# keypad_scanner

==> keypad_scanner/class_map.png <==
Scale: 6 px per um. Fill, decap, tap and diode cells in grey.
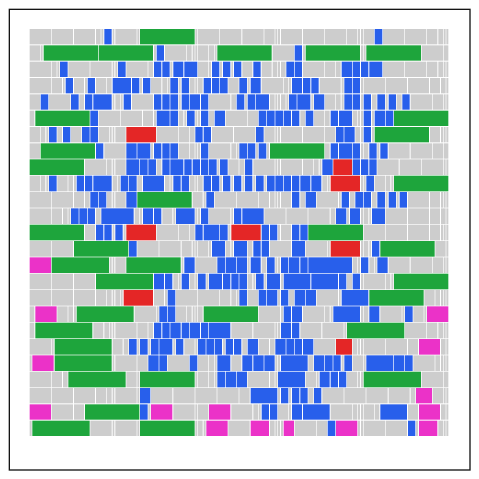
### src/rtl/keypad_scanner.sv
//==============================================================================
// keypad_scanner : 4x4 matrix keypad column scanner with press/release debounce
// Revision 1.0
//==============================================================================
`default_nettype none

module keypad_scanner #(
  parameter int SCAN_CYCLES     = 1000,
  parameter int DEBOUNCE_CYCLES = 50000
) (
  input  logic       clk,
  input  logic       reset,
  input  logic [3:0] rows_n,
  output logic [3:0] cols_n,
  output logic [3:0] key,
  output logic       key_valid
);

  localparam int CNT_MAX = ((SCAN_CYCLES > DEBOUNCE_CYCLES) ? SCAN_CYCLES : DEBOUNCE_CYCLES) - 1;
  localparam int CNT_W   = (CNT_MAX < 2) ? 1 : $clog2(CNT_MAX + 1);
  localparam logic [CNT_W-1:0] SCAN_LAST = CNT_W'(SCAN_CYCLES - 1);
  localparam logic [CNT_W-1:0] DB_LAST   = CNT_W'(DEBOUNCE_CYCLES - 1);

  typedef enum logic [1:0] {SCAN, DEBOUNCE, HELD, RELEASE} state_t;

  state_t           state, state_nx;
  logic [3:0]       sync_q, rs_n;
  logic [1:0]       col, col_nx;
  logic [1:0]       row, row_nx;
  logic [CNT_W-1:0] cnt, cnt_nx;
  logic [3:0]       key_nx;
  logic             valid_nx;
  logic             row_low;
  logic             any_low;
  logic [1:0]       low_row;

  function automatic logic [3:0] key_code(input logic [1:0] r, input logic [1:0] c);
    logic [3:0] code;
    case ({r, c})
      4'h0: code = 4'h1;  4'h1: code = 4'h2;  4'h2: code = 4'h3;  4'h3: code = 4'hA;
      4'h4: code = 4'h4;  4'h5: code = 4'h5;  4'h6: code = 4'h6;  4'h7: code = 4'hB;
      4'h8: code = 4'h7;  4'h9: code = 4'h8;  4'hA: code = 4'h9;  4'hB: code = 4'hC;
      4'hC: code = 4'hE;  4'hD: code = 4'h0;  4'hE: code = 4'hF;  default: code = 4'hD;
    endcase
    return code;
  endfunction

  always_ff @(posedge clk or negedge reset) begin
    if (!reset) begin
      sync_q <= 4'hF;
      rs_n   <= 4'hF;
    end else begin
      sync_q <= rows_n;
      rs_n   <= sync_q;
    end
  end

  assign row_low = ~rs_n[row];
  assign any_low = ~&rs_n;
  assign cols_n  = ~(4'b0001 << col);

  // Lowest-index low row wins when several keys share the sampled column.
  always_comb begin
    low_row = 2'd3;
    for (int i = 3; i >= 0; i--) begin
      if (!rs_n[i]) low_row = 2'(i);
    end
  end

  always_comb begin
    state_nx = state;
    col_nx   = col;
    row_nx   = row;
    cnt_nx   = cnt;
    key_nx   = key;
    valid_nx = 1'b0;
    case (state)
      SCAN: begin
        if (cnt == SCAN_LAST) begin
          cnt_nx = '0;
          if (any_low) begin
            row_nx   = low_row;
            state_nx = DEBOUNCE;
          end else begin
            col_nx = col + 2'd1;
          end
        end else begin
          cnt_nx = cnt + 1'b1;
        end
      end
      DEBOUNCE: begin
        if (row_low) begin
          if (cnt == DB_LAST) begin
            key_nx   = key_code(row, col);
            valid_nx = 1'b1;
            cnt_nx   = '0;
            state_nx = HELD;
          end else begin
            cnt_nx = cnt + 1'b1;
          end
        end else begin
          col_nx   = col + 2'd1;
          cnt_nx   = '0;
          state_nx = SCAN;
        end
      end
      HELD: begin
        if (!row_low) begin
          cnt_nx   = '0;
          state_nx = RELEASE;
        end
      end
      RELEASE: begin
        if (row_low) begin
          cnt_nx = '0;
        end else if (cnt == DB_LAST) begin
          col_nx   = col + 2'd1;
          cnt_nx   = '0;
          state_nx = SCAN;
        end else begin
          cnt_nx = cnt + 1'b1;
        end
      end
      default: state_nx = SCAN;
    endcase
  end

  always_ff @(posedge clk or negedge reset) begin
    if (!reset) begin
      state     <= SCAN;
      col       <= 2'd0;
      row       <= 2'd0;
      cnt       <= '0;
      key       <= 4'h0;
      key_valid <= 1'b0;
    end else begin
      state     <= state_nx;
      col       <= col_nx;
      row       <= row_nx;
      cnt       <= cnt_nx;
      key       <= key_nx;
      key_valid <= valid_nx;
    end
  end

endmodule

`default_nettype wire
### config.mk
export PLATFORM = sky130hd
export DESIGN_NAME = keypad_scanner
export DESIGN_NICKNAME = d
export VERILOG_FILES = /design/src/rtl/keypad_scanner.sv
export SDC_FILE = /design/constraint.sdc
export NUM_CORES = 1
export LEC_CHECK = 0
export ABC_AREA = 1
export CAP_MARGIN = 20
export CORE_MARGIN = 3
export CORE_UTILIZATION = 45
export DETAILED_ROUTE_END_ITERATION = 16
export HOLD_SLACK_MARGIN = 0.08
export MAX_ROUTING_LAYER = met4
export PLACE_DENSITY_LB_ADDON = 0.05
export SLEW_MARGIN = 20
export SYNTH_ARGS = -nofsm -noshare
export SYNTH_HDL_FRONTEND = slang
export SYNTH_SLANG_ARGS = --single-unit
### constraint.sdc
create_clock -name clk -period 2.1 [get_ports clk]
set_input_delay 0.63 -clock clk [delete_from_list [all_inputs] [get_ports clk]]
set_output_delay 0.63 -clock clk [all_outputs]
set_load 0.02 [all_outputs]
==> out/metrics.yaml <==
cells_and_area:
  seq_area_sq_um: 888
  logic_area_sq_um: 1100
  clk_share_pct: 3.91
  syn_to_final_growth_pct: 13.1
critical_path:
  cp_max_fo: 6
  crit_family: "buffers and inverters"
  cp-startpoint: "col[1]$_DFFE_PN0P_"
  crit_arrival_ns: 1.36
worst_hold_path:
  hold_start: "sync_q[2]$_DFF_PN1_"
global_routing:
  overflow: 0
  antenna_found_initial: 0
synth:
  ys_top_cells_by_count: "nand2_1 (103), inv_1 (57), nor2_1 (36)"
  synth.cellmix.simpleShare_pct: 35.5
  ys_area_sq_um: 2240
  topCellsByArea: "dfrtp_1 (30%), nand2_1 (17%), inv_1 (9.6%)"
  fa_ha_area_share_pct: 6.15
power:
  seq_power_uw: 692
  clock_power_uw: 515
  p_clk_share_pct: 41.4
  leakage_uw: 0.00132
die:
  tap_cells: 67
  die_y_um: 76.5
drt:
  drt-met1-wl_mm: 2.36
timing:
  setup_ws_ns: 0.105
  fin_setup_tns_ns: 0
  holdWs_ns: 0.356
outcome:
  status: "finished, final reports clean"
Notes on keypad_scanner/class_map.png above:
[red] clock drivers and dummy loads | cells: 8
[blue] remaining logic cells | cells: 282
[green] registers | cells: 35
[magenta] remaining buffers and delay cells | cells: 15
Layout Cell Area excl Fill: 2530 sq um
cell row count: 25
Seq area share: 35.1%
core area: 4750 sq um
Final Core Density: 53.2%


# mem_port_master

==> mem_port_master/class_map.png <==
Scale: 4 px per um. Fill, decap, tap and diode cells in grey.
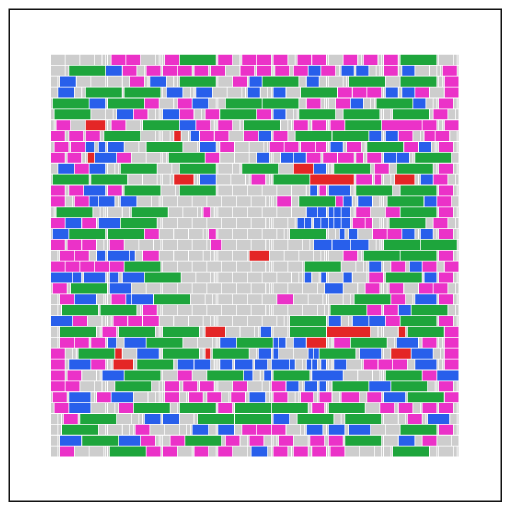
[src/rtl/mem_port_master.sv]
// mem_port_master: single-outstanding request/response master for a 32-bit
// combined memory with combinational read and edge-sampled write strobe.
module mem_port_master #(
  parameter int MEM_BYTES = 256
) (
  input  logic        clk,
  input  logic        reset_n,
  input  logic        req_valid,
  output logic        req_ready,
  input  logic        req_write,
  input  logic [31:0] req_addr,
  input  logic [31:0] req_wdata,
  output logic        resp_valid,
  input  logic        resp_ready,
  output logic [31:0] resp_rdata,
  output logic        resp_err,
  output logic [31:0] addr,
  output logic [31:0] writeData,
  output logic        writeEnable,
  input  logic [31:0] read,
  output logic [7:0]  err_count
);
  localparam logic [1:0] IDLE = 2'd0;
  localparam logic [1:0] RD   = 2'd1;
  localparam logic [1:0] WR   = 2'd2;
  localparam logic [1:0] RESP = 2'd3;
  logic [1:0]  state_q, state_d;
  logic [31:0] addr_q, addr_d;
  logic [31:0] wdata_q, wdata_d;
  logic [31:0] rdata_q, rdata_d;
  logic        err_q, err_d;
  logic [7:0]  cnt_q, cnt_d;
  logic        legal;
  assign legal = (req_addr[1:0] == 2'b00) && (req_addr < 32'(MEM_BYTES));
  always_comb begin
    state_d = state_q;
    addr_d  = addr_q;
    wdata_d = wdata_q;
    rdata_d = rdata_q;
    err_d   = err_q;
    cnt_d   = cnt_q;
    case (state_q)
      IDLE: if (req_valid) begin
        addr_d  = req_addr;
        wdata_d = req_wdata;
        rdata_d = '0;
        err_d   = !legal;
        state_d = !legal ? RESP : (req_write ? WR : RD);
      end
      RD: begin
        rdata_d = read;
        state_d = RESP;
      end
      WR: state_d = RESP;
      default: if (resp_ready) begin
        state_d = IDLE;
        cnt_d   = (err_q && cnt_q != 8'hFF) ? cnt_q + 8'd1 : cnt_q;
      end
    endcase
  end
  always_ff @(posedge clk or negedge reset_n) begin
    if (!reset_n) begin
      state_q <= IDLE;
      addr_q  <= '0;
      wdata_q <= '0;
      rdata_q <= '0;
      err_q   <= 1'b0;
      cnt_q   <= '0;
    end else begin
      state_q <= state_d;
      addr_q  <= addr_d;
      wdata_q <= wdata_d;
      rdata_q <= rdata_d;
      err_q   <= err_d;
      cnt_q   <= cnt_d;
    end
  end
  // Strobe decoded straight from state so an async reset drops it at once.
  assign writeEnable = (state_q == WR);
  assign req_ready   = (state_q == IDLE);
  assign resp_valid  = (state_q == RESP);
  assign resp_rdata  = rdata_q;
  assign resp_err    = err_q;
  assign addr        = addr_q;
  assign writeData   = wdata_q;
  assign err_count   = cnt_q;
endmodule

[config.mk]
export PLATFORM = sky130hd
export DESIGN_NAME = mem_port_master
export DESIGN_NICKNAME = d
export VERILOG_FILES = /design/src/rtl/mem_port_master.sv
export SDC_FILE = /design/constraint.sdc
export NUM_CORES = 1
export LEC_CHECK = 0
export CORE_MARGIN = 10
export CORE_UTILIZATION = 41
export DETAILED_ROUTE_END_ITERATION = 10
export GPL_TIMING_DRIVEN = 0
export PLACE_DENSITY = 0.81
export SYNTH_ARGS = -nofsm -noshare
export SYNTH_HDL_FRONTEND = slang
export SYNTH_SLANG_ARGS = --single-unit
[constraint.sdc]
create_clock -name clk -period 2 [get_ports clk]
set_clock_uncertainty 0.1 [all_clocks]
set_input_delay 0.4 -clock clk [delete_from_list [all_inputs] [get_ports clk]]
set_output_delay 0.4 -clock clk [all_outputs]
set_load 0.02 [all_outputs]
==> out/metrics.yaml <==
outcome:
  status: "finished, final reports clean"
cells_and_area:
  drive_gt1_share_pct: 18.7
  syn_to_final_growth_pct: 57.6
  signal_buffer_area_fraction_pct: 32.6
  fillers: 761
  signal_buffers: 224
  flops: 107
  n_antenna_cell: 0
critical_path:
  startpoint_type: "flip-flop"
  crit_required_ns: 1.50
  critical_path.reg2reg.endpoint: "resp_rdata[7]$_DFFE_PN0P_"
  cp.buffers_inverters: 1
  cp_slowest_cell: "clkdlybuf4s50_1"
clock_tree:
  clk_pin_slew_ns: 0.09
  cts_setup_buffers: 0
timing:
  slew_headroom_pct: 50.9
  setup_viol_count_final: 0
  fin_setup_tns_ns: 0
synth:
  postSynthAreaPerCell_sq_um: 15.6
  ys_cells: 277
  ys_top_cells_by_count: "dfrtp_1 (107), a22o_1 (32), mux2_4 (30)"
  topCellsByArea: "dfrtp_1 (62%), mux2_4 (10%), mux2_2 (7.0%)"
  synth.distinct_cells: 31
place:
  hpwl_mm: 9.92
power:
  pwr-share-comb_pct: 53.7
  switching_share_pct: 36.6
  clock_power_uw: 1400
  vdd_drop_max_uv: 981
  seq_power_uw: 3780
die:
  io_pins: 209
## Picture notes: mem_port_master/class_map.png
[magenta] remaining buffers and delay cells | cells: 224
[blue] remaining logic cells | cells: 156
[green] registers | cells: 107
[red] clock drivers and dummy loads | cells: 16
Final Core Density: 66.3%
Seq area share: 39.3%
Layout Cell Area excl Fill: 6810 sq um
core area: 10300 sq um


# instruction_fetch_flat

==> instruction_fetch_flat/ff_map.png <==
Scale: 3 px per um. Other sequential cells in the stronger grey, the rest of the logic in the fainter grey.
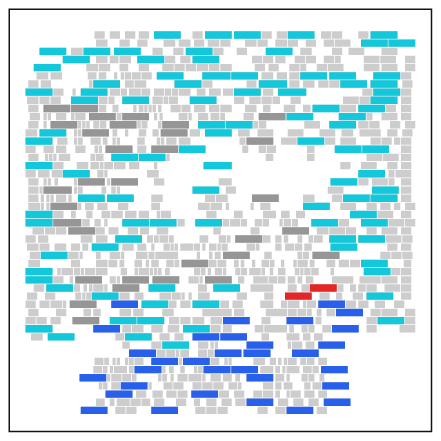
==> instruction_fetch_flat/class_map.png <==
Scale: 3 px per um. Fill, decap, tap and diode cells in grey.
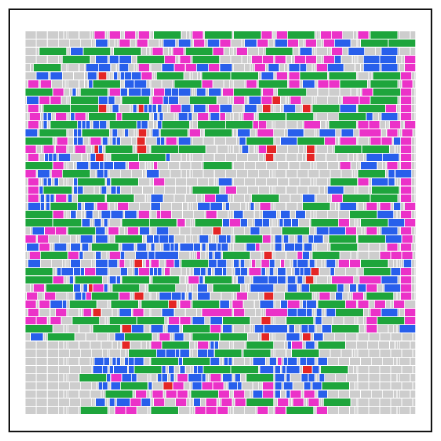
===== config.mk =====
export PLATFORM = sky130hd
export DESIGN_NAME = instruction_fetch_flat
export DESIGN_NICKNAME = d
export VERILOG_FILES = /design/src/rtl/riscv_pkg.sv /design/src/rtl/instruction_fetch_if.sv /design/src/rtl/instruction_fetch_if_id_register.sv /design/src/rtl/instruction_fetch.sv /design/src/flat_wrapper.sv
export SDC_FILE = /design/constraint.sdc
export NUM_CORES = 1
export LEC_CHECK = 0
export CAP_MARGIN = 20
export CORE_MARGIN = 5
export CORE_UTILIZATION = 44
export CTS_BUF_LIST = sky130_fd_sc_hd__clkbuf_4
export DETAILED_ROUTE_END_ITERATION = 10
export GPL_TIMING_DRIVEN = 0
export PLACE_DENSITY = 0.82
export SLEW_MARGIN = 20
export SYNTH_ARGS = -nofsm -noshare
export SYNTH_HDL_FRONTEND = slang
export SYNTH_HIERARCHICAL = 1
export SYNTH_SLANG_ARGS = --single-unit
export TNS_END_PERCENT = 20

===== constraint.sdc =====
create_clock -name clk -period 3.05 [get_ports clk]
set_input_delay 0.61 -clock clk [delete_from_list [all_inputs] [get_ports clk]]
set_output_delay 0.61 -clock clk [all_outputs]
set_load 0.01 [all_outputs]

===== src/rtl/riscv_pkg.sv =====
// Shared RISC-V pipeline constants and types used by the fetch stage and its
// pipeline register.
package riscv_pkg;

  localparam logic [31:0] NOP_INSTR    = 32'h0000_0013;
  localparam logic [31:0] EBREAK_INSTR = 32'h0010_0073;

  typedef enum logic [1:0] {
    RUN,
    HALTED,
    FAULT
  } fetch_state_t;

  typedef struct packed {
    logic        valid;
    logic [31:0] pc;
    logic [31:0] instr;
    logic [31:0] pcplus4;
  } if_id_t;

endpackage


===== src/rtl/instruction_fetch_if.sv =====
// Fetch stage bus: instruction memory port, hazard/redirect controls and the
// IF/ID outputs seen by decode.
interface instruction_fetch_if;

  logic [31:0] Address;
  logic [31:0] Instruction;
  logic        Stall;
  logic        Redirect;
  logic [31:0] RedirectTarget;
  logic        IfIdValid;
  logic [31:0] IfIdPc;
  logic [31:0] IfIdInstr;
  logic [31:0] IfIdPcPlus4;
  logic        Halted;
  logic        Fault;
  logic [31:0] FetchCount;

  modport master (
    output Address,
    input  Instruction,
    input  Stall,
    input  Redirect,
    input  RedirectTarget,
    output IfIdValid,
    output IfIdPc,
    output IfIdInstr,
    output IfIdPcPlus4,
    output Halted,
    output Fault,
    output FetchCount
  );

  modport slave (
    input  Address,
    output Instruction,
    output Stall,
    output Redirect,
    output RedirectTarget,
    input  IfIdValid,
    input  IfIdPc,
    input  IfIdInstr,
    input  IfIdPcPlus4,
    input  Halted,
    input  Fault,
    input  FetchCount
  );

endinterface


===== src/rtl/instruction_fetch_if_id_register.sv =====
// IF/ID pipeline register. hold wins over load, load wins over clear; clear
// drops only the valid bit so decode can still inspect the last word.
module if_id_register
  import riscv_pkg::*;
(
  input  logic   clk,
  input  logic   rst,
  input  logic   load,
  input  logic   hold,
  input  logic   clear,
  input  if_id_t d,
  output if_id_t q
);

  always_ff @(posedge clk or posedge rst) begin
    if (rst) begin
      q.valid   <= 1'b0;
      q.pc      <= 32'h0000_0000;
      q.instr   <= NOP_INSTR;
      q.pcplus4 <= 32'h0000_0004;
    end else if (!hold) begin
      if (load) begin
        q <= d;
      end else if (clear) begin
        q.valid <= 1'b0;
      end
    end
  end

endmodule


===== src/rtl/instruction_fetch.sv =====
// Fetch stage: PC register, next-PC selection, range/alignment checks, the
// run/halt/fault state machine and the fetched-instruction counter.
//
// state  | meaning
// RUN    | normal fetch; redirect > stall > fetch
// HALTED | EBREAK was fetched; PC frozen until reset
// FAULT  | misaligned redirect or fetch past memory; frozen until reset
module instruction_fetch
  import riscv_pkg::*;
#(
  parameter logic [31:0] RESET_PC   = 32'h0000_0000,
  parameter int          IMEM_WORDS = 64
) (
  input logic               clk,
  input logic               rst,
  instruction_fetch_if.master bus
);

  // 33 bits so a full 4 GiB memory limit cannot wrap to zero
  localparam logic [32:0] PC_LIMIT = 33'(4 * IMEM_WORDS);

  fetch_state_t state_q, state_d;
  logic [31:0]  pc_q, pc_d;
  logic [31:0]  count_q, count_d;
  logic [31:0]  pc_plus4;
  logic         if_load, if_hold, if_clear;
  if_id_t       if_d, if_q;

  assign pc_plus4 = pc_q + 32'd4;

  always_ff @(posedge clk or posedge rst) begin
    if (rst) begin
      state_q <= RUN;
      pc_q    <= RESET_PC;
      count_q <= 32'd0;
    end else begin
      state_q <= state_d;
      pc_q    <= pc_d;
      count_q <= count_d;
    end
  end

  always_comb begin
    state_d  = state_q;
    pc_d     = pc_q;
    count_d  = count_q;
    if_load  = 1'b0;
    if_hold  = 1'b0;
    if_clear = 1'b0;
    if_d     = '{valid: 1'b1, pc: pc_q, instr: bus.Instruction, pcplus4: pc_plus4};

    unique case (state_q)
      RUN: begin
        if (bus.Redirect) begin
          if_clear = 1'b1;
          if (bus.RedirectTarget[1:0] == 2'b00) begin
            pc_d = bus.RedirectTarget;
          end else begin
            state_d = FAULT;
          end
        end else if (bus.Stall) begin
          if_hold = 1'b1;
        end else if ({1'b0, pc_q} >= PC_LIMIT) begin
          if_clear = 1'b1;
          state_d  = FAULT;
        end else begin
          if_load = 1'b1;
          count_d = count_q + 32'd1;
          // EBREAK is delivered to decode but the PC stays on it
          if (bus.Instruction == EBREAK_INSTR) begin
            state_d = HALTED;
          end else begin
            pc_d = pc_plus4;
          end
        end
      end
      default: begin
        if (bus.Stall) begin
          if_hold = 1'b1;
        end else begin
          if_clear = 1'b1;
        end
      end
    endcase
  end

  if_id_register u_if_id (
    .clk   (clk),
    .rst   (rst),
    .load  (if_load),
    .hold  (if_hold),
    .clear (if_clear),
    .d     (if_d),
    .q     (if_q)
  );

  assign bus.Address     = pc_q;
  assign bus.IfIdValid   = if_q.valid;
  assign bus.IfIdPc      = if_q.pc;
  assign bus.IfIdInstr   = if_q.instr;
  assign bus.IfIdPcPlus4 = if_q.pcplus4;
  assign bus.Halted      = (state_q == HALTED);
  assign bus.Fault       = (state_q == FAULT);
  assign bus.FetchCount  = count_q;

endmodule


===== src/flat_wrapper.sv =====
// flat-port wrapper written by rule: the top's interface ports become plain ports
module instruction_fetch_flat import riscv_pkg::*;
#(
  parameter logic [31:0] RESET_PC   = 32'h0000_0000,
  parameter int          IMEM_WORDS = 64
)
  (clk, rst, bus_Address, bus_Instruction, bus_Stall, bus_Redirect, bus_RedirectTarget, bus_IfIdValid, bus_IfIdPc, bus_IfIdInstr, bus_IfIdPcPlus4, bus_Halted, bus_Fault, bus_FetchCount);
  instruction_fetch_if bus_i ();
  input logic clk;
  input logic rst;
  output wire logic [$bits(bus_i.Address)-1:0] bus_Address;
  input wire logic [$bits(bus_i.Instruction)-1:0] bus_Instruction;
  input wire logic [$bits(bus_i.Stall)-1:0] bus_Stall;
  input wire logic [$bits(bus_i.Redirect)-1:0] bus_Redirect;
  input wire logic [$bits(bus_i.RedirectTarget)-1:0] bus_RedirectTarget;
  output wire logic [$bits(bus_i.IfIdValid)-1:0] bus_IfIdValid;
  output wire logic [$bits(bus_i.IfIdPc)-1:0] bus_IfIdPc;
  output wire logic [$bits(bus_i.IfIdInstr)-1:0] bus_IfIdInstr;
  output wire logic [$bits(bus_i.IfIdPcPlus4)-1:0] bus_IfIdPcPlus4;
  output wire logic [$bits(bus_i.Halted)-1:0] bus_Halted;
  output wire logic [$bits(bus_i.Fault)-1:0] bus_Fault;
  output wire logic [$bits(bus_i.FetchCount)-1:0] bus_FetchCount;
  assign bus_Address = bus_i.Address;
  assign bus_i.Instruction = bus_Instruction;
  assign bus_i.Stall = bus_Stall;
  assign bus_i.Redirect = bus_Redirect;
  assign bus_i.RedirectTarget = bus_RedirectTarget;
  assign bus_IfIdValid = bus_i.IfIdValid;
  assign bus_IfIdPc = bus_i.IfIdPc;
  assign bus_IfIdInstr = bus_i.IfIdInstr;
  assign bus_IfIdPcPlus4 = bus_i.IfIdPcPlus4;
  assign bus_Halted = bus_i.Halted;
  assign bus_Fault = bus_i.Fault;
  assign bus_FetchCount = bus_i.FetchCount;
  instruction_fetch #(.RESET_PC(RESET_PC), .IMEM_WORDS(IMEM_WORDS)) u_core (.clk(clk), .rst(rst), .bus(bus_i));
endmodule

==> out/metrics.yaml <==
drt:
  avgRoutedWirePerCell_um: 19.1
  drt-initial-drc-count: 310
  wl_met3_mm: 1.75
  highest_layer: "met4"
cells_and_area:
  clk_share_pct: 2.30
  syn_to_final_growth_pct: 40.1
  fin_cells: 1100
  layout.nets: 937
  largest_register: "u_core/u_if_id/q"
  dominant_cells: "registers"
critical_path:
  crit_path_cell_trace: "nor4_1 -> and4_4 -> clkbuf_4 -> and3_1 -> buf_6 -> buf_12 -> nor2b_4 -> buf_6 -> buf_8 -> buf_8 -> mux2_4"
  critical_path.reg2reg.endpoint: "u_core/u_if_id/q[55]$_DFFE_PP0P_"
  startpoint_type: "flip-flop"
  timing.rr.start: "u_core/bus.Address[24]$_DFFE_PP0P_"
  crit_type: "flip-flop to flip-flop"
  crit_family: "simple AND/OR/NAND/NOR gates"
  crit_arrival_ns: 3.38
  cp-endpoint: "u_core/u_if_id/q[55]$_DFFE_PP0P_"
timing:
  worst_pin_slew_ns: 1.11
  fin_crit_ns: 2.93
  setup_viol_count_final: 0
  fmax_ghz: 0.342
  holdWs_ns: 0.485
global_routing:
  grt_util_met2_pct: 34.7
  grt_busiest_layer: "met2"
  grt_pass1_wl_mm: 33.4
synth:
  ys_async_sr_fraction_pct: 100
  postSynthSeqShare_pct: 54.7
  edf_count: 0
  ys_sh_xor_pct: 6.92
  synthMuxAreaShare_pct: 16.1
  yosys.area.top_type_share_pct: 53.3
  topCellsByArea: "dfrtp_1 (53%), mux2_2 (10%), mux2_4 (5.8%)"
  synth_top_cell_by_count: "dfrtp_1"
  ys_top_cells_by_count: "dfrtp_1 (159), mux2_2 (68), nand2_1 (56)"
  syn-num-nets: 681
clock_tree:
  cts_tree: "done"
  cts_setup_buffers: 1
  cts_resized: 2
power:
  powerDensity_nw_per_um2: 365
  pwr-share-comb_pct: 9.9
  powerComb_uw: 378
  clock_power_uw: 1160
die:
  fp_util_pct: 44.9
outcome:
  status: "finished, final reports clean"
run:
  warnings: 28
worst_hold_path:
  hold_path_class: "input port to asynchronous set/reset pin"
## Picture notes: instruction_fetch_flat/ff_map.png
[blue] u_core/bus.FetchCount | flops: 32
[red] u_core/state_q | flops: 2
[cyan] u_core/u_if_id/q | flops: 97
not coloured: 32
Flop area: 4090 sq um
Seq area share: 39.1%
power in sequential cells: 2280 uW
Final Core Density: 62.8%

## Picture notes: instruction_fetch_flat/class_map.png
[green] registers | cells: 163
[magenta] remaining buffers and delay cells | cells: 264
[red] clock drivers and dummy loads | cells: 32
[blue] remaining logic cells | cells: 420
cell row count: 47
core area: 16600 sq um
Layout Cell Area excl Fill: 10500 sq um


# clint_timer

[config.mk]
export PLATFORM = sky130hd
export DESIGN_NAME = clint_timer
export DESIGN_NICKNAME = d
export VERILOG_FILES = /design/src/rtl/clint_timer.sv
export SDC_FILE = /design/constraint.sdc
export NUM_CORES = 1
export LEC_CHECK = 0
export CAP_MARGIN = 20
export CORE_AREA = 2 2 192 175
export DETAILED_ROUTE_END_ITERATION = 7
export DIE_AREA = 0 0 194 177
export PLACE_DENSITY = 0.56
export SYNTH_ARGS = -nofsm -noshare
export SYNTH_HDL_FRONTEND = slang
export SYNTH_SLANG_ARGS = --single-unit
[constraint.sdc]
create_clock -name clk -period 4.7 [get_ports clk]
set_clock_uncertainty 0.1 [all_clocks]
set_input_delay 0.94 -clock clk [delete_from_list [all_inputs] [get_ports clk]]
set_output_delay 0.94 -clock clk [all_outputs]
set_load 0.01 [all_outputs]
[src/rtl/clint_timer.sv]
// Core-local interrupt timer: free-running 64-bit mtime with prescaler, mtimecmp
// comparator and msip bit, in the standard CLINT register layout.
module clint_timer #(
    parameter logic [31:0] BASE_ADDR = 32'h0200_0000,
    parameter int          PRESCALE  = 1
) (
    input  logic        clk,
    input  logic        rst,
    input  logic        wr_en,
    input  logic        rd_en,
    input  logic [31:0] write_addr,
    input  logic [31:0] read_addr,
    input  logic [31:0] wr_data,
    output logic [31:0] rd_data,
    output logic        rd_hit,
    output logic        timer_interrupt,
    output logic        software_interrupt
);

    // Word offsets within the window (byte offset >> 2)
    localparam logic [13:0] OFF_MSIP     = 14'h0000;
    localparam logic [13:0] OFF_CMP_LO   = 14'h1000;
    localparam logic [13:0] OFF_CMP_HI   = 14'h1001;
    localparam logic [13:0] OFF_MTIME_LO = 14'h2FFE;
    localparam logic [13:0] OFF_MTIME_HI = 14'h2FFF;
    localparam logic [15:0] PRESCALE_MAX = 16'(PRESCALE - 1);

    logic [15:0] presc_q, presc_d;
    logic [63:0] mtime_q, mtime_d;
    logic [63:0] mtimecmp_q, mtimecmp_d;
    logic        msip_q, msip_d;
    logic        timer_irq_q, timer_irq_d;

    logic        tick;
    logic        wr_hit;
    logic [13:0] wr_off;
    logic [13:0] rd_off;
    logic        unused_addr_bits;

    assign wr_hit = wr_en && (write_addr[31:16] == BASE_ADDR[31:16]);
    assign wr_off = write_addr[15:2];
    assign rd_off = read_addr[15:2];
    assign unused_addr_bits = ^{read_addr[1:0], write_addr[1:0]};

    always_comb begin
        presc_d     = presc_q;
        mtime_d     = mtime_q;
        mtimecmp_d  = mtimecmp_q;
        msip_d      = msip_q;
        timer_irq_d = (mtime_q >= mtimecmp_q);

        tick    = (presc_q == PRESCALE_MAX);
        presc_d = tick ? 16'd0 : presc_q + 16'd1;

        if (tick) begin
            mtime_d = mtime_q + 64'd1;
        end

        // A store to either mtime half overrides that cycle's increment
        if (wr_hit) begin
            case (wr_off)
                OFF_MSIP:     msip_d     = wr_data[0];
                OFF_CMP_LO:   mtimecmp_d = {mtimecmp_q[63:32], wr_data};
                OFF_CMP_HI:   mtimecmp_d = {wr_data, mtimecmp_q[31:0]};
                OFF_MTIME_LO: mtime_d    = {mtime_q[63:32], wr_data};
                OFF_MTIME_HI: mtime_d    = {wr_data, mtime_q[31:0]};
                default:      ;
            endcase
        end
    end

    always_ff @(posedge clk or posedge rst) begin
        if (rst) begin
            presc_q     <= 16'd0;
            mtime_q     <= 64'd0;
            mtimecmp_q  <= 64'hFFFF_FFFF_FFFF_FFFF;
            msip_q      <= 1'b0;
            timer_irq_q <= 1'b0;
        end else begin
            presc_q     <= presc_d;
            mtime_q     <= mtime_d;
            mtimecmp_q  <= mtimecmp_d;
            msip_q      <= msip_d;
            timer_irq_q <= timer_irq_d;
        end
    end

    always_comb begin
        rd_hit  = rd_en && (read_addr[31:16] == BASE_ADDR[31:16]);
        rd_data = 32'd0;
        if (rd_hit) begin
            case (rd_off)
                OFF_MSIP:     rd_data = {31'd0, msip_q};
                OFF_CMP_LO:   rd_data = mtimecmp_q[31:0];
                OFF_CMP_HI:   rd_data = mtimecmp_q[63:32];
                OFF_MTIME_LO: rd_data = mtime_q[31:0];
                OFF_MTIME_HI: rd_data = mtime_q[63:32];
                default:      rd_data = 32'd0;
            endcase
        end
    end

    assign timer_interrupt    = timer_irq_q;
    assign software_interrupt = msip_q;

endmodule
==> clint_timer/clock_wires.png <==
Scale: 3 px per um.
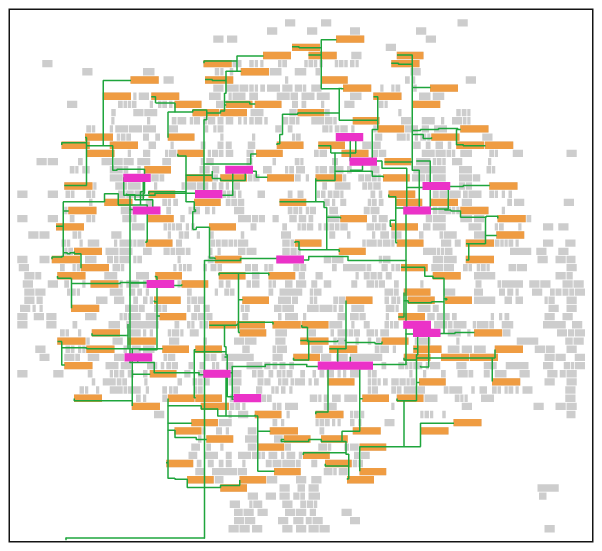
[green] clock wires | length: 2430 um
[magenta] clock-net drivers | count: 17
[orange] flip-flops | count: 146
flops lie: widely spread
P_clk: 1500 uW
clock power share: 51.7%
Clk Latency, worst-skew pair: 0.44 ns

==> clint_timer/congestion_map.png <==
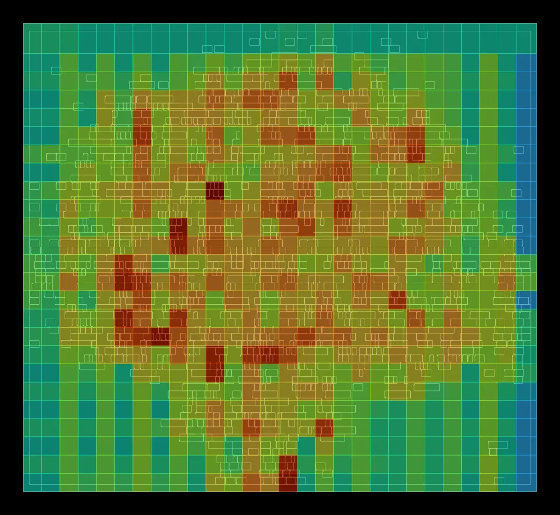
routing usage on met2: 28.4%
Total GRT Usage: 18.9%
GRT busiest layer: met2

==> out/metrics.yaml <==
cells_and_area:
  drive_gt1_share_pct: 14.3
  seq_area_sq_um: 3730
  comb_cells: 817
  signal_buffer_area_fraction_pct: 12.7
  flops: 146
  reg_top3: "mtime_q: 64 flops, mtimecmp_q: 64 flops, presc_q: 16 flops"
  layout.nets: 1378
  logic_area_sq_um: 5410
  fillers: 3339
drt:
  highest_layer: "met4"
  route.detailed.drc: 0
  drt-met1-wl_mm: 15.6
  wl_met3_mm: 2.13
  drt-initial-drc-count: 997
  first_pass_iters: 6
  route.antenna.remaining_nets: 0
  wl_met2_mm: 13.8
clock_tree:
  htree_levels: 4
  cts.path.max_buffers: 2
  clk_pin_slew_ns: 0.07
  cts.hold.buffers_added: 0
  cts_tree: "done"
synth:
  numSynthFlops: 146
  syn_inst: 1090
  synth_area_sq_um: 9580
  ys_area_sq_um: 9580
  synthMuxAreaShare_pct: 4.51
  synth.cellmix.simpleShare_pct: 22.7
  edf_count: 0
  syn-num-nets: 1257
  compound_area_share_pct: 18.6
timing:
  slew_headroom_pct: 39.2
  fin_crit_ns: 4.52
  report.final.slew_viol_count: 0
  finalCritPeriodShare_pct: 96.2
  rsz0062_at_grt: "false"
  holdWs_ns: 0.392
  hold_viol: 0
  fin_setup_tns_ns: 0
place:
  portBuffers: 130
  dp.cells: 1614
  finalWeightedCongestion: 0.889
  hpwl_mm: 22.9
power:
  switching_share_pct: 22.8
  powerComb_uw: 141
  power.switching_uw: 660
  seq_power_uw: 1260
  maxPowerGroup: "the clock network"
critical_path:
  cp_max_fo: 31
  timing.rr.start: "mtimecmp_q[36]$_DFFE_PP1P_"
  r2r_slack_ns: 1.30
  cp_slowest_cell: "clkdlybuf4s50_1"
  cp-startpoint: "read_addr[9]"
  crit_type: "input port to output port"
die:
  fp.dieW_um: 194
  placementRows: 63
  tap_cells: 422
  fp.dieArea_sq_um: 34300
outcome:
  status: "finished, final reports clean"
global_routing:
  met3_usage_pct: 3.60
  grt_pass1_wl_mm: 51.0
  grt_max_degree: 147
run:
  maxCapViolations: 0
  warnings: 33

# hs_rx_endpoint

===== config.mk =====
export PLATFORM = sky130hd
export DESIGN_NAME = hs_rx_endpoint
export DESIGN_NICKNAME = d
export VERILOG_FILES = /design/src/rtl/hs_rx_endpoint.sv
export SDC_FILE = /design/constraint.sdc
export NUM_CORES = 1
export LEC_CHECK = 0
export ABC_AREA = 1
export ABC_CLOCK_PERIOD_IN_PS = 2100
export CORE_ASPECT_RATIO = 0.75
export CORE_MARGIN = 5
export CORE_UTILIZATION = 46
export CTS_CLUSTER_DIAMETER = 150
export DETAILED_ROUTE_END_ITERATION = 16
export HOLD_SLACK_MARGIN = 0.08
export PLACE_DENSITY = 0.81
export SLEW_MARGIN = 10
export SYNTH_ARGS = -nofsm -noshare
export SYNTH_HDL_FRONTEND = slang
export SYNTH_SLANG_ARGS = --single-unit

===== constraint.sdc =====
create_clock -name bclk -period 2.1 [get_ports bclk]
set_input_delay 0.42 -clock bclk [delete_from_list [all_inputs] [get_ports bclk]]
set_output_delay 0.42 -clock bclk [all_outputs]
set_load 0.01 [all_outputs]

===== src/rtl/hs_rx_endpoint.sv =====
// Four-phase handshake receiver: synchronizes a foreign breq into bclk, captures
// bdata into a single holding slot and applies backpressure by withholding back.
module hs_rx_endpoint #(
    parameter int WIDTH       = 8,
    parameter int SYNC_STAGES = 2
) (
    input  logic             bclk,
    input  logic             brst_n,
    input  logic             breq,
    input  logic [WIDTH-1:0] bdata,
    output logic             back,
    input  logic             bload,
    output logic             bvalid,
    output logic [WIDTH-1:0] dout,
    output logic [7:0]       bcnt
);

    typedef enum logic {IDLE = 1'b0, ACK = 1'b1} state_t;

    logic [SYNC_STAGES-1:0] r_sync;
    state_t                 r_state;
    state_t                 w_next;
    logic                   w_req_s;
    logic                   w_capture;
    logic                   r_bvalid;
    logic [WIDTH-1:0]       r_dout;
    logic [7:0]             r_bcnt;

    always_ff @(posedge bclk or negedge brst_n) begin
        if (!brst_n) r_sync <= '0;
        else         r_sync <= {r_sync[SYNC_STAGES-2:0], breq};
    end

    assign w_req_s = r_sync[SYNC_STAGES-1];

    always_ff @(posedge bclk or negedge brst_n) begin
        if (!brst_n) r_state <= IDLE;
        else         r_state <= w_next;
    end

    // Capture only from IDLE, and only when the slot is empty or being drained this edge.
    always_comb begin
        w_next    = r_state;
        w_capture = 1'b0;
        case (r_state)
            IDLE: begin
                if (w_req_s && (!r_bvalid || bload)) begin
                    w_capture = 1'b1;
                    w_next    = ACK;
                end
            end
            ACK: begin
                if (!w_req_s) w_next = IDLE;
            end
            default: w_next = IDLE;
        endcase
    end

    always_ff @(posedge bclk or negedge brst_n) begin
        if (!brst_n) begin
            r_bvalid <= 1'b0;
            r_dout   <= '0;
            r_bcnt   <= '0;
        end else if (w_capture) begin
            r_bvalid <= 1'b1;
            r_dout   <= bdata;
            r_bcnt   <= r_bcnt + 8'd1;
        end else if (r_bvalid && bload) begin
            r_bvalid <= 1'b0;
        end
    end

    assign back   = (r_state == ACK);
    assign bvalid = r_bvalid;
    assign dout   = r_dout;
    assign bcnt   = r_bcnt;

endmodule


==> hs_rx_endpoint/ff_map.png <==
Scale: 8 px per um. Other sequential cells in the stronger grey, the rest of the logic in the fainter grey.
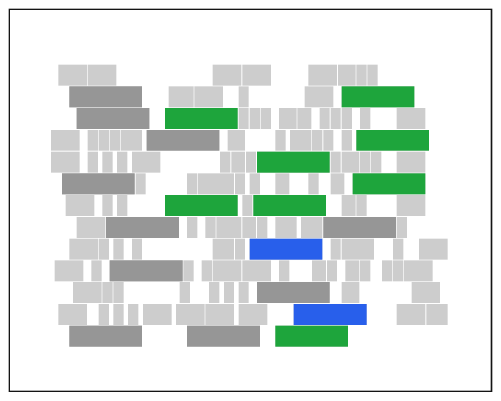
[green] bcnt | flops: 8
[blue] r_sync | flops: 2
Final Core Density: 68.6%
power in sequential cells: 572 uW
Seq area share: 41.5%
Flop area: 500 sq um

==> hs_rx_endpoint/floorplan.png <==
Scale: 6 px per um. Pins as bars on the die edge.
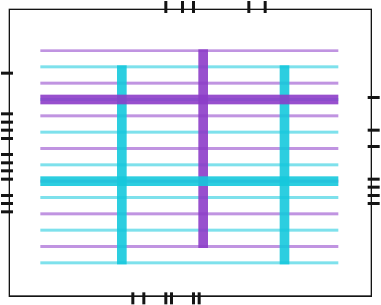
[purple] VDD
[cyan] VSS
rows: 13
met1 rails: 14
signal pins: 30
met5 straps: 2
met4 straps: 3
Die W: 60.1 um
Die Height: 47.6 um
VDD IR-drop max: 584 uV
core area: 1760 sq um

==> out/metrics.yaml <==
outcome:
  status: "finished, final reports clean"
drt:
  wl_met2_um: 918
  highest_layer: "met4"
  drt-initial-drc-count: 22
  avgRoutedWirePerCell_um: 12.1
critical_path:
  cp_max_fo: 7
  crit_family: "buffers and inverters"
  path_depth: 1
  cp-endpoint: "bcnt[3]"
  crit_arrival_ns: 1.35
die:
  fp.dieArea_sq_um: 2860
power:
  power_uw: 1200
  p_int_uw: 797
cells_and_area:
  n_all_inverters: 11
  syn_to_final_growth_pct: 39.2
  fillers: 166
  flops: 20
  layout_top_cell: "nand2_1"
  clock_buffers: 3
place:
  dp.cells: 152
  portBuffers: 29
timing:
  report.final.slew_viol_count: 0
  rsz0062_at_grt: "false"
  setup_viol_count_final: 0
  holdWs_ns: 0.366
synth:
  syn-num-nets: 114
  topCellsByArea: "dfrtp_1 (58%), nand2_1 (21%), inv_1 (4.3%)"
  postSynthSeqShare_pct: 57.8
  ys_area_sq_um: 866
worst_hold_path:
  holdPathEnd: "r_sync[1]$_DFF_PN0_"
global_routing:
  antenna_found_initial: 0
  grt_pass1_wl_mm: 3.17
run:
  warnings: 26

# lsu_ctrl

==> lsu_ctrl/floorplan.png <==
Scale: 2 px per um. Pins as bars on the die edge.
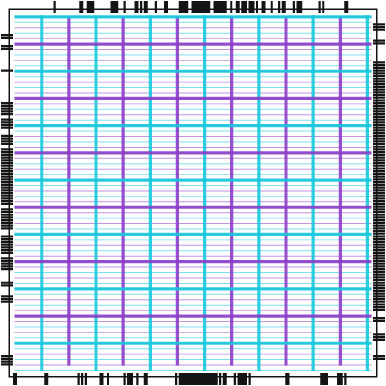
==> lsu_ctrl/clock_wires.png <==
Scale: 3 px per um.
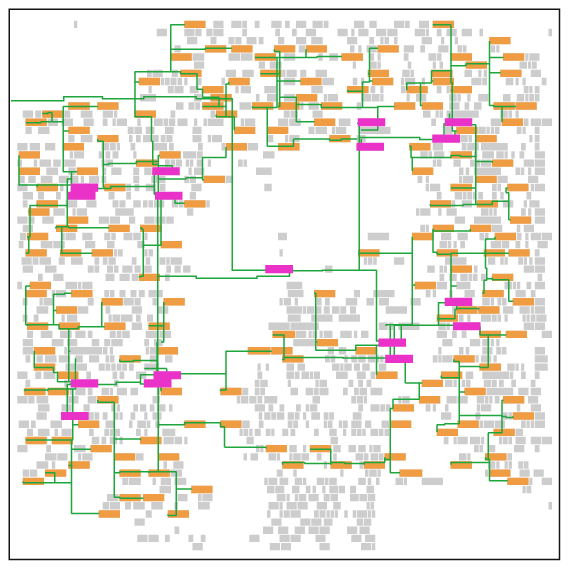
### src/rtl/lsu_ctrl_pkg.sv
// Shared definitions for the load/store sequencer: DCache micro-op codes,
// request op codes and FSM state encoding.
package lsu_ctrl_pkg;

  // DCache micro-ops; the DCache decodes the same constants.
  localparam logic [4:0] UOP_NONE = 5'b00000;
  localparam logic [4:0] UOP_STR  = 5'b01001;
  localparam logic [4:0] UOP_LDR  = 5'b01010;

  localparam int unsigned WORD_BYTES = 4;

  typedef enum logic [1:0] {
    OpLdr = 2'd0,
    OpStr = 2'd1,
    OpLdm = 2'd2,
    OpStm = 2'd3
  } lsu_op_e;

  typedef enum logic [1:0] {
    StIdle   = 2'd0,
    StAccess = 2'd1,
    StWait   = 2'd2,
    StDone   = 2'd3
  } lsu_state_e;

  function automatic logic op_is_store(lsu_op_e op);
    return (op == OpStr) || (op == OpStm);
  endfunction

  function automatic logic op_is_single(lsu_op_e op);
    return (op == OpLdr) || (op == OpStr);
  endfunction

  // Single-word ops become a one-entry register list so LDR/STR share the LDM/STM path.
  function automatic logic [15:0] op_mask(lsu_op_e op, logic [3:0] rd, logic [15:0] reglist);
    logic [15:0] one;
    one = 16'd1;
    return op_is_single(op) ? (one << rd) : reglist;
  endfunction

endpackage

### src/rtl/lsu_prio_enc.sv
// Lowest-set-bit encoder for a 16-bit register mask.
module lsu_prio_enc (
  input  logic [15:0] mask,
  output logic [3:0]  idx,
  output logic        any
);

  always_comb begin
    idx = '0;
    // Scan downwards so the lowest set bit is the last to win.
    for (int i = 15; i >= 0; i--) begin
      if (mask[i]) begin
        idx = 4'(i);
      end
    end
  end

  assign any = |mask;

endmodule

### src/rtl/lsu_ctrl.sv
// Load/store sequencer driving the DCache port: LDR/STR single words and LDM/STM
// register-list transfers in ascending register/address order, increment-after.
module lsu_ctrl
  import lsu_ctrl_pkg::*;
#(
  parameter int unsigned ADDR_W = 32,
  parameter int unsigned DATA_W = 32
) (
  input  logic              clock,
  input  logic              reset,
  input  logic              req_valid,
  output logic              req_ready,
  input  logic [1:0]        req_op,
  input  logic [ADDR_W-1:0] req_base,
  input  logic [3:0]        req_rd,
  input  logic [DATA_W-1:0] req_wdata,
  input  logic [15:0]       req_reglist,
  output logic [3:0]        rf_raddr,
  input  logic [DATA_W-1:0] rf_rdata,
  output logic [ADDR_W-1:0] dc_addr,
  output logic [DATA_W-1:0] dc_data_in,
  output logic [4:0]        dc_uop,
  input  logic [DATA_W-1:0] dc_data_out,
  output logic              wb_valid,
  output logic [3:0]        wb_reg,
  output logic [DATA_W-1:0] wb_data,
  output logic              done,
  output logic [ADDR_W-1:0] base_wb
);

  lsu_state_e        state_q;
  logic [15:0]       mask_q;
  logic [ADDR_W-1:0] cur_addr_q;
  logic              store_q;
  logic              single_q;
  logic [DATA_W-1:0] wdata_q;
  logic [ADDR_W-1:0] dc_addr_q;
  logic [DATA_W-1:0] dc_data_q;
  logic [ADDR_W-1:0] base_wb_q;

  logic [3:0]        cur_reg;
  logic              mask_any;
  logic [15:0]       mask_rest;
  logic [ADDR_W-1:0] next_addr;
  logic [DATA_W-1:0] store_data;
  lsu_op_e           op_in;
  logic [15:0]       new_mask;

  lsu_prio_enc u_prio_enc (
    .mask (mask_q),
    .idx  (cur_reg),
    .any  (mask_any)
  );

  assign op_in      = lsu_op_e'(req_op);
  assign new_mask   = op_mask(op_in, req_rd, req_reglist);
  // Clearing the lowest set bit retires exactly the current register.
  assign mask_rest  = mask_q & (mask_q - 16'd1);
  assign next_addr  = cur_addr_q + ADDR_W'(WORD_BYTES);
  assign store_data = single_q ? wdata_q : rf_rdata;

  always_ff @(posedge clock) begin
    if (reset) begin
      state_q    <= StIdle;
      mask_q     <= '0;
      cur_addr_q <= '0;
      store_q    <= 1'b0;
      single_q   <= 1'b0;
      wdata_q    <= '0;
      dc_addr_q  <= '0;
      dc_data_q  <= '0;
      base_wb_q  <= '0;
    end else begin
      unique case (state_q)
        StIdle: begin
          if (req_valid) begin
            mask_q     <= new_mask;
            cur_addr_q <= req_base & ~ADDR_W'(3);
            store_q    <= op_is_store(op_in);
            single_q   <= op_is_single(op_in);
            wdata_q    <= req_wdata;
            state_q    <= (new_mask == '0) ? StDone : StAccess;
          end
        end
        StAccess: begin
          dc_addr_q <= cur_addr_q;
          if (store_q) begin
            dc_data_q  <= store_data;
            mask_q     <= mask_rest;
            cur_addr_q <= next_addr;
            state_q    <= (mask_rest == '0) ? StDone : StAccess;
          end else begin
            state_q <= StWait;
          end
        end
        StWait: begin
          mask_q     <= mask_rest;
          cur_addr_q <= next_addr;
          state_q    <= (mask_rest == '0) ? StDone : StAccess;
        end
        StDone: begin
          base_wb_q <= cur_addr_q;
          state_q   <= StIdle;
        end
        default: state_q <= StIdle;
      endcase
    end
  end

  // Store data must be combinational here: rf_rdata answers rf_raddr in the same cycle.
  always_comb begin
    req_ready  = (state_q == StIdle) && !reset;
    rf_raddr   = cur_reg;
    dc_uop     = UOP_NONE;
    dc_addr    = dc_addr_q;
    dc_data_in = dc_data_q;
    if (state_q == StAccess && mask_any) begin
      dc_uop  = store_q ? UOP_STR : UOP_LDR;
      dc_addr = cur_addr_q;
      if (store_q) begin
        dc_data_in = store_data;
      end
    end
    wb_valid = (state_q == StWait);
    wb_reg   = cur_reg;
    wb_data  = dc_data_out;
    done     = (state_q == StDone);
    base_wb  = done ? cur_addr_q : base_wb_q;
  end

endmodule

### config.mk
export PLATFORM = sky130hd
export DESIGN_NAME = lsu_ctrl
export DESIGN_NICKNAME = d
export VERILOG_FILES = /design/src/rtl/lsu_ctrl_pkg.sv /design/src/rtl/lsu_prio_enc.sv /design/src/rtl/lsu_ctrl.sv
export SDC_FILE = /design/constraint.sdc
export NUM_CORES = 1
export LEC_CHECK = 0
export CAP_MARGIN = 20
export CORE_MARGIN = 2
export CORE_UTILIZATION = 29
export DETAILED_ROUTE_END_ITERATION = 7
export HOLD_SLACK_MARGIN = 0.06
export PLACE_DENSITY_LB_ADDON = 0.25
export SYNTH_ARGS = -nofsm -noshare
export SYNTH_HDL_FRONTEND = slang
export SYNTH_HIERARCHICAL = 1
export SYNTH_SLANG_ARGS = --single-unit
export TNS_END_PERCENT = 5
### constraint.sdc
create_clock -name clock -period 3 [get_ports clock]
set_input_delay 0.6 -clock clock [delete_from_list [all_inputs] [get_ports clock]]
set_output_delay 0.6 -clock clock [all_outputs]
set_load 0.02 [all_outputs]
==> out/metrics.yaml <==
outcome:
  status: "finished, final reports clean"
synth:
  synth_area_sq_um: 9290
  synth_top_cell_by_count: "dfxtp_1"
  synth.cellmix.simpleShare_pct: 20.2
  yosys.area.top_type_share_pct: 37.9
  postSynthAreaPerCell_sq_um: 8.20
  fa_ha_area_share_pct: 0.781
  ys_area_sq_um: 9290
  postSynthSeqShare_pct: 37.9
  edf_count: 0
  syn_inst: 1133
  synthMuxAreaShare_pct: 14.5
cells_and_area:
  flops: 176
  signal_buffers: 280
  n_all_inverters: 11
  layout.nets: 1455
  dominant_cells: "logic gates"
  fillers: 3286
  comb_cells: 811
clock_tree:
  htree_levels: 4
  cts_setup_buffers: 0
  cts.sinks: 176
  cts_made_buffers: 17
  cts_tree: "done"
  root_buffer: "clkbuf_16"
  cts_resized: 202
timing:
  finalCritPeriodShare_pct: 98.1
  fin_crit_ns: 2.94
  rsz0062_at_grt: "true"
  holdWs_ns: 0.455
  hold_viol: 0
  report.final.slew_viol_count: 0
  fin_setup_tns_ns: 0
power:
  leakage_uw: 0.00474
  p_int_uw: 6450
  powerDensity_nw_per_um2: 896
  maxPowerGroup: "combinational cells"
  switching_share_pct: 41.8
  seq_power_uw: 3200
die:
  tap_cells: 402
  fp.dieArea_sq_um: 33500
  placementRows: 65
  fp_util_pct: 29.4
drt:
  drt_wl_total_mm: 28.7
  route.antenna.remaining_nets: 0
  drt-initial-drc-count: 594
  route.detailed.drc: 0
  num_vias: 8542
  wl_met3_mm: 1.87
critical_path:
  cp-startpoint: "mask_q[5]$_SDFFE_PP0P_"
  cp-endpoint: "dc_addr[11]"
  critPathCaptureType: "output port"
  crit_family: "simple AND/OR/NAND/NOR gates"
  crit_type: "flip-flop to output port"
  crit_arrival_ns: 2.34
  timing.rr.start: "state_q[1]$_SDFFE_PP0P_"
  cp.buffers_inverters: 2
  cp_max_fo: 24
  crit_required_ns: 2.40
global_routing:
  grt_busiest_layer: "met2"
  grt.total_usage_pct: 16.5
  first_global_vias: 7996
  grt_pass1_wl_mm: 44.1
  grt_util_met2_pct: 25.8
run:
  warnings: 35
place:
  portBuffers: 226
  hpwl_mm: 18.6
  dp_slack_ns: -0.0346
Notes on lsu_ctrl/floorplan.png above:
[purple] VDD
[cyan] VSS
signal pins: 297
rows: 65
met1 rails: 66
met5 straps: 13
met4 straps: 13
Die Height: 183 um
core area: 31600 sq um
VDD IR-drop max: 487 uV

Notes on lsu_ctrl/clock_wires.png above:
[magenta] clock-net drivers | count: 17
[orange] flip-flops | count: 176
[green] clock wires | length: 2620 um
routed clock nets: 18
clock power share: 21.6%
Clk Latency, worst-skew pair: 0.43 ns


# div_seq_param

==> div_seq_param/class_map.png <==
Scale: 4 px per um. Fill, decap, tap and diode cells in grey.
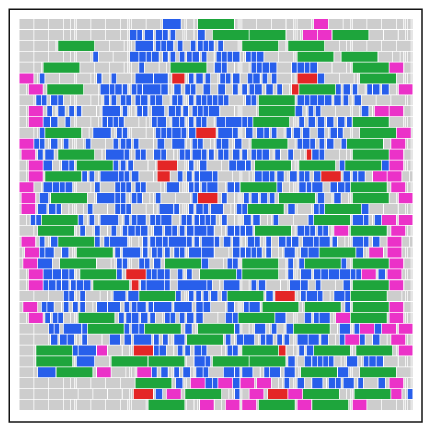
### src/rtl/div_seq_param.sv
// Multi-cycle restoring divider with width/sign parameters and result flags.
// Optional DIV_EARLY_EXIT_EN: finish at once when |dividend| < |divisor|.
module div_seq_param #(
  parameter int WIDTH  = 16,
  parameter int SIGNED = 0
) (
  input  logic             clk,
  input  logic             rst,
  input  logic             start,
  input  logic [WIDTH-1:0] dividend,
  input  logic [WIDTH-1:0] divisor,
  output logic             busy,
  output logic             done,
  output logic [WIDTH-1:0] quotient,
  output logic [WIDTH-1:0] remainder,
  output logic             div_by_zero,
  output logic             overflow
);

  localparam int CW = $clog2(WIDTH);

  typedef enum logic [1:0] {
    IDLE,
    CALC,
    FIX,
    DONE
  } state_t;

  state_t state_q, state_d;

  logic [CW-1:0]    cnt_q, cnt_d;
  logic [WIDTH:0]   rem_q, rem_d;
  logic [WIDTH-1:0] dvd_q, dvd_d;
  logic [WIDTH-1:0] dvs_q, dvs_d;
  logic             negq_q, negq_d;
  logic             negr_q, negr_d;
  logic             ovfp_q, ovfp_d;
  logic [WIDTH-1:0] quo_q, quo_d;
  logic [WIDTH-1:0] res_q, res_d;
  logic             dbz_q, dbz_d;
  logic             ovf_q, ovf_d;

  logic             sign_a;
  logic             sign_b;
  logic [WIDTH-1:0] mag_a;
  logic [WIDTH-1:0] mag_b;
  logic             is_ovf;
  logic [WIDTH+1:0] shifted;
  logic [WIDTH+1:0] diff;

  assign sign_a = (SIGNED != 0) & dividend[WIDTH-1];
  assign sign_b = (SIGNED != 0) & divisor[WIDTH-1];
  assign mag_a  = sign_a ? -dividend : dividend;
  assign mag_b  = sign_b ? -divisor : divisor;
  assign is_ovf = (SIGNED != 0)
                & (dividend == {1'b1, {(WIDTH-1){1'b0}}})
                & (divisor == {WIDTH{1'b1}});

  // Extra top bit keeps the trial subtract's borrow visible.
  assign shifted = {rem_q, dvd_q[WIDTH-1]};
  assign diff    = shifted - {2'b00, dvs_q};

  always_comb begin
    state_d = state_q;
    cnt_d   = cnt_q;
    rem_d   = rem_q;
    dvd_d   = dvd_q;
    dvs_d   = dvs_q;
    negq_d  = negq_q;
    negr_d  = negr_q;
    ovfp_d  = ovfp_q;
    quo_d   = quo_q;
    res_d   = res_q;
    dbz_d   = dbz_q;
    ovf_d   = ovf_q;
    busy    = 1'b0;
    done    = 1'b0;
    unique case (state_q)
      IDLE: begin
        if (start) begin
          dvd_d  = mag_a;
          dvs_d  = mag_b;
          rem_d  = '0;
          cnt_d  = CW'(WIDTH-1);
          negq_d = sign_a ^ sign_b;
          negr_d = sign_a;
          ovfp_d = is_ovf;
          dbz_d  = 1'b0;
          ovf_d  = 1'b0;
          if (divisor == '0) begin
            quo_d   = '1;
            res_d   = dividend;
            dbz_d   = 1'b1;
            state_d = DONE;
          end
`ifdef DIV_EARLY_EXIT_EN
          else if (mag_a < mag_b) begin
            quo_d   = '0;
            res_d   = dividend;
            state_d = DONE;
          end
`endif
          else begin
            state_d = CALC;
          end
        end
      end
      CALC: begin
        busy  = 1'b1;
        cnt_d = cnt_q - CW'(1);
        if (!diff[WIDTH+1]) begin
          rem_d = diff[WIDTH:0];
          dvd_d = {dvd_q[WIDTH-2:0], 1'b1};
        end else begin
          rem_d = shifted[WIDTH:0];
          dvd_d = {dvd_q[WIDTH-2:0], 1'b0};
        end
        if (cnt_q == '0) begin
          state_d = FIX;
        end
      end
      FIX: begin
        busy    = 1'b1;
        quo_d   = negq_q ? -dvd_q : dvd_q;
        res_d   = negr_q ? -rem_q[WIDTH-1:0]
                         : rem_q[WIDTH-1:0];
        ovf_d   = ovfp_q;
        state_d = DONE;
      end
      DONE: begin
        done    = 1'b1;
        state_d = IDLE;
      end
      default: state_d = IDLE;
    endcase
  end

  always_ff @(posedge clk or negedge rst) begin
    if (!rst) begin
      state_q <= IDLE;
      cnt_q   <= '0;
      rem_q   <= '0;
      dvd_q   <= '0;
      dvs_q   <= '0;
      negq_q  <= 1'b0;
      negr_q  <= 1'b0;
      ovfp_q  <= 1'b0;
      quo_q   <= '0;
      res_q   <= '0;
      dbz_q   <= 1'b0;
      ovf_q   <= 1'b0;
    end else begin
      state_q <= state_d;
      cnt_q   <= cnt_d;
      rem_q   <= rem_d;
      dvd_q   <= dvd_d;
      dvs_q   <= dvs_d;
      negq_q  <= negq_d;
      negr_q  <= negr_d;
      ovfp_q  <= ovfp_d;
      quo_q   <= quo_d;
      res_q   <= res_d;
      dbz_q   <= dbz_d;
      ovf_q   <= ovf_d;
    end
  end

  assign quotient    = quo_q;
  assign remainder   = res_q;
  assign div_by_zero = dbz_q;
  assign overflow    = ovf_q;

endmodule

### config.mk
export PLATFORM = sky130hd
export DESIGN_NAME = div_seq_param
export DESIGN_NICKNAME = d
export VERILOG_FILES = /design/src/rtl/div_seq_param.sv
export SDC_FILE = /design/constraint.sdc
export NUM_CORES = 1
export LEC_CHECK = 0
export ABC_AREA = 1
export CAP_MARGIN = 10
export CORE_MARGIN = 2
export CORE_UTILIZATION = 55
export DETAILED_ROUTE_END_ITERATION = 10
export PLACE_DENSITY = 0.82
export SLEW_MARGIN = 10
export SYNTH_ARGS = -nofsm -noshare
export SYNTH_HDL_FRONTEND = slang
export SYNTH_SLANG_ARGS = --single-unit
### constraint.sdc
create_clock -name clk -period 5.3 [get_ports clk]
set_input_delay 1.06 -clock clk [delete_from_list [all_inputs] [get_ports clk]]
set_output_delay 1.06 -clock clk [all_outputs]
set_load 0.02 [all_outputs]
==> out/metrics.yaml <==
outcome:
  status: "finished, final reports clean"
cells_and_area:
  comb_area_share_pct: 41.5
  n_antenna_cell: 0
  comb_cells: 508
  clock_buffers: 11
  seq_share_pct: 35.1
  utilization_pct: 65.0
  syn_to_final_growth_pct: 16.8
  layout.nets: 849
  drive_gt1_share_pct: 4.02
  largest_reg_flops: 17
  signal_buffer_area_fraction_pct: 11.1
  logic_area_sq_um: 2600
  final_cell_mix: "nand2_1 (224), inv_1 (114), nand3_1 (100), dfrtp_1 (88), clkdlybuf4s50_1 (68)"
  dominant_cells: "logic gates"
drt:
  highest_layer: "met4"
  drt-initial-drc-count: 393
  viasPerCell: 5.41
  drt_wl_total_mm: 13.5
timing:
  fin_crit_ns: 3.50
  fin_setup_tns_ns: 0
  fmax_ghz: 0.286
  worst_pin_slew_ns: 1.10
power:
  power_uw: 4380
  clock_power_uw: 424
global_routing:
  first_global_vias: 4669
  grt.total_usage_pct: 27.1
  met3_usage_pct: 4.07
  grt_max_degree: 89
clock_tree:
  clk_pin_slew_ns: 0.09
  cts_made_buffers: 9
  cts_resized: 0
  cts.hold.buffers_added: 0
place:
  portBuffers: 69
  hpwl_mm: 10.3
synth:
  logic_family: "simple AND/OR/NAND/NOR gates"
  ys_area_sq_um: 5370
  ys_sh_xor_pct: 1.47
  synth_top_cell_by_count: "nand2_1"
  ys_top_cells_by_count: "nand2_1 (224), inv_1 (114), nand3_1 (101)"
  synth_area_leader_cell: "dfrtp_1"
  edf_count: 0
  compound_area_share_pct: 11.4
die:
  fp_util_pct: 55.7
  tap_cells: 133
  io_pins: 71
critical_path:
  path_depth: 7
  crit_required_ns: 5.61
  startpoint_type: "input port"
  cp_common_cell: "nand2_1"
  critical_path.reg2reg.endpoint: "quotient[15]$_DFFE_PN0P_"
  cp_slowest_cell: "o21ai_2"
  crit_path_cell_trace: "clkdlybuf4s50_1 -> nand2_1 -> o21ai_2 -> inv_1 -> a21oi_1 -> o21ai_1 -> nand2_1"
  crit_arrival_ns: 3.81
  cp_max_fo: 33
worst_hold_path:
  hold_path_class: "flip-flop to flip-flop"
## Picture notes: div_seq_param/class_map.png
[green] registers | cells: 88
[red] clock drivers and dummy loads | cells: 16
[blue] remaining logic cells | cells: 623
[magenta] remaining buffers and delay cells | cells: 70
cell row count: 36
core area: 9640 sq um
Layout Cell Area excl Fill: 6270 sq um


# cfa_writeback

==> cfa_writeback/congestion_map.png <==
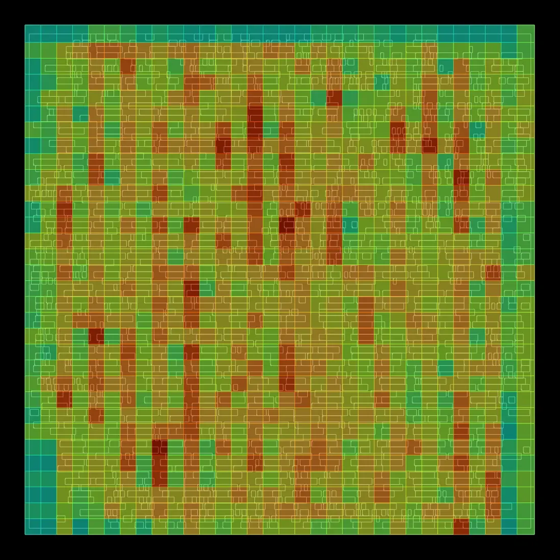
==> cfa_writeback/class_map.png <==
Scale: 2 px per um. Fill, decap, tap and diode cells in grey.
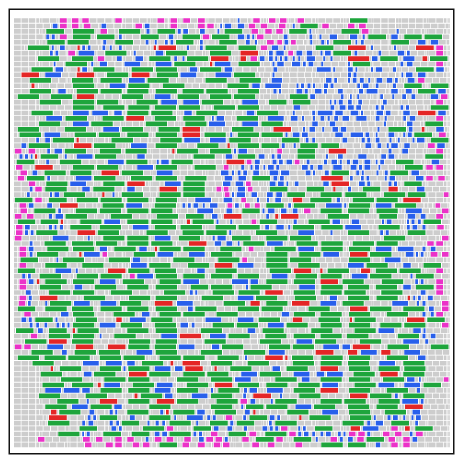
<file path="config.mk">
export PLATFORM = sky130hd
export DESIGN_NAME = cfa_writeback
export DESIGN_NICKNAME = d
export VERILOG_FILES = /design/src/rtl/cfa_pkg.sv /design/src/rtl/cfa_sync_fifo.sv /design/src/rtl/cfa_writeback.sv
export SDC_FILE = /design/constraint.sdc
export NUM_CORES = 1
export LEC_CHECK = 0
export ABC_CLOCK_PERIOD_IN_PS = 17700
export CELL_PAD_IN_SITES_DETAIL_PLACEMENT = 1
export CELL_PAD_IN_SITES_GLOBAL_PLACEMENT = 2
export CORE_MARGIN = 1.5
export CORE_UTILIZATION = 48
export DETAILED_ROUTE_END_ITERATION = 10
export GPL_ROUTABILITY_DRIVEN = 0
export PLACE_DENSITY_LB_ADDON = 0.1
export SLEW_MARGIN = 10
export SYNTH_ARGS = -nofsm -noshare
export SYNTH_HDL_FRONTEND = slang
export SYNTH_HIERARCHICAL = 1
export SYNTH_SLANG_ARGS = --single-unit
</file>
<file path="constraint.sdc">
create_clock -name clk -period 17.7 [get_ports clk]
set_input_delay 3.54 -clock clk [delete_from_list [all_inputs] [get_ports clk]]
set_output_delay 3.54 -clock clk [all_outputs]
set_load 0.03 [all_outputs]
</file>
<file path="src/rtl/cfa_pkg.sv">
// Shared definitions for the CFA demosaic output path: channel-mask bit
// positions and the pixel record carried from the CFA core to frame memory.
package cfa_pkg;

  localparam int GREEN_BIT  = 2;
  localparam int RED_BIT    = 1;
  localparam int BLUE_BIT   = 0;

  localparam int CFA_ADDR_W = 17;
  localparam int CFA_DATA_W = 12;

  typedef struct packed {
    logic [CFA_ADDR_W-1:0] addr;
    logic [CFA_DATA_W-1:0] green;
    logic [CFA_DATA_W-1:0] red;
    logic [CFA_DATA_W-1:0] blue;
    logic [2:0]            mask;
  } cfa_pixel_t;

endpackage

</file>
<file path="src/rtl/cfa_sync_fifo.sv">
// Single-clock pixel FIFO with show-ahead read data; pointers wrap modulo
// DEPTH, which must be a power of two.
module cfa_sync_fifo
  import cfa_pkg::*;
#(
  parameter int DEPTH = 8
) (
  input  logic       clk,
  input  logic       rst_n,
  input  logic       i_clear,
  input  logic       i_wrEn,
  input  cfa_pixel_t i_wrData,
  input  logic       i_rdEn,
  output cfa_pixel_t o_rdData,
  output logic       o_empty
);

  localparam int PW = $clog2(DEPTH);

  cfa_pixel_t    r_mem [DEPTH];
  logic [PW-1:0] r_wrPtr;
  logic [PW-1:0] r_rdPtr;
  logic [PW:0]   r_count;

  always_ff @(posedge clk or negedge rst_n) begin
    if (!rst_n) begin
      r_wrPtr <= '0;
      r_rdPtr <= '0;
      r_count <= '0;
    end else if (i_clear) begin
      r_wrPtr <= '0;
      r_rdPtr <= '0;
      r_count <= '0;
    end else begin
      if (i_wrEn) r_wrPtr <= r_wrPtr + 1'b1;
      if (i_rdEn) r_rdPtr <= r_rdPtr + 1'b1;
      case ({i_wrEn, i_rdEn})
        2'b10:   r_count <= r_count + 1'b1;
        2'b01:   r_count <= r_count - 1'b1;
        default: r_count <= r_count;
      endcase
    end
  end

  // Storage carries no reset; validity is tracked solely by the pointers.
  always_ff @(posedge clk) begin
    if (i_wrEn && !i_clear) r_mem[r_wrPtr] <= i_wrData;
  end

  assign o_rdData = r_mem[r_rdPtr];
  assign o_empty  = (r_count == '0);

endmodule

</file>
<file path="src/rtl/cfa_writeback.sv">
// CFA pipeline output stage: buffers interpolated pixels and drains them to
// the three-plane frame memory, with stall, overflow and frame-done flags.
module cfa_writeback
  import cfa_pkg::*;
#(
  parameter int addressBitWidth = CFA_ADDR_W,
  parameter int dataBitWidth    = CFA_DATA_W,
  parameter int fifoDepth       = 8,
  parameter int almostFullLevel = 6
) (
  input  logic                          clk,
  input  logic                          rst,
  input  logic                          start,
  input  logic [addressBitWidth-1:0]    frameLength,
  input  logic                          inValid,
  input  logic [addressBitWidth-1:0]    inAddress,
  input  logic [dataBitWidth-1:0]       inGreen,
  input  logic [dataBitWidth-1:0]       inRed,
  input  logic [dataBitWidth-1:0]       inBlue,
  input  logic [2:0]                    inMask,
  input  logic                          memReady,
  output logic [addressBitWidth-1:0]    writeAddress,
  output logic [dataBitWidth-1:0]       greenWrite,
  output logic [dataBitWidth-1:0]       redWrite,
  output logic [dataBitWidth-1:0]       blueWrite,
  output logic [2:0]                    writeEnable,
  output logic                          stall,
  output logic [$clog2(fifoDepth):0]    level,
  output logic                          overflow,
  output logic                          frameDone
);

  localparam int LW = $clog2(fifoDepth) + 1;

  cfa_pixel_t                 r_out;
  logic [LW-1:0]              r_level;
  logic                       r_stall;
  logic                       r_overflow;
  logic                       r_frameDone;
  logic [addressBitWidth-1:0] r_pixelCount;
  logic [addressBitWidth-1:0] r_frameLength;

  cfa_pixel_t                 w_pixel;
  cfa_pixel_t                 w_head;
  logic                       w_fifoEmpty;
  logic                       w_accept;
  logic                       w_push;
  logic                       w_drop;
  logic                       w_pop;
  logic                       w_outFree;
  logic                       w_bypass;
  logic                       w_fifoWr;
  logic                       w_fifoRd;
  logic [LW-1:0]              w_levelNext;
  logic [addressBitWidth-1:0] w_countNext;
  logic                       w_frameEnd;

  assign w_pixel = '{addr: inAddress, green: inGreen, red: inRed,
                     blue: inBlue, mask: inMask};

  // A zero mask writes nothing, so it is filtered here rather than stored.
  assign w_accept  = inValid && (inMask != 3'b000) && !start;
  assign w_push    = w_accept && (r_level <  LW'(fifoDepth));
  assign w_drop    = w_accept && (r_level == LW'(fifoDepth));
  assign w_pop     = (r_out.mask != 3'b000) && memReady && !start;
  assign w_outFree = (r_out.mask == 3'b000) || w_pop;

  // With nothing queued ahead, a new pixel skips the FIFO for one-cycle latency.
  assign w_bypass  = w_push && w_fifoEmpty && w_outFree;
  assign w_fifoWr  = w_push && !w_bypass;
  assign w_fifoRd  = !w_fifoEmpty && w_outFree && !start;

  always_comb begin
    w_levelNext = r_level;
    if (w_push && !w_pop)      w_levelNext = r_level + 1'b1;
    else if (!w_push && w_pop) w_levelNext = r_level - 1'b1;
  end

  assign w_countNext = r_pixelCount + 1'b1;
  assign w_frameEnd  = w_pop && (r_frameLength != '0) &&
                       (w_countNext == r_frameLength);

  cfa_sync_fifo #(
    .DEPTH (fifoDepth)
  ) u_fifo (
    .clk      (clk),
    .rst_n    (rst),
    .i_clear  (start),
    .i_wrEn   (w_fifoWr),
    .i_wrData (w_pixel),
    .i_rdEn   (w_fifoRd),
    .o_rdData (w_head),
    .o_empty  (w_fifoEmpty)
  );

  always_ff @(posedge clk or negedge rst) begin
    if (!rst) begin
      r_out <= '0;
    end else if (start) begin
      r_out <= '0;
    end else if (w_fifoRd) begin
      r_out <= w_head;
    end else if (w_bypass) begin
      r_out <= w_pixel;
    end else if (w_pop) begin
      r_out.mask <= 3'b000;
    end
  end

  always_ff @(posedge clk or negedge rst) begin
    if (!rst) begin
      r_level    <= '0;
      r_stall    <= 1'b0;
      r_overflow <= 1'b0;
    end else if (start) begin
      r_level    <= '0;
      r_stall    <= 1'b0;
      r_overflow <= 1'b0;
    end else begin
      r_level <= w_levelNext;
      r_stall <= (r_level >= LW'(almostFullLevel));
      if (w_drop) r_overflow <= 1'b1;
    end
  end

  always_ff @(posedge clk or negedge rst) begin
    if (!rst) begin
      r_pixelCount  <= '0;
      r_frameLength <= '0;
      r_frameDone   <= 1'b0;
    end else if (start) begin
      r_pixelCount  <= '0;
      r_frameLength <= frameLength;
      r_frameDone   <= 1'b0;
    end else begin
      r_frameDone <= w_frameEnd;
      if (w_frameEnd)  r_pixelCount <= '0;
      else if (w_pop)  r_pixelCount <= w_countNext;
    end
  end

  assign writeAddress = r_out.addr;
  assign greenWrite   = r_out.green;
  assign redWrite     = r_out.red;
  assign blueWrite    = r_out.blue;
  assign writeEnable  = r_out.mask;
  assign level        = r_level;
  assign stall        = r_stall;
  assign overflow     = r_overflow;
  assign frameDone    = r_frameDone;

endmodule

</file>
==> out/metrics.yaml <==
outcome:
  status: "finished, final reports clean"
clock_tree:
  cts.hold.buffers_added: 0
  cts_resized: 0
drt:
  viasPerCell: 5.84
  drt-met1-wl_mm: 22.9
  route.antenna.remaining_nets: 0
  first_pass_iters: 4
  route.detailed.drc: 0
  num_vias: 12300
  wl_met3_mm: 1.93
global_routing:
  grt_pass1_wl_mm: 80.5
  grt_max_degree: 69
  grt_util_met2_pct: 36.1
  antenna_found_initial: 0
  first_global_vias: 13400
critical_path:
  r2r_slack_ns: 14.00
  crit_family: "buffers and inverters"
  crit_required_ns: 17.94
  critPathCaptureType: "flip-flop"
  startpoint_type: "input port"
  crit_path_cell_trace: "clkdlybuf4s50_1 -> o31ai_1 -> a2111oi_2 -> buf_4 -> nand2_1 -> nor2_4 -> buf_4"
  r2r_cells: 6
  cp-startpoint: "inMask[2]"
  cp-endpoint: "u_fifo/r_mem[5][42]$_DFFE_PP_"
  cp.buffers_inverters: 3
  crit_arrival_ns: 6.62
  cp_common_cell: "buf_4"
power:
  p_int_uw: 2600
  switching_share_pct: 29.4
  pwr-share-comb_pct: 25.3
  powerDensity_nw_per_um2: 138
  vdd_drop_max_uv: 84.4
  seq_power_share_pct: 43.3
  maxPowerGroup: "registers"
cells_and_area:
  signal_buffers: 162
  fillers: 4249
  fin_cells: 2114
  comb_area_share_pct: 23.8
  seq_area_sq_um: 16100
  flops: 555
  layout.nets: 1547
  final_cell_mix: "edfxtp_1 (448), clkdlybuf4s50_1 (138), mux4_2 (112), dfrtp_1 (104), nand2_1 (83)"
  drive_gt1_share_pct: 20.9
  largest_reg_flops: 448
  largest_register: "u_fifo/r_mem"
  dominant_cells: "registers"
  signal_buffer_area_fraction_pct: 5.85
timing:
  skew_ns: 0.0146
  fin_setup_tns_ns: 0
  hold_viol: 0
  holdWs_ns: 0.517
  rsz0062_at_grt: "false"
die:
  io_pins: 141
  tap_cells: 607
  coreArea_sq_um: 46900
  fp_util_pct: 48.9
place:
  dp.cells: 2009
  dp_slack_ns: 10.62
synth:
  syn-num-nets: 1413
  edf_count: 448
  synth.distinct_cells: 62
  synthMuxAreaShare_pct: 15.1
  ys_top_cells_by_count: "edfxtp_1 (448), mux4_2 (112), dfrtp_1 (107)"
  ys_sh_xor_pct: 1.22
worst_hold_path:
  hold_start: "overflow$_DFFE_PN0P_"
  hold_path_class: "flip-flop to flip-flop"
  holdPathEnd: "overflow$_DFFE_PN0P_"
run:
  maxCapViolations: 0
About cfa_writeback/congestion_map.png:
Total GRT Usage: 21.4%
GR Util met3: 3.64%

About cfa_writeback/class_map.png:
[blue] remaining logic cells | cells: 685
[magenta] remaining buffers and delay cells | cells: 162
[green] registers | cells: 555
[red] clock drivers and dummy loads | cells: 105
Seq area share: 60.5%
cell row count: 79
Layout Cell Area excl Fill: 26700 sq um
Final Core Density: 56.9%


# output_job_scheduler_flat

File: config.mk
export PLATFORM = sky130hd
export DESIGN_NAME = output_job_scheduler_flat
export DESIGN_NICKNAME = d
export VERILOG_FILES = /design/src/rtl/output_job_scheduler_if.sv /design/src/rtl/output_job_scheduler.sv /design/src/flat_wrapper.sv
export SDC_FILE = /design/constraint.sdc
export NUM_CORES = 1
export LEC_CHECK = 0
export ABC_AREA = 1
export CAP_MARGIN = 10
export CORE_MARGIN = 2
export CORE_UTILIZATION = 50
export DETAILED_ROUTE_END_ITERATION = 10
export GPL_ROUTABILITY_DRIVEN = 0
export GPL_TIMING_DRIVEN = 0
export PLACE_DENSITY = 0.71
export SYNTH_ARGS = -nofsm -noshare
export SYNTH_HDL_FRONTEND = slang
export SYNTH_SLANG_ARGS = --single-unit
File: constraint.sdc
create_clock -name m_axis_aclk -period 3.6 [get_ports m_axis_aclk]
set_input_delay 0.36 -clock m_axis_aclk [delete_from_list [all_inputs] [get_ports m_axis_aclk]]
set_output_delay 0.36 -clock m_axis_aclk [all_outputs]
set_load 0.02 [all_outputs]
File: src/rtl/output_job_scheduler_if.sv
// rtl/output_job_scheduler_if.sv - descriptor channel and stream-monitor bundle for output_job_scheduler
interface output_job_scheduler_if #(
   parameter int MAX_ADDR_WIDTH     = 13,
   parameter int NUM_CHANNELS_WIDTH = 7
);
   logic                          desc_valid;
   logic                          desc_ready;
   logic [MAX_ADDR_WIDTH-1:0]     desc_out_size;
   logic [2:0]                    desc_groups;
   logic [NUM_CHANNELS_WIDTH-1:0] desc_tag;
   logic                          mon_tvalid;
   logic                          mon_tready;
   logic                          mon_tlast;

   // producer side: compute controller plus the stream being snooped
   modport master (
      output desc_valid,
      output desc_out_size,
      output desc_groups,
      output desc_tag,
      output mon_tvalid,
      output mon_tready,
      output mon_tlast,
      input  desc_ready
   );

   // scheduler side
   modport slave (
      input  desc_valid,
      input  desc_out_size,
      input  desc_groups,
      input  desc_tag,
      input  mon_tvalid,
      input  mon_tready,
      input  mon_tlast,
      output desc_ready
   );
endinterface

File: src/rtl/output_job_scheduler.sv
// rtl/output_job_scheduler.sv - queues output-stream jobs and sequences the output engine one job at a time
module output_job_scheduler #(
   parameter int MAX_ADDR_WIDTH     = 13,
   parameter int NUM_CHANNELS_WIDTH = 7,
   parameter int DESC_DEPTH         = 4,
   parameter int GAP_CYCLES         = 2,
   parameter int TIMEOUT_CYCLES     = 4096
) (
   input  logic                              m_axis_aclk,
   input  logic                              m_axis_aresetn,
   output_job_scheduler_if.slave             job_if,
   output logic                              start_output,
   output logic [MAX_ADDR_WIDTH-1:0]         out_size,
   output logic [2:0]                        groups,
   output logic                              job_done,
   output logic                              job_err,
   output logic [NUM_CHANNELS_WIDTH-1:0]     job_tag,
   output logic                              busy,
   output logic [$clog2(DESC_DEPTH+1)-1:0]   jobs_pending,
   output logic [MAX_ADDR_WIDTH-1:0]         beat_count
);
   localparam int PW = $clog2(DESC_DEPTH);
   localparam int CW = $clog2(DESC_DEPTH + 1);
   localparam int WW = (TIMEOUT_CYCLES > 1) ? $clog2(TIMEOUT_CYCLES) : 1;
   localparam int GW = (GAP_CYCLES > 1) ? $clog2(GAP_CYCLES) : 1;
   localparam logic [CW-1:0] FULL_CNT   = CW'(DESC_DEPTH);
   localparam logic [WW-1:0] WD_LAST    = WW'(TIMEOUT_CYCLES - 1);
   localparam logic [GW-1:0] GAP_LAST   = GW'(GAP_CYCLES - 1);

   typedef enum logic [1:0] {S_IDLE, S_LOAD, S_RUN, S_DRAIN} state_t;

   state_t                        state;
   state_t                        state_nxt;

   logic [MAX_ADDR_WIDTH-1:0]     fifo_size   [DESC_DEPTH];
   logic [2:0]                    fifo_groups [DESC_DEPTH];
   logic [NUM_CHANNELS_WIDTH-1:0] fifo_tag    [DESC_DEPTH];
   logic [PW-1:0]                 wr_ptr;
   logic [PW-1:0]                 rd_ptr;
   logic [CW-1:0]                 count;
   logic [CW-1:0]                 count_nxt;
   logic                          push;
   logic                          pop;

   logic [MAX_ADDR_WIDTH-1:0]     ld_size;
   logic [2:0]                    ld_groups;
   logic [NUM_CHANNELS_WIDTH-1:0] ld_tag;
   logic                          ld_valid;

   logic                          raw_beat;
   logic                          beat_q;
   logic                          last_q;
   logic [WW-1:0]                 wd_cnt;
   logic [GW-1:0]                 gap_cnt;
   logic                          wd_expire;
   logic                          run_done;

   logic                          start_nxt;
   logic                          done_nxt;
   logic                          err_nxt;
   logic                          busy_nxt;

   // desc_ready is registered, so a full FIFO refuses a push even when a pop happens on the same edge
   assign push      = job_if.desc_valid && job_if.desc_ready;
   assign pop       = (state == S_IDLE) && (count != '0);
   assign count_nxt = count + CW'(push) - CW'(pop);

   assign ld_valid  = (ld_size >= MAX_ADDR_WIDTH'(2)) && (ld_groups != 3'd0);
   assign raw_beat  = job_if.mon_tvalid && job_if.mon_tready && (state == S_RUN);
   assign run_done  = (state == S_RUN) && beat_q && last_q;
   assign wd_expire = (state == S_RUN) && !raw_beat && (wd_cnt == WD_LAST);

   assign jobs_pending = count;

   // descriptor storage, written only on an accepted push
   always_ff @(posedge m_axis_aclk) begin
      if (push) begin
         fifo_size[wr_ptr]   <= job_if.desc_out_size;
         fifo_groups[wr_ptr] <= job_if.desc_groups;
         fifo_tag[wr_ptr]    <= job_if.desc_tag;
      end
   end

   // FIFO pointers, occupancy and registered not-full
   always_ff @(posedge m_axis_aclk) begin
      if (!m_axis_aresetn) begin
         wr_ptr            <= '0;
         rd_ptr            <= '0;
         count             <= '0;
         job_if.desc_ready <= 1'b0;
      end else begin
         if (push) wr_ptr <= wr_ptr + PW'(1);
         if (pop)  rd_ptr <= rd_ptr + PW'(1);
         count             <= count_nxt;
         job_if.desc_ready <= (count_nxt != FULL_CNT);
      end
   end

   // head entry captured at pop and held for the whole job
   always_ff @(posedge m_axis_aclk) begin
      if (!m_axis_aresetn) begin
         ld_size   <= '0;
         ld_groups <= '0;
         ld_tag    <= '0;
      end else if (pop) begin
         ld_size   <= fifo_size[rd_ptr];
         ld_groups <= fifo_groups[rd_ptr];
         ld_tag    <= fifo_tag[rd_ptr];
      end
   end

   // snooped handshake registered once; only beats seen while running are kept
   always_ff @(posedge m_axis_aclk) begin
      if (!m_axis_aresetn) begin
         beat_q <= 1'b0;
         last_q <= 1'b0;
      end else begin
         beat_q <= raw_beat;
         last_q <= raw_beat && job_if.mon_tlast;
      end
   end

   // watchdog counts beat-less RUN cycles; gap counter times the DRAIN idle window
   always_ff @(posedge m_axis_aclk) begin
      if (!m_axis_aresetn) begin
         wd_cnt  <= '0;
         gap_cnt <= '0;
      end else begin
         if ((state == S_RUN) && !raw_beat) wd_cnt <= wd_cnt + WW'(1);
         else                               wd_cnt <= '0;
         if (state == S_DRAIN) gap_cnt <= gap_cnt + GW'(1);
         else                  gap_cnt <= '0;
      end
   end

   // FSM state register
   always_ff @(posedge m_axis_aclk) begin
      if (!m_axis_aresetn) state <= S_IDLE;
      else                 state <= state_nxt;
   end

   // FSM next-state logic
   always_comb begin
      state_nxt = state;
      case (state)
         S_IDLE:  if (pop) state_nxt = S_LOAD;
         S_LOAD:  state_nxt = ld_valid ? S_RUN : S_DRAIN;
         S_RUN:   if (run_done || wd_expire) state_nxt = S_DRAIN;
         S_DRAIN: if (gap_cnt == GAP_LAST) state_nxt = S_IDLE;
         default: state_nxt = S_IDLE;
      endcase
   end

   // FSM output decode, one cycle ahead of the registered outputs
   always_comb begin
      start_nxt = (state_nxt == S_RUN);
      done_nxt  = 1'b0;
      err_nxt   = 1'b0;
      if ((state == S_LOAD) && !ld_valid) begin
         done_nxt = 1'b1;
         err_nxt  = 1'b1;
      end else if (run_done) begin
         done_nxt = 1'b1;
      end else if (wd_expire) begin
         done_nxt = 1'b1;
         err_nxt  = 1'b1;
      end
      busy_nxt = (state_nxt != S_IDLE) || (count_nxt != '0);
   end

   // registered engine controls, job status and beat counter
   always_ff @(posedge m_axis_aclk) begin
      if (!m_axis_aresetn) begin
         start_output <= 1'b0;
         out_size     <= '0;
         groups       <= '0;
         job_done     <= 1'b0;
         job_err      <= 1'b0;
         job_tag      <= '0;
         busy         <= 1'b0;
         beat_count   <= '0;
      end else begin
         start_output <= start_nxt;
         job_done     <= done_nxt;
         job_err      <= err_nxt;
         busy         <= busy_nxt;
         if (done_nxt) job_tag <= ld_tag;
         if (state == S_LOAD) begin
            out_size   <= ld_size;
            groups     <= ld_groups;
            beat_count <= '0;
         end else if ((state == S_RUN) && beat_q && (beat_count != '1)) begin
            beat_count <= beat_count + MAX_ADDR_WIDTH'(1);
         end
      end
   end
endmodule

File: src/flat_wrapper.sv
// flat-port wrapper written by rule: the top's interface ports become plain ports
module output_job_scheduler_flat 
#(
   parameter int MAX_ADDR_WIDTH     = 13,
   parameter int NUM_CHANNELS_WIDTH = 7,
   parameter int DESC_DEPTH         = 4,
   parameter int GAP_CYCLES         = 2,
   parameter int TIMEOUT_CYCLES     = 4096
)
  (m_axis_aclk, m_axis_aresetn, start_output, out_size, groups, job_done, job_err, job_tag, busy, jobs_pending, beat_count, job_if_desc_valid, job_if_desc_out_size, job_if_desc_groups, job_if_desc_tag, job_if_mon_tvalid, job_if_mon_tready, job_if_mon_tlast, job_if_desc_ready);
  output_job_scheduler_if #(.MAX_ADDR_WIDTH(MAX_ADDR_WIDTH), .NUM_CHANNELS_WIDTH(NUM_CHANNELS_WIDTH)) job_if_i ();
  input  logic m_axis_aclk;
  input  logic m_axis_aresetn;
  output logic start_output;
  output logic [MAX_ADDR_WIDTH-1:0] out_size;
  output logic [2:0] groups;
  output logic job_done;
  output logic job_err;
  output logic [NUM_CHANNELS_WIDTH-1:0] job_tag;
  output logic busy;
  output logic [$clog2(DESC_DEPTH+1)-1:0] jobs_pending;
  output logic [MAX_ADDR_WIDTH-1:0] beat_count;
  input wire logic [$bits(job_if_i.desc_valid)-1:0] job_if_desc_valid;
  input wire logic [$bits(job_if_i.desc_out_size)-1:0] job_if_desc_out_size;
  input wire logic [$bits(job_if_i.desc_groups)-1:0] job_if_desc_groups;
  input wire logic [$bits(job_if_i.desc_tag)-1:0] job_if_desc_tag;
  input wire logic [$bits(job_if_i.mon_tvalid)-1:0] job_if_mon_tvalid;
  input wire logic [$bits(job_if_i.mon_tready)-1:0] job_if_mon_tready;
  input wire logic [$bits(job_if_i.mon_tlast)-1:0] job_if_mon_tlast;
  output wire logic [$bits(job_if_i.desc_ready)-1:0] job_if_desc_ready;
  assign job_if_i.desc_valid = job_if_desc_valid;
  assign job_if_i.desc_out_size = job_if_desc_out_size;
  assign job_if_i.desc_groups = job_if_desc_groups;
  assign job_if_i.desc_tag = job_if_desc_tag;
  assign job_if_i.mon_tvalid = job_if_mon_tvalid;
  assign job_if_i.mon_tready = job_if_mon_tready;
  assign job_if_i.mon_tlast = job_if_mon_tlast;
  assign job_if_desc_ready = job_if_i.desc_ready;
  output_job_scheduler #(.MAX_ADDR_WIDTH(MAX_ADDR_WIDTH), .NUM_CHANNELS_WIDTH(NUM_CHANNELS_WIDTH), .DESC_DEPTH(DESC_DEPTH), .GAP_CYCLES(GAP_CYCLES), .TIMEOUT_CYCLES(TIMEOUT_CYCLES)) u_core (.m_axis_aclk(m_axis_aclk), .m_axis_aresetn(m_axis_aresetn), .job_if(job_if_i), .start_output(start_output), .out_size(out_size), .groups(groups), .job_done(job_done), .job_err(job_err), .job_tag(job_tag), .busy(busy), .jobs_pending(jobs_pending), .beat_count(beat_count));
endmodule
==> out/metrics.yaml <==
clock_tree:
  root_buffer: "clkbuf_16"
critical_path:
  cp_max_fo: 10
  slowest_delay_ns: 0.44
  r2r_cells: 13
drt:
  viasPerCell: 5.26
  wl_met3_um: 847
power:
  powerComb_uw: 2170
  seq_power_uw: 2710
timing:
  hold_viol: 0
  holdWs_ns: 0.261
synth:
  numSynthFlops: 180
  fa_ha_area_share_pct: 1.69
  ys_async_sr_fraction_pct: 0
  flop_cell: "edfxtp_1"
  syn_inst: 727
global_routing:
  grt_busiest_layer: "met2"
  met3_usage_pct: 6.27
cells_and_area:
  comb_cells: 451
outcome:
  status: "finished, final reports clean"
die:
  io_pins: 73
  fp_util_pct: 51.1
  fp.dieW_um: 123
  fp.dieArea_sq_um: 15200
place:
  hpwl_mm: 10.7
worst_hold_path:
  holdPathEnd: "u_core.groups[1]$_SDFFE_PN0P_"
  hold_start: "m_axis_aresetn"
==> output_job_scheduler_flat/class_map.png <==
Scale: 4 px per um. Fill, decap, tap and diode cells in grey.
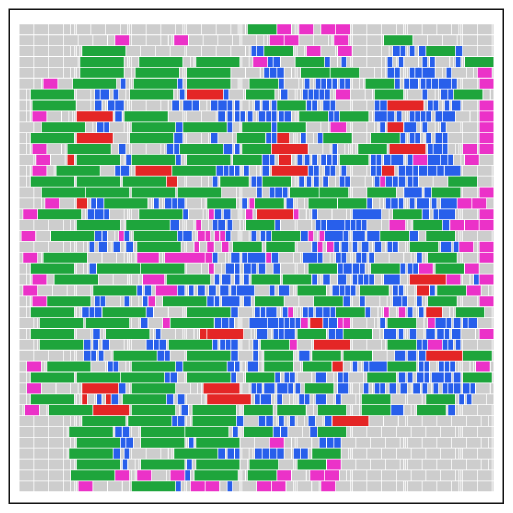
[blue] remaining logic cells | cells: 514
[magenta] remaining buffers and delay cells | cells: 108
[red] clock drivers and dummy loads | cells: 32
[green] registers | cells: 180
cell row count: 43
Layout Cell Area excl Fill: 8680 sq um

==> output_job_scheduler_flat/floorplan.png <==
Scale: 3 px per um. Pins as bars on the die edge.
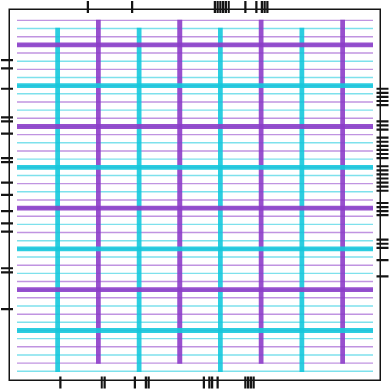
[purple] VDD
[cyan] VSS
met5 straps: 8
met4 straps: 8
Die Height: 123 um
VDD IR-drop max: 477 uV

==> output_job_scheduler_flat/ff_map.png <==
Scale: 4 px per um. Other sequential cells in the stronger grey, the rest of the logic in the fainter grey.
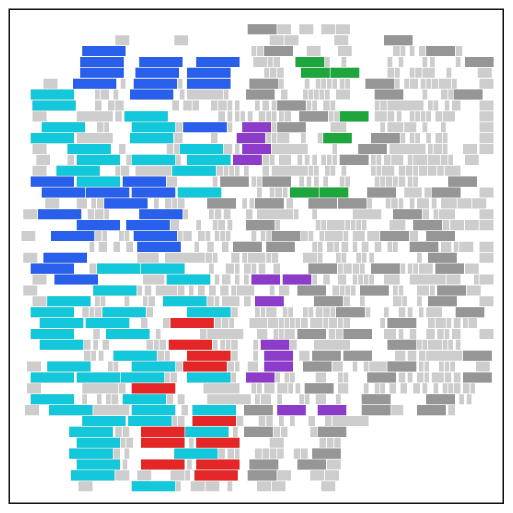
[green] u_core.job_tag | flops: 7
[red] u_core.fifo_groups | flops: 12
[blue] u_core.fifo_tag | flops: 28
[cyan] u_core.fifo_size | flops: 52
[purple] u_core.ld_size | flops: 13
Flop area: 4520 sq um
Seq area share: 52.1%
Final Core Density: 62.5%


# ifetch_queue

$ cat src/rtl/ifetch_pkg.sv
// Shared constants and types for the instruction fetch front end.
package ifetch_pkg;

  localparam int unsigned IF_ADDR_W = 10;
  localparam int unsigned IF_DATA_W = 32;

  localparam logic [IF_DATA_W-1:0] NOP_INSTR = '0;

  typedef enum logic [0:0] {
    ST_BOOT = 1'b0,
    ST_RUN  = 1'b1
  } fetch_state_e;

  typedef struct packed {
    logic [IF_DATA_W-1:0] instr;
    logic [IF_ADDR_W-1:0] pc;
  } fetch_entry_t;

endpackage

$ cat src/rtl/sync_fifo.sv
// Synchronous FIFO with flush; the head entry is presented combinationally.
module sync_fifo
  import ifetch_pkg::*;
#(
  parameter int unsigned DEPTH = 4,
  parameter int unsigned WIDTH = $bits(fetch_entry_t)
) (
  input  logic                   clk,
  input  logic                   rst_n,
  input  logic                   i_push,
  input  logic                   i_pop,
  input  logic                   i_flush,
  input  logic [WIDTH-1:0]       i_wdata,
  output logic [WIDTH-1:0]       o_head,
  output logic [$clog2(DEPTH):0] o_count
);

  localparam int unsigned PTR_W = $clog2(DEPTH);
  localparam int unsigned CNT_W = PTR_W + 1;

  logic [WIDTH-1:0] r_mem [DEPTH];
  logic [PTR_W-1:0] r_rd_ptr;
  logic [PTR_W-1:0] r_wr_ptr;
  logic [CNT_W-1:0] r_count;
  logic             w_pop;

  // A pop on an empty queue is ignored so the pointers never drift.
  assign w_pop = i_pop && (r_count != '0);

  always_ff @(posedge clk or negedge rst_n) begin
    if (!rst_n) begin
      r_rd_ptr <= '0;
      r_wr_ptr <= '0;
      r_count  <= '0;
    end else if (i_flush) begin
      r_rd_ptr <= '0;
      r_wr_ptr <= '0;
      r_count  <= '0;
    end else begin
      if (i_push) begin
        r_wr_ptr <= r_wr_ptr + PTR_W'(1);
      end
      if (w_pop) begin
        r_rd_ptr <= r_rd_ptr + PTR_W'(1);
      end
      unique case ({i_push, w_pop})
        2'b10:   r_count <= r_count + CNT_W'(1);
        2'b01:   r_count <= r_count - CNT_W'(1);
        default: r_count <= r_count;
      endcase
    end
  end

  always_ff @(posedge clk) begin
    if (i_push && !i_flush) begin
      r_mem[r_wr_ptr] <= i_wdata;
    end
  end

  assign o_head  = r_mem[r_rd_ptr];
  assign o_count = r_count;

endmodule

$ cat src/rtl/ifetch_queue.sv
// Instruction fetch front end: issues instruction memory reads and queues the
// returned words, tagged with their PC, for the decode stage.
module ifetch_queue
  import ifetch_pkg::*;
#(
  parameter int unsigned DEPTH  = 4,
  parameter int unsigned ADDR_W = IF_ADDR_W,
  parameter int unsigned DATA_W = IF_DATA_W
) (
  input  logic              clk,
  input  logic              rst,
  input  logic              redirect,
  input  logic [ADDR_W-1:0] redirect_pc,
  input  logic              stall,
  output logic              IM_read,
  output logic              IM_write,
  output logic              IM_enable,
  output logic [ADDR_W-1:0] IM_address,
  input  logic [DATA_W-1:0] IM_dout,
  output logic              instr_valid,
  output logic [DATA_W-1:0] instr_out,
  output logic [ADDR_W-1:0] instr_pc
);

  localparam int unsigned CNT_W = $clog2(DEPTH) + 1;
  localparam int unsigned CW1   = CNT_W + 1;
  localparam int unsigned ENT_W = DATA_W + ADDR_W;

  fetch_state_e      r_state;
  fetch_state_e      w_state_nxt;
  logic [ADDR_W-1:0] r_fetch_pc;
  logic              r_im_read;
  logic [ADDR_W-1:0] r_im_addr;
  logic              r_inflight;
  logic [ADDR_W-1:0] r_inflight_pc;
  logic              r_kill;
  logic              w_issue;
  logic              w_push;
  logic              w_pop;
  logic [CNT_W-1:0]  w_count;
  logic [CW1-1:0]    w_committed;
  logic [ENT_W-1:0]  w_head;

  // Slots already promised: queued words, the read on the bus now and the
  // word returning now; a new read is allowed only if a slot remains.
  assign w_committed = {1'b0, w_count} + CW1'(r_im_read) + CW1'(r_inflight);

  always_ff @(posedge clk or negedge rst) begin
    if (!rst) begin
      r_state <= ST_BOOT;
    end else begin
      r_state <= w_state_nxt;
    end
  end

  always_comb begin
    w_state_nxt = r_state;
    w_issue     = 1'b0;
    unique case (r_state)
      ST_BOOT: w_state_nxt = ST_RUN;
      ST_RUN:  w_issue     = !redirect && (w_committed < CW1'(DEPTH));
      default: w_state_nxt = ST_BOOT;
    endcase
  end

  always_ff @(posedge clk or negedge rst) begin
    if (!rst) begin
      r_fetch_pc    <= '0;
      r_im_read     <= 1'b0;
      r_im_addr     <= '0;
      r_inflight    <= 1'b0;
      r_inflight_pc <= '0;
      r_kill        <= 1'b0;
    end else begin
      r_im_read     <= w_issue;
      r_inflight    <= r_im_read;
      r_inflight_pc <= r_im_addr;
      // The read on the bus during a redirect returns next cycle as stale data.
      r_kill        <= redirect && r_im_read;
      if (w_issue) begin
        r_im_addr <= r_fetch_pc;
      end
      if (redirect) begin
        r_fetch_pc <= redirect_pc;
      end else if (w_issue) begin
        r_fetch_pc <= r_fetch_pc + ADDR_W'(1);
      end
    end
  end

  assign w_push = r_inflight && !r_kill && !redirect;
  assign w_pop  = instr_valid && !stall && !redirect;

  sync_fifo #(
    .DEPTH (DEPTH),
    .WIDTH (ENT_W)
  ) u_fifo (
    .clk     (clk),
    .rst_n   (rst),
    .i_push  (w_push),
    .i_pop   (w_pop),
    .i_flush (redirect),
    .i_wdata ({IM_dout, r_inflight_pc}),
    .o_head  (w_head),
    .o_count (w_count)
  );

  assign IM_read     = r_im_read;
  assign IM_address  = r_im_addr;
  assign IM_write    = 1'b0;
  assign IM_enable   = 1'b1;
  assign instr_valid = (w_count != '0);
  assign instr_out   = instr_valid ? w_head[ENT_W-1:ADDR_W] : DATA_W'(NOP_INSTR);
  assign instr_pc    = instr_valid ? w_head[ADDR_W-1:0] : '0;

endmodule

$ cat config.mk
export PLATFORM = sky130hd
export DESIGN_NAME = ifetch_queue
export DESIGN_NICKNAME = d
export VERILOG_FILES = /design/src/rtl/ifetch_pkg.sv /design/src/rtl/sync_fifo.sv /design/src/rtl/ifetch_queue.sv
export SDC_FILE = /design/constraint.sdc
export NUM_CORES = 1
export LEC_CHECK = 0
export ABC_AREA = 1
export CAP_MARGIN = 20
export CORE_ASPECT_RATIO = 1.25
export CORE_UTILIZATION = 55
export CTS_CLUSTER_SIZE = 25
export DETAILED_ROUTE_END_ITERATION = 8
export PLACE_DENSITY_LB_ADDON = 0.2
export SKIP_LAST_GASP = 1
export SYNTH_ARGS = -nofsm -noshare
export SYNTH_HDL_FRONTEND = slang
export SYNTH_SLANG_ARGS = --single-unit
$ cat constraint.sdc
create_clock -name clk -period 4.45 [get_ports clk]
set_clock_uncertainty 0.2 [all_clocks]
set_input_delay 0.6675 -clock clk [delete_from_list [all_inputs] [get_ports clk]]
set_output_delay 0.6675 -clock clk [all_outputs]
set_load 0.05 [all_outputs]
==> ifetch_queue/ff_map.png <==
Scale: 3 px per um. Other sequential cells in the stronger grey, the rest of the logic in the fainter grey.
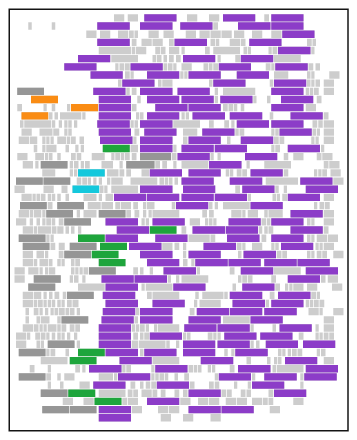
[cyan] u_fifo.r_wr_ptr | flops: 2
[purple] u_fifo.r_mem | flops: 168
[green] r_inflight_pc | flops: 10
[orange] u_fifo.o_count | flops: 3
Final Core Density: 68.7%
Flop area: 6080 sq um
power in sequential cells: 2260 uW
Seq area share: 59.2%

==> ifetch_queue/class_map.png <==
Scale: 3 px per um. Fill, decap, tap and diode cells in grey.
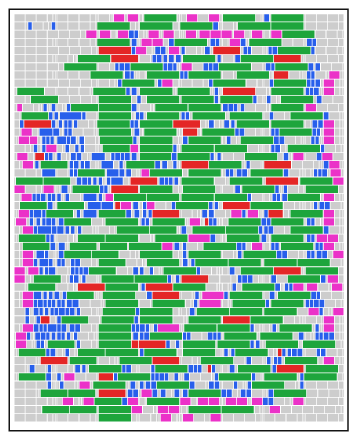
[red] clock drivers and dummy loads | cells: 36
[green] registers | cells: 209
[blue] remaining logic cells | cells: 472
[magenta] remaining buffers and delay cells | cells: 108
Layout Cell Area excl Fill: 10300 sq um
cell row count: 50
core area: 15000 sq um

==> out/metrics.yaml <==
critical_path:
  startpoint_type: "flip-flop"
  cp.buffers_inverters: 2
  timing.rr.start: "r_inflight$_DFF_PN0_"
  critPathCaptureType: "output port"
  cp-startpoint: "u_fifo.r_rd_ptr[1]$_DFFE_PN0P_"
  r2r_slack_ns: 2.21
  r2r_cells: 5
  path_depth: 5
  cp_max_fo: 44
global_routing:
  met3_usage_pct: 3.89
  globalRouteMet1Util_pct: 27.7
  antenna_found_initial: 1
  grt.total_usage_pct: 22.7
cells_and_area:
  comb_cells: 439
  n_antenna_cell: 0
  dominant_cells: "registers"
  syn_to_final_growth_pct: 22.6
  drive_gt1_share_pct: 7.15
  largest_reg_flops: 168
  clk_share_pct: 7.16
  logic_area_sq_um: 2000
  fillers: 1065
  fin_cells: 1007
  signal_buffers: 108
  n_all_inverters: 33
place:
  hpwl_mm: 10.2
  dp_slack_ns: 0.611
  portBuffers: 99
die:
  fp.dieW_um: 112
  fp.dieArea_sq_um: 15700
timing:
  holdWs_ns: 0.115
  worst_pin_slew_ns: 0.920
  fmax_ghz: 0.249
  hold_viol: 0
  setup_viol_count_final: 0
  fin_setup_tns_ns: 0
  finalCritPeriodShare_pct: 90.3
power:
  vdd_drop_max_uv: 338
  power.switching_uw: 1250
  powerComb_uw: 708
  p_int_uw: 3570
  pwr-share-comb_pct: 14.7
drt:
  first_pass_iters: 5
  drt-initial-drc-count: 357
  wl_met3_um: 908
  route.detailed.drc: 0
  num_vias: 5527
  viasPerCell: 5.49
  avgRoutedWirePerCell_um: 17.1
  drt-met1-wl_mm: 7.01
synth:
  ys_top_cells_by_count: "nor2_1 (176), edfxtp_1 (168), o21ai_0 (83)"
  numSynthFlops: 209
  ys_sh_xor_pct: 0.314
  synth_top_cell_by_count: "nor2_1"
  logic_family: "simple AND/OR/NAND/NOR gates"
  synthMuxAreaShare_pct: 0
  yosys.area.top_type_share_pct: 60.2
  compound_area_share_pct: 8.72
  postSynthAreaPerCell_sq_um: 11.7
  fa_ha_area_share_pct: 1.14
  edf_count: 168
  yosysWarnings: 0
worst_hold_path:
  hold_path_class: "input port to asynchronous set/reset pin"
clock_tree:
  root_buffer: "clkbuf_16"
  clk_pin_slew_ns: 0.06
run:
  warnings: 29
  maxCapViolations: 0
outcome:
  status: "finished, final reports clean"
==> ifetch_queue/clock_wires.png <==
Scale: 4 px per um.
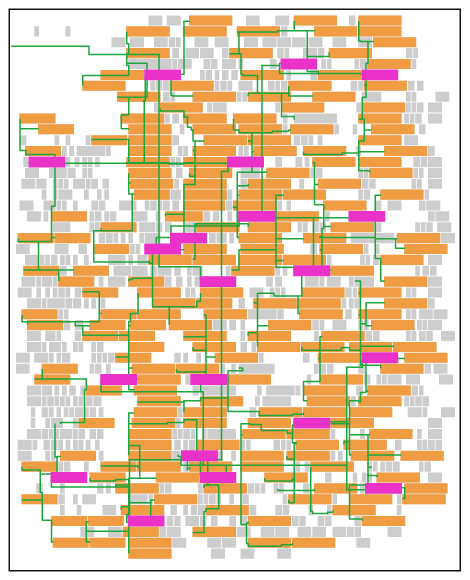
[magenta] clock-net drivers | count: 20
[orange] flip-flops | count: 209
[green] clock wires | length: 2200 um
routed clock nets: 21
P_clk: 1840 uW
Clk Latency, worst-skew pair: 0.49 ns
clock power share: 38.3%


# demux_rr_ctrl

==> demux_rr_ctrl/floorplan.png <==
Scale: 4 px per um. Pins as bars on the die edge.
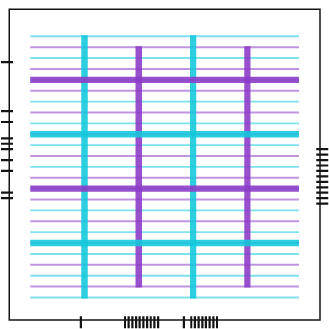
===== src/rtl/demux_rr_ctrl.sv =====
// Dispatch controller for a 1-to-4 demux: one holding register, round-robin or fixed
// destination choice, and timeout re-routing of stalled round-robin words.
module demux_rr_ctrl #(
    parameter int WIDTH   = 8,
    parameter int TIMEOUT = 15
) (
    input  logic             clk,
    input  logic             rst,
    input  logic             in_valid,
    input  logic [WIDTH-1:0] in_data,
    output logic             in_ready,
    input  logic             mode,
    input  logic [1:0]       cfg_sel,
    input  logic [3:0]       out_ready,
    output logic [3:0]       out_valid,
    output logic [WIDTH-1:0] out_data,
    output logic [1:0]       sel,
    output logic [7:0]       skip_cnt
);

    localparam bit         REROUTE_EN = (TIMEOUT != 0);
    localparam logic [7:0] STALL_LAST = 8'((TIMEOUT == 0) ? 0 : TIMEOUT - 1);

    logic             held;
    logic [WIDTH-1:0] data;
    logic [1:0]       dest;
    logic [1:0]       ptr;
    logic             word_rr;
    logic [7:0]       stall;
    logic [7:0]       skip_q;

    logic done;
    logic accept;
    logic stalled;
    logic reroute;

    // Valid/ready: a word moves on any edge where both sides are high; a held word
    // completes when its current destination is ready, freeing the register that edge.
    assign done     = held & out_ready[dest];
    assign in_ready = !held | done;
    assign accept   = in_valid & in_ready;
    assign stalled  = held & !out_ready[dest];
    assign reroute  = REROUTE_EN & word_rr & stalled & (stall == STALL_LAST);

    always_ff @(posedge clk or posedge rst) begin
        if (rst) begin
            held    <= 1'b0;
            data    <= '0;
            dest    <= 2'd0;
            ptr     <= 2'd0;
            word_rr <= 1'b0;
            stall   <= 8'd0;
            skip_q  <= 8'd0;
        end else if (accept) begin
            data    <= in_data;
            held    <= 1'b1;
            word_rr <= !mode;
            stall   <= 8'd0;
            if (!mode) begin
                dest <= ptr;
                ptr  <= ptr + 2'd1;
            end else begin
                dest <= cfg_sel;
            end
        end else if (done) begin
            // data and dest are left alone so sel keeps the last destination.
            held <= 1'b0;
        end else if (reroute) begin
            dest  <= dest + 2'd1;
            stall <= 8'd0;
            if (skip_q != 8'hFF) begin
                skip_q <= skip_q + 8'd1;
            end
        end else if (stalled) begin
            stall <= stall + 8'd1;
        end
    end

    assign out_valid = held ? (4'b0001 << dest) : 4'b0000;
    assign out_data  = data;
    assign sel       = dest;
    assign skip_cnt  = skip_q;

endmodule


===== config.mk =====
export PLATFORM = sky130hd
export DESIGN_NAME = demux_rr_ctrl
export DESIGN_NICKNAME = d
export VERILOG_FILES = /design/src/rtl/demux_rr_ctrl.sv
export SDC_FILE = /design/constraint.sdc
export NUM_CORES = 1
export LEC_CHECK = 0
export ABC_AREA = 0
export CAP_MARGIN = 15
export CORE_MARGIN = 5
export CORE_UTILIZATION = 35
export CTS_CLUSTER_SIZE = 14
export DETAILED_ROUTE_END_ITERATION = 6
export SYNTH_ARGS = -nofsm -noshare
export SYNTH_HDL_FRONTEND = slang
export SYNTH_SLANG_ARGS = --single-unit

===== constraint.sdc =====
create_clock -name clk -period 1.8 [get_ports clk]
set_input_delay 0.27 -clock clk [delete_from_list [all_inputs] [get_ports clk]]
set_output_delay 0.27 -clock clk [all_outputs]
set_load 0.02 [all_outputs]

==> out/metrics.yaml <==
cells_and_area:
  clk_share_pct: 4.16
  utilization_pct: 52.1
  layout_top_cell: "clkdlybuf4s50_1"
  seq_area_sq_um: 753
  dominant_cells: "logic gates"
  drive_gt1_share_pct: 25.9
  flops: 30
synth:
  synth.cellmix.simpleShare_pct: 19.3
  numSynthFlops: 30
  ys_sh_xor_pct: 5.52
  ys_async_sr_fraction_pct: 100
  synthMuxAreaShare_pct: 9.31
  postSynthSeqShare_pct: 47.4
global_routing:
  grt_max_degree: 16
  antenna_found_initial: 0
drt:
  route.antenna.remaining_nets: 0
  first_pass_iters: 4
  highest_layer: "met4"
place:
  dp.cells: 237
  dp_slack_ns: -0.213
  hpwl_mm: 2.78
outcome:
  status: "finished, final reports clean"
power:
  leakage_uw: 0.00101
  maxPowerGroup: "combinational cells"
  p_int_uw: 1900
timing:
  slew_headroom_pct: 70.7
  finalCritPeriodShare_pct: 99.3
  rsz0062_at_grt: "true"
  fmax_ghz: 0.559
  fin_crit_ns: 1.79
clock_tree:
  cts_made_buffers: 5
  cts.path.max_buffers: 2
die:
  fp_util_pct: 36.2
critical_path:
  crit_required_ns: 2.00
## Picture notes: demux_rr_ctrl/floorplan.png
[purple] VDD
[cyan] VSS
met5 straps: 4
met4 straps: 4
signal pins: 41
core area: 4380 sq um
Die Height: 77.3 um
VDD IR-drop max: 446 uV
Die W: 77.3 um


# mobilenetv3_input_scheduler_flat

==> mobilenetv3_input_scheduler_flat/clock_wires.png <==
Scale: 4 px per um.
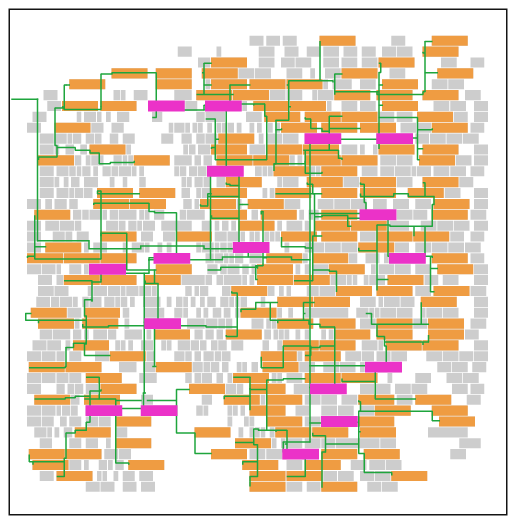
==> mobilenetv3_input_scheduler_flat/class_map.png <==
Scale: 4 px per um. Fill, decap, tap and diode cells in grey.
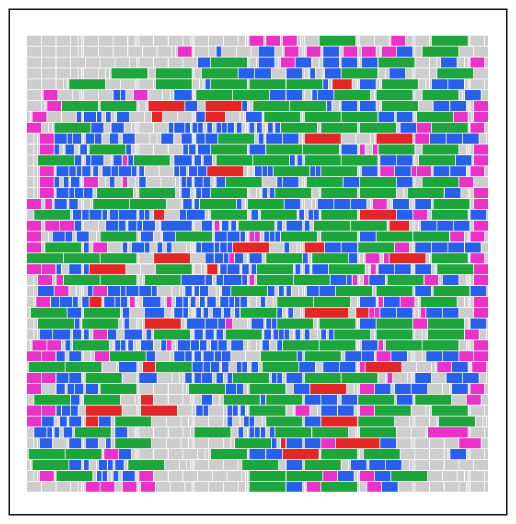
===== src/rtl/mobilenetv3_input_scheduler_if.sv =====
// Memory-read and element-stream bundle between the input scheduler (master)
// and the pixel memory / network input port (slave).
interface mobilenetv3_input_scheduler_if #(
  parameter int DATA_WIDTH = 16,
  parameter int ADDR_WIDTH = 18
);
  logic                  mem_rd_en;
  logic [ADDR_WIDTH-1:0] mem_addr;
  logic [DATA_WIDTH-1:0] mem_rd_data;
  logic                  out_valid;
  logic                  out_ready;
  logic [DATA_WIDTH-1:0] out_data;
  logic [7:0]            out_channel;
  logic [7:0]            out_row;
  logic [7:0]            out_col;
  logic                  out_last;

  modport master (
    output mem_rd_en, mem_addr,
    input  mem_rd_data,
    output out_valid, out_data, out_channel, out_row, out_col, out_last,
    input  out_ready
  );

  modport slave (
    input  mem_rd_en, mem_addr,
    output mem_rd_data,
    input  out_valid, out_data, out_channel, out_row, out_col, out_last,
    output out_ready
  );
endinterface


===== src/rtl/mobilenetv3_input_scheduler.sv =====
// Walks a stored feature map channel-innermost, reads it through a 1-cycle memory and
// streams tagged elements. Optional perf counters: define MOBILENETV3_SCHED_PERF_EN.
module mobilenetv3_input_scheduler #(
  parameter int DATA_WIDTH = 16,
  parameter int IMG_ROWS   = 224,
  parameter int IMG_COLS   = 224,
  parameter int CHANNELS   = 3,
  parameter int ADDR_WIDTH = 18
) (
  input  logic        clk,
  input  logic        rst_n,
  input  logic        start_i,
  input  logic        abort_i,
  input  logic        net_done_i,
  mobilenetv3_input_scheduler_if.master bus,
  output logic        busy_o,
  output logic        done_o,
  output logic [15:0] frame_count_o,
  output logic [2:0]  state_dbg_o
`ifdef MOBILENETV3_SCHED_PERF_EN
  ,
  output logic [31:0] perf_stall_cycles_o,
  output logic [31:0] perf_frame_cycles_o
`endif
);

  typedef enum logic [2:0] {
    IDLE      = 3'd0,
    STREAM    = 3'd1,
    DRAIN     = 3'd2,
    WAIT_DONE = 3'd3,
    COMPLETE  = 3'd4
  } state_e;

  typedef struct packed {
    logic [DATA_WIDTH-1:0] data;
    logic [7:0]            ch;
    logic [7:0]            row;
    logic [7:0]            col;
    logic                  last;
  } entry_t;

  localparam logic [7:0] CH_LAST  = 8'(CHANNELS - 1);
  localparam logic [7:0] COL_LAST = 8'(IMG_COLS - 1);
  localparam logic [7:0] ROW_LAST = 8'(IMG_ROWS - 1);

  state_e                state_q;
  logic [ADDR_WIDTH-1:0] addr_q;
  logic [7:0]            ch_q, col_q, row_q;
  logic                  inflight_q;
  logic [7:0]            if_ch_q, if_col_q, if_row_q;
  logic                  if_last_q;
  logic                  wr_ptr_q, rd_ptr_q;
  logic [1:0]            count_q;
  logic                  done_q;
  logic [15:0]           frame_count_q;

  logic   pop, push, issue, last_elem;
  logic   [1:0] occ;
  entry_t push_entry, head;

  // Budget counts what the FIFO will hold once every in-flight read lands.
  assign pop        = (count_q != 2'd0) && bus.out_ready;
  assign push       = inflight_q;
  assign occ        = count_q + {1'b0, inflight_q};
  assign issue      = (state_q == STREAM) && (occ < (2'd2 + {1'b0, pop}));
  assign last_elem  = (ch_q == CH_LAST) && (col_q == COL_LAST) && (row_q == ROW_LAST);
  assign push_entry = '{data: bus.mem_rd_data, ch: if_ch_q, row: if_row_q,
                        col: if_col_q, last: if_last_q};

  for (genvar gi = 0; gi < 2; gi++) begin : g_slot
    entry_t slot_q;
    always_ff @(posedge clk or negedge rst_n) begin
      if (!rst_n)
        slot_q <= '0;
      else if (push && (wr_ptr_q == 1'(gi)))
        slot_q <= push_entry;
    end
  end

  assign head = rd_ptr_q ? g_slot[1].slot_q : g_slot[0].slot_q;

  always_ff @(posedge clk or negedge rst_n) begin
    if (!rst_n) begin
      state_q       <= IDLE;
      addr_q        <= '0;
      ch_q          <= '0;
      col_q         <= '0;
      row_q         <= '0;
      inflight_q    <= 1'b0;
      if_ch_q       <= '0;
      if_col_q      <= '0;
      if_row_q      <= '0;
      if_last_q     <= 1'b0;
      wr_ptr_q      <= 1'b0;
      rd_ptr_q      <= 1'b0;
      count_q       <= '0;
      done_q        <= 1'b0;
      frame_count_q <= '0;
    end else if (abort_i) begin
      // Clearing inflight_q drops the data returned for a read issued this cycle.
      state_q    <= IDLE;
      inflight_q <= 1'b0;
      wr_ptr_q   <= 1'b0;
      rd_ptr_q   <= 1'b0;
      count_q    <= '0;
      done_q     <= 1'b0;
    end else begin
      done_q     <= 1'b0;
      inflight_q <= issue;
      if (issue) begin
        if_ch_q   <= ch_q;
        if_col_q  <= col_q;
        if_row_q  <= row_q;
        if_last_q <= last_elem;
        addr_q    <= addr_q + ADDR_WIDTH'(1);
        if (ch_q == CH_LAST) begin
          ch_q <= '0;
          if (col_q == COL_LAST) begin
            col_q <= '0;
            row_q <= row_q + 8'd1;
          end else begin
            col_q <= col_q + 8'd1;
          end
        end else begin
          ch_q <= ch_q + 8'd1;
        end
      end
      if (push) wr_ptr_q <= ~wr_ptr_q;
      if (pop)  rd_ptr_q <= ~rd_ptr_q;
      count_q <= count_q + {1'b0, push} - {1'b0, pop};

      case (state_q)
        IDLE: if (start_i) begin
          state_q <= STREAM;
          addr_q  <= '0;
          ch_q    <= '0;
          col_q   <= '0;
          row_q   <= '0;
        end
        STREAM:    if (issue && last_elem) state_q <= DRAIN;
        DRAIN:     if ((count_q == 2'd0) && !inflight_q) state_q <= WAIT_DONE;
        WAIT_DONE: if (net_done_i) begin
          state_q       <= COMPLETE;
          done_q        <= 1'b1;
          frame_count_q <= frame_count_q + 16'd1;
        end
        COMPLETE:  state_q <= IDLE;
        default:   state_q <= IDLE;
      endcase
    end
  end

  assign bus.mem_rd_en   = issue;
  assign bus.mem_addr    = addr_q;
  assign bus.out_valid   = (count_q != 2'd0);
  assign bus.out_data    = head.data;
  assign bus.out_channel = head.ch;
  assign bus.out_row     = head.row;
  assign bus.out_col     = head.col;
  assign bus.out_last    = head.last;

  assign busy_o        = (state_q != IDLE);
  assign done_o        = done_q;
  assign frame_count_o = frame_count_q;
  assign state_dbg_o   = state_q;

`ifdef MOBILENETV3_SCHED_PERF_EN
  logic [31:0] stall_cnt_q, frame_cnt_q;

  always_ff @(posedge clk or negedge rst_n) begin
    if (!rst_n) begin
      stall_cnt_q <= '0;
      frame_cnt_q <= '0;
    end else if ((state_q == IDLE) && start_i && !abort_i) begin
      stall_cnt_q <= '0;
      frame_cnt_q <= '0;
    end else begin
      if (bus.out_valid && !bus.out_ready && (stall_cnt_q != 32'hFFFF_FFFF))
        stall_cnt_q <= stall_cnt_q + 32'd1;
      if (busy_o && (frame_cnt_q != 32'hFFFF_FFFF))
        frame_cnt_q <= frame_cnt_q + 32'd1;
    end
  end

  assign perf_stall_cycles_o = stall_cnt_q;
  assign perf_frame_cycles_o = frame_cnt_q;
`endif

endmodule


===== src/flat_wrapper.sv =====
// flat-port wrapper written by rule: the top's interface ports become plain ports
module mobilenetv3_input_scheduler_flat 
#(
  parameter int DATA_WIDTH = 16,
  parameter int IMG_ROWS   = 224,
  parameter int IMG_COLS   = 224,
  parameter int CHANNELS   = 3,
  parameter int ADDR_WIDTH = 18
)
  (clk, rst_n, start_i, abort_i, net_done_i, busy_o, done_o, frame_count_o, state_dbg_o, bus_mem_rd_en, bus_mem_addr, bus_mem_rd_data, bus_out_valid, bus_out_data, bus_out_channel, bus_out_row, bus_out_col, bus_out_last, bus_out_ready);
  mobilenetv3_input_scheduler_if #(.DATA_WIDTH(DATA_WIDTH), .ADDR_WIDTH(ADDR_WIDTH)) bus_i ();
  input  logic clk;
  input  logic rst_n;
  input  logic start_i;
  input  logic abort_i;
  input  logic net_done_i;
  output logic busy_o;
  output logic done_o;
  output logic [15:0] frame_count_o;
  output logic [2:0] state_dbg_o;
  output wire logic [$bits(bus_i.mem_rd_en)-1:0] bus_mem_rd_en;
  output wire logic [$bits(bus_i.mem_addr)-1:0] bus_mem_addr;
  input wire logic [$bits(bus_i.mem_rd_data)-1:0] bus_mem_rd_data;
  output wire logic [$bits(bus_i.out_valid)-1:0] bus_out_valid;
  output wire logic [$bits(bus_i.out_data)-1:0] bus_out_data;
  output wire logic [$bits(bus_i.out_channel)-1:0] bus_out_channel;
  output wire logic [$bits(bus_i.out_row)-1:0] bus_out_row;
  output wire logic [$bits(bus_i.out_col)-1:0] bus_out_col;
  output wire logic [$bits(bus_i.out_last)-1:0] bus_out_last;
  input wire logic [$bits(bus_i.out_ready)-1:0] bus_out_ready;
  assign bus_mem_rd_en = bus_i.mem_rd_en;
  assign bus_mem_addr = bus_i.mem_addr;
  assign bus_i.mem_rd_data = bus_mem_rd_data;
  assign bus_out_valid = bus_i.out_valid;
  assign bus_out_data = bus_i.out_data;
  assign bus_out_channel = bus_i.out_channel;
  assign bus_out_row = bus_i.out_row;
  assign bus_out_col = bus_i.out_col;
  assign bus_out_last = bus_i.out_last;
  assign bus_i.out_ready = bus_out_ready;
  mobilenetv3_input_scheduler #(.DATA_WIDTH(DATA_WIDTH), .IMG_ROWS(IMG_ROWS), .IMG_COLS(IMG_COLS), .CHANNELS(CHANNELS), .ADDR_WIDTH(ADDR_WIDTH)) u_core (.clk(clk), .rst_n(rst_n), .start_i(start_i), .abort_i(abort_i), .net_done_i(net_done_i), .bus(bus_i), .busy_o(busy_o), .done_o(done_o), .frame_count_o(frame_count_o), .state_dbg_o(state_dbg_o));
endmodule

===== config.mk =====
export PLATFORM = sky130hd
export DESIGN_NAME = mobilenetv3_input_scheduler_flat
export DESIGN_NICKNAME = d
export VERILOG_FILES = /design/src/rtl/mobilenetv3_input_scheduler_if.sv /design/src/rtl/mobilenetv3_input_scheduler.sv /design/src/flat_wrapper.sv
export SDC_FILE = /design/constraint.sdc
export NUM_CORES = 1
export LEC_CHECK = 0
export CAP_MARGIN = 10
export CORE_AREA = 4 4 120 122
export DETAILED_ROUTE_END_ITERATION = 8
export DIE_AREA = 0 0 124 126
export GPL_TIMING_DRIVEN = 0
export PLACE_DENSITY = 0.88
export SLEW_MARGIN = 20
export SYNTH_ARGS = -nofsm -noshare
export SYNTH_HDL_FRONTEND = slang
export SYNTH_SLANG_ARGS = --single-unit

===== constraint.sdc =====
create_clock -name clk -period 7 [get_ports clk]
set_input_delay 0.7 -clock clk [delete_from_list [all_inputs] [get_ports clk]]
set_output_delay 0.7 -clock clk [all_outputs]
set_load 0.02 [all_outputs]

==> out/metrics.yaml <==
cells_and_area:
  layout.nets: 818
  logic_area_sq_um: 3290
  n_antenna_cell: 0
  clk_share_pct: 6.31
  fin_cells: 976
  n_all_inverters: 13
  comb_cells: 451
  largest_reg_flops: 82
synth:
  syn_inst: 665
  ys_top_cells_by_count: "dfrtp_1 (174), mux2_2 (124), nand2_1 (91)"
critical_path:
  path_depth: 8
  slowest_delay_ns: 0.62
  cp-startpoint: "bus_out_ready"
outcome:
  status: "finished, final reports clean"
die:
  fp.dieArea_sq_um: 15600
  tap_cells: 176
  fp_util_pct: 59.1
clock_tree:
  cts.hold.buffers_added: 0
drt:
  highest_layer: "met4"
global_routing:
  grt_max_degree: 102
  grt_pass1_wl_mm: 28.9
place:
  finalWeightedCongestion: 0.861
timing:
  worst_pin_slew_ns: 0.675
## Picture notes: mobilenetv3_input_scheduler_flat/clock_wires.png
[magenta] clock-net drivers | count: 17
[orange] flip-flops | count: 174
[green] clock wires | length: 1900 um
routed clock nets: 18
flops lie: widely spread
Clk Latency, worst-skew pair: 0.42 ns
clock power share: 31.7%
P_clk: 961 uW
Setup Skew: 0.00805 ns

## Picture notes: mobilenetv3_input_scheduler_flat/class_map.png
[green] registers | cells: 174
[red] clock drivers and dummy loads | cells: 32
[magenta] remaining buffers and delay cells | cells: 130
[blue] remaining logic cells | cells: 464
Layout Cell Area excl Fill: 9680 sq um
Seq area share: 45.0%
Final Core Density: 73.4%
cell row count: 42



==> gallery <==
Routing congestion map.
panel A
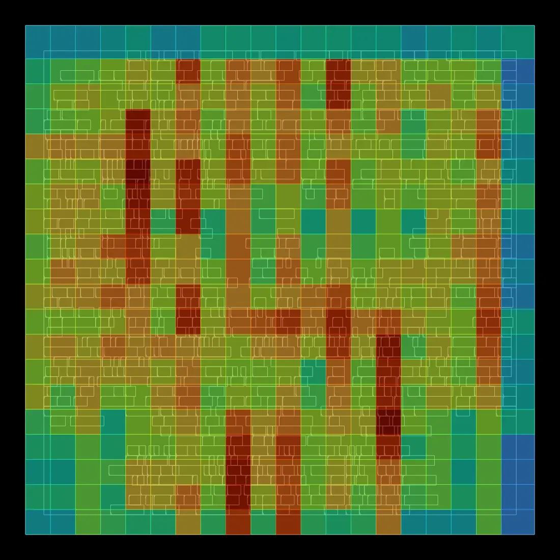
panel B
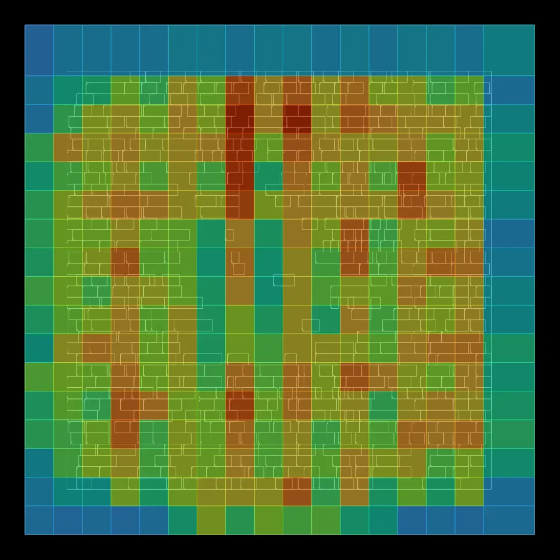
panel C
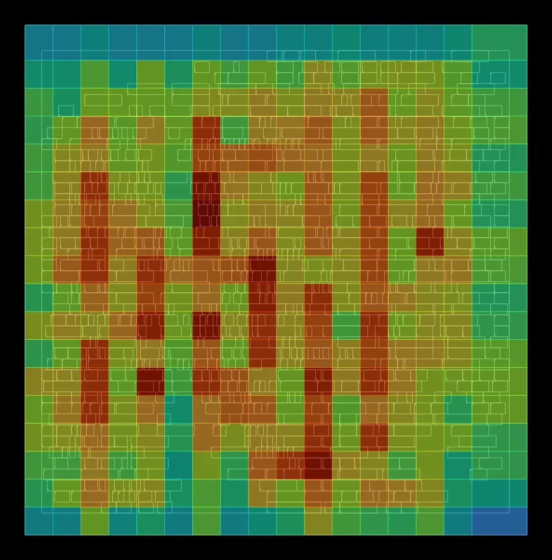
panel D
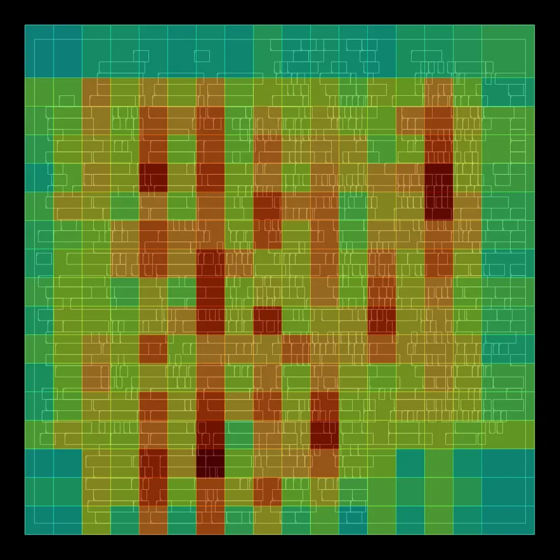
panel E
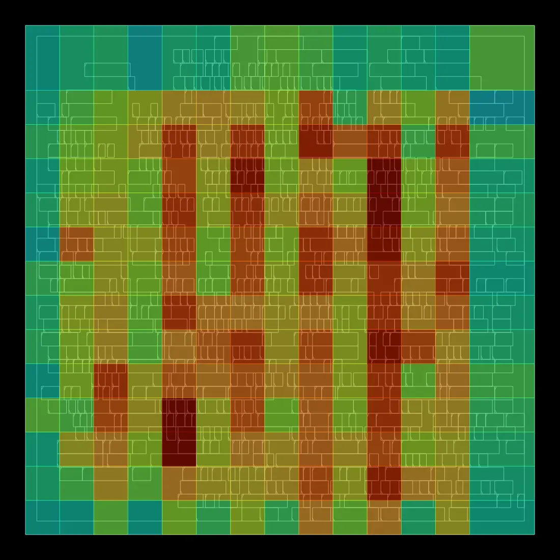
panel F
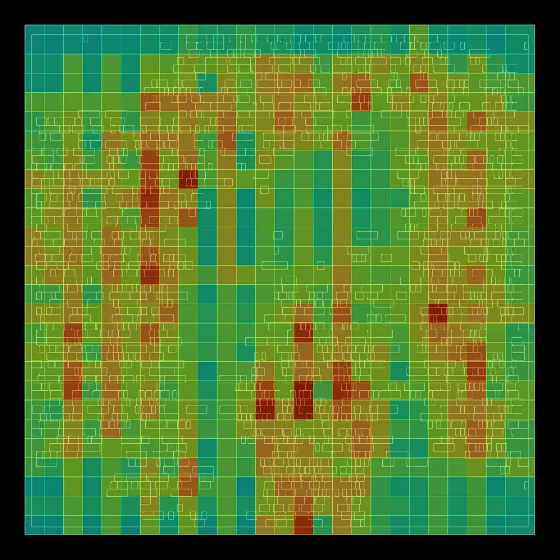
The one with the highest track usage is panel E.
The one with the lowest utilization is panel F.
output_job_scheduler_flat is panel D.
instruction_fetch_flat is panel A.
lsu_ctrl is panel F.
mobilenetv3_input_scheduler_flat is panel C.
div_seq_param is panel E.
mem_port_master is panel B.


==> layout pictures side by side <==
PDN straps and rails.
(a)
Scale: 3 px per um. Pins as bars on the die edge.
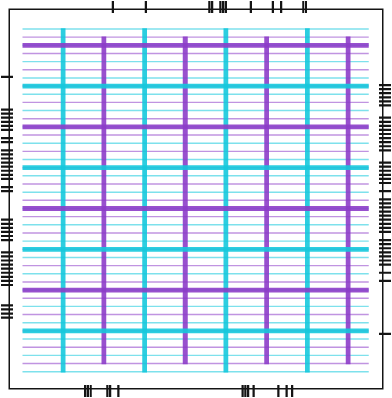
(b)
Scale: 3 px per um. Pins as bars on the die edge.
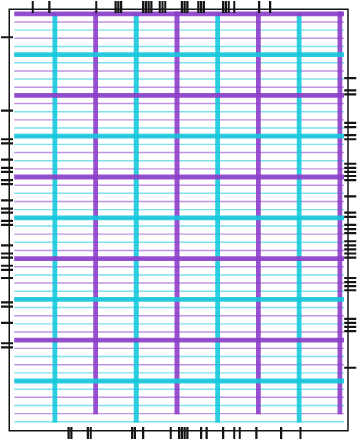
(c)
Scale: 3 px per um. Pins as bars on the die edge.
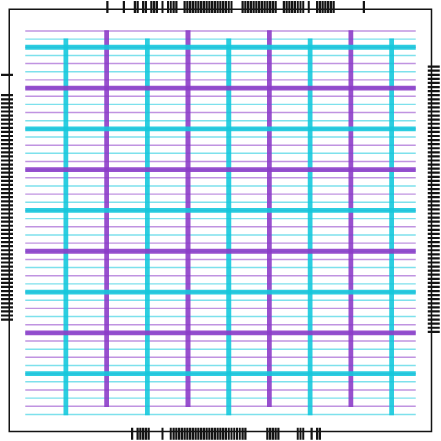
(d)
Scale: 4 px per um. Pins as bars on the die edge.
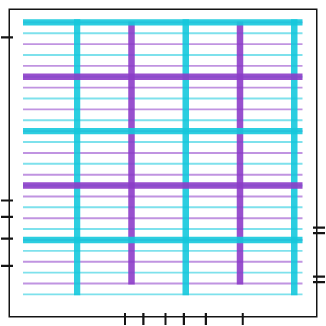
(e)
Scale: 2 px per um. Pins as bars on the die edge.
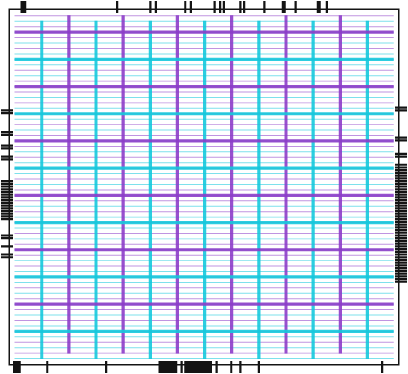
(f)
Scale: 3 px per um. Pins as bars on the die edge.
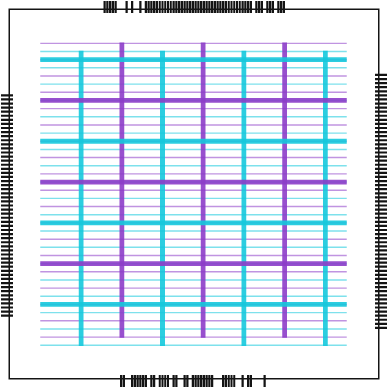
Of these, largest die: (e)
Of these, fewest pins: (d)
keypad_scanner -> (d)
instruction_fetch_flat -> (c)
ifetch_queue -> (b)
mem_port_master -> (f)
clint_timer -> (e)
mobilenetv3_input_scheduler_flat -> (a)

Key to (f):
[cyan] VSS
[purple] VDD
met1 rails: 38
met5 straps: 7
rows: 37
signal pins: 209

Power and IR drop assume default switching activity.
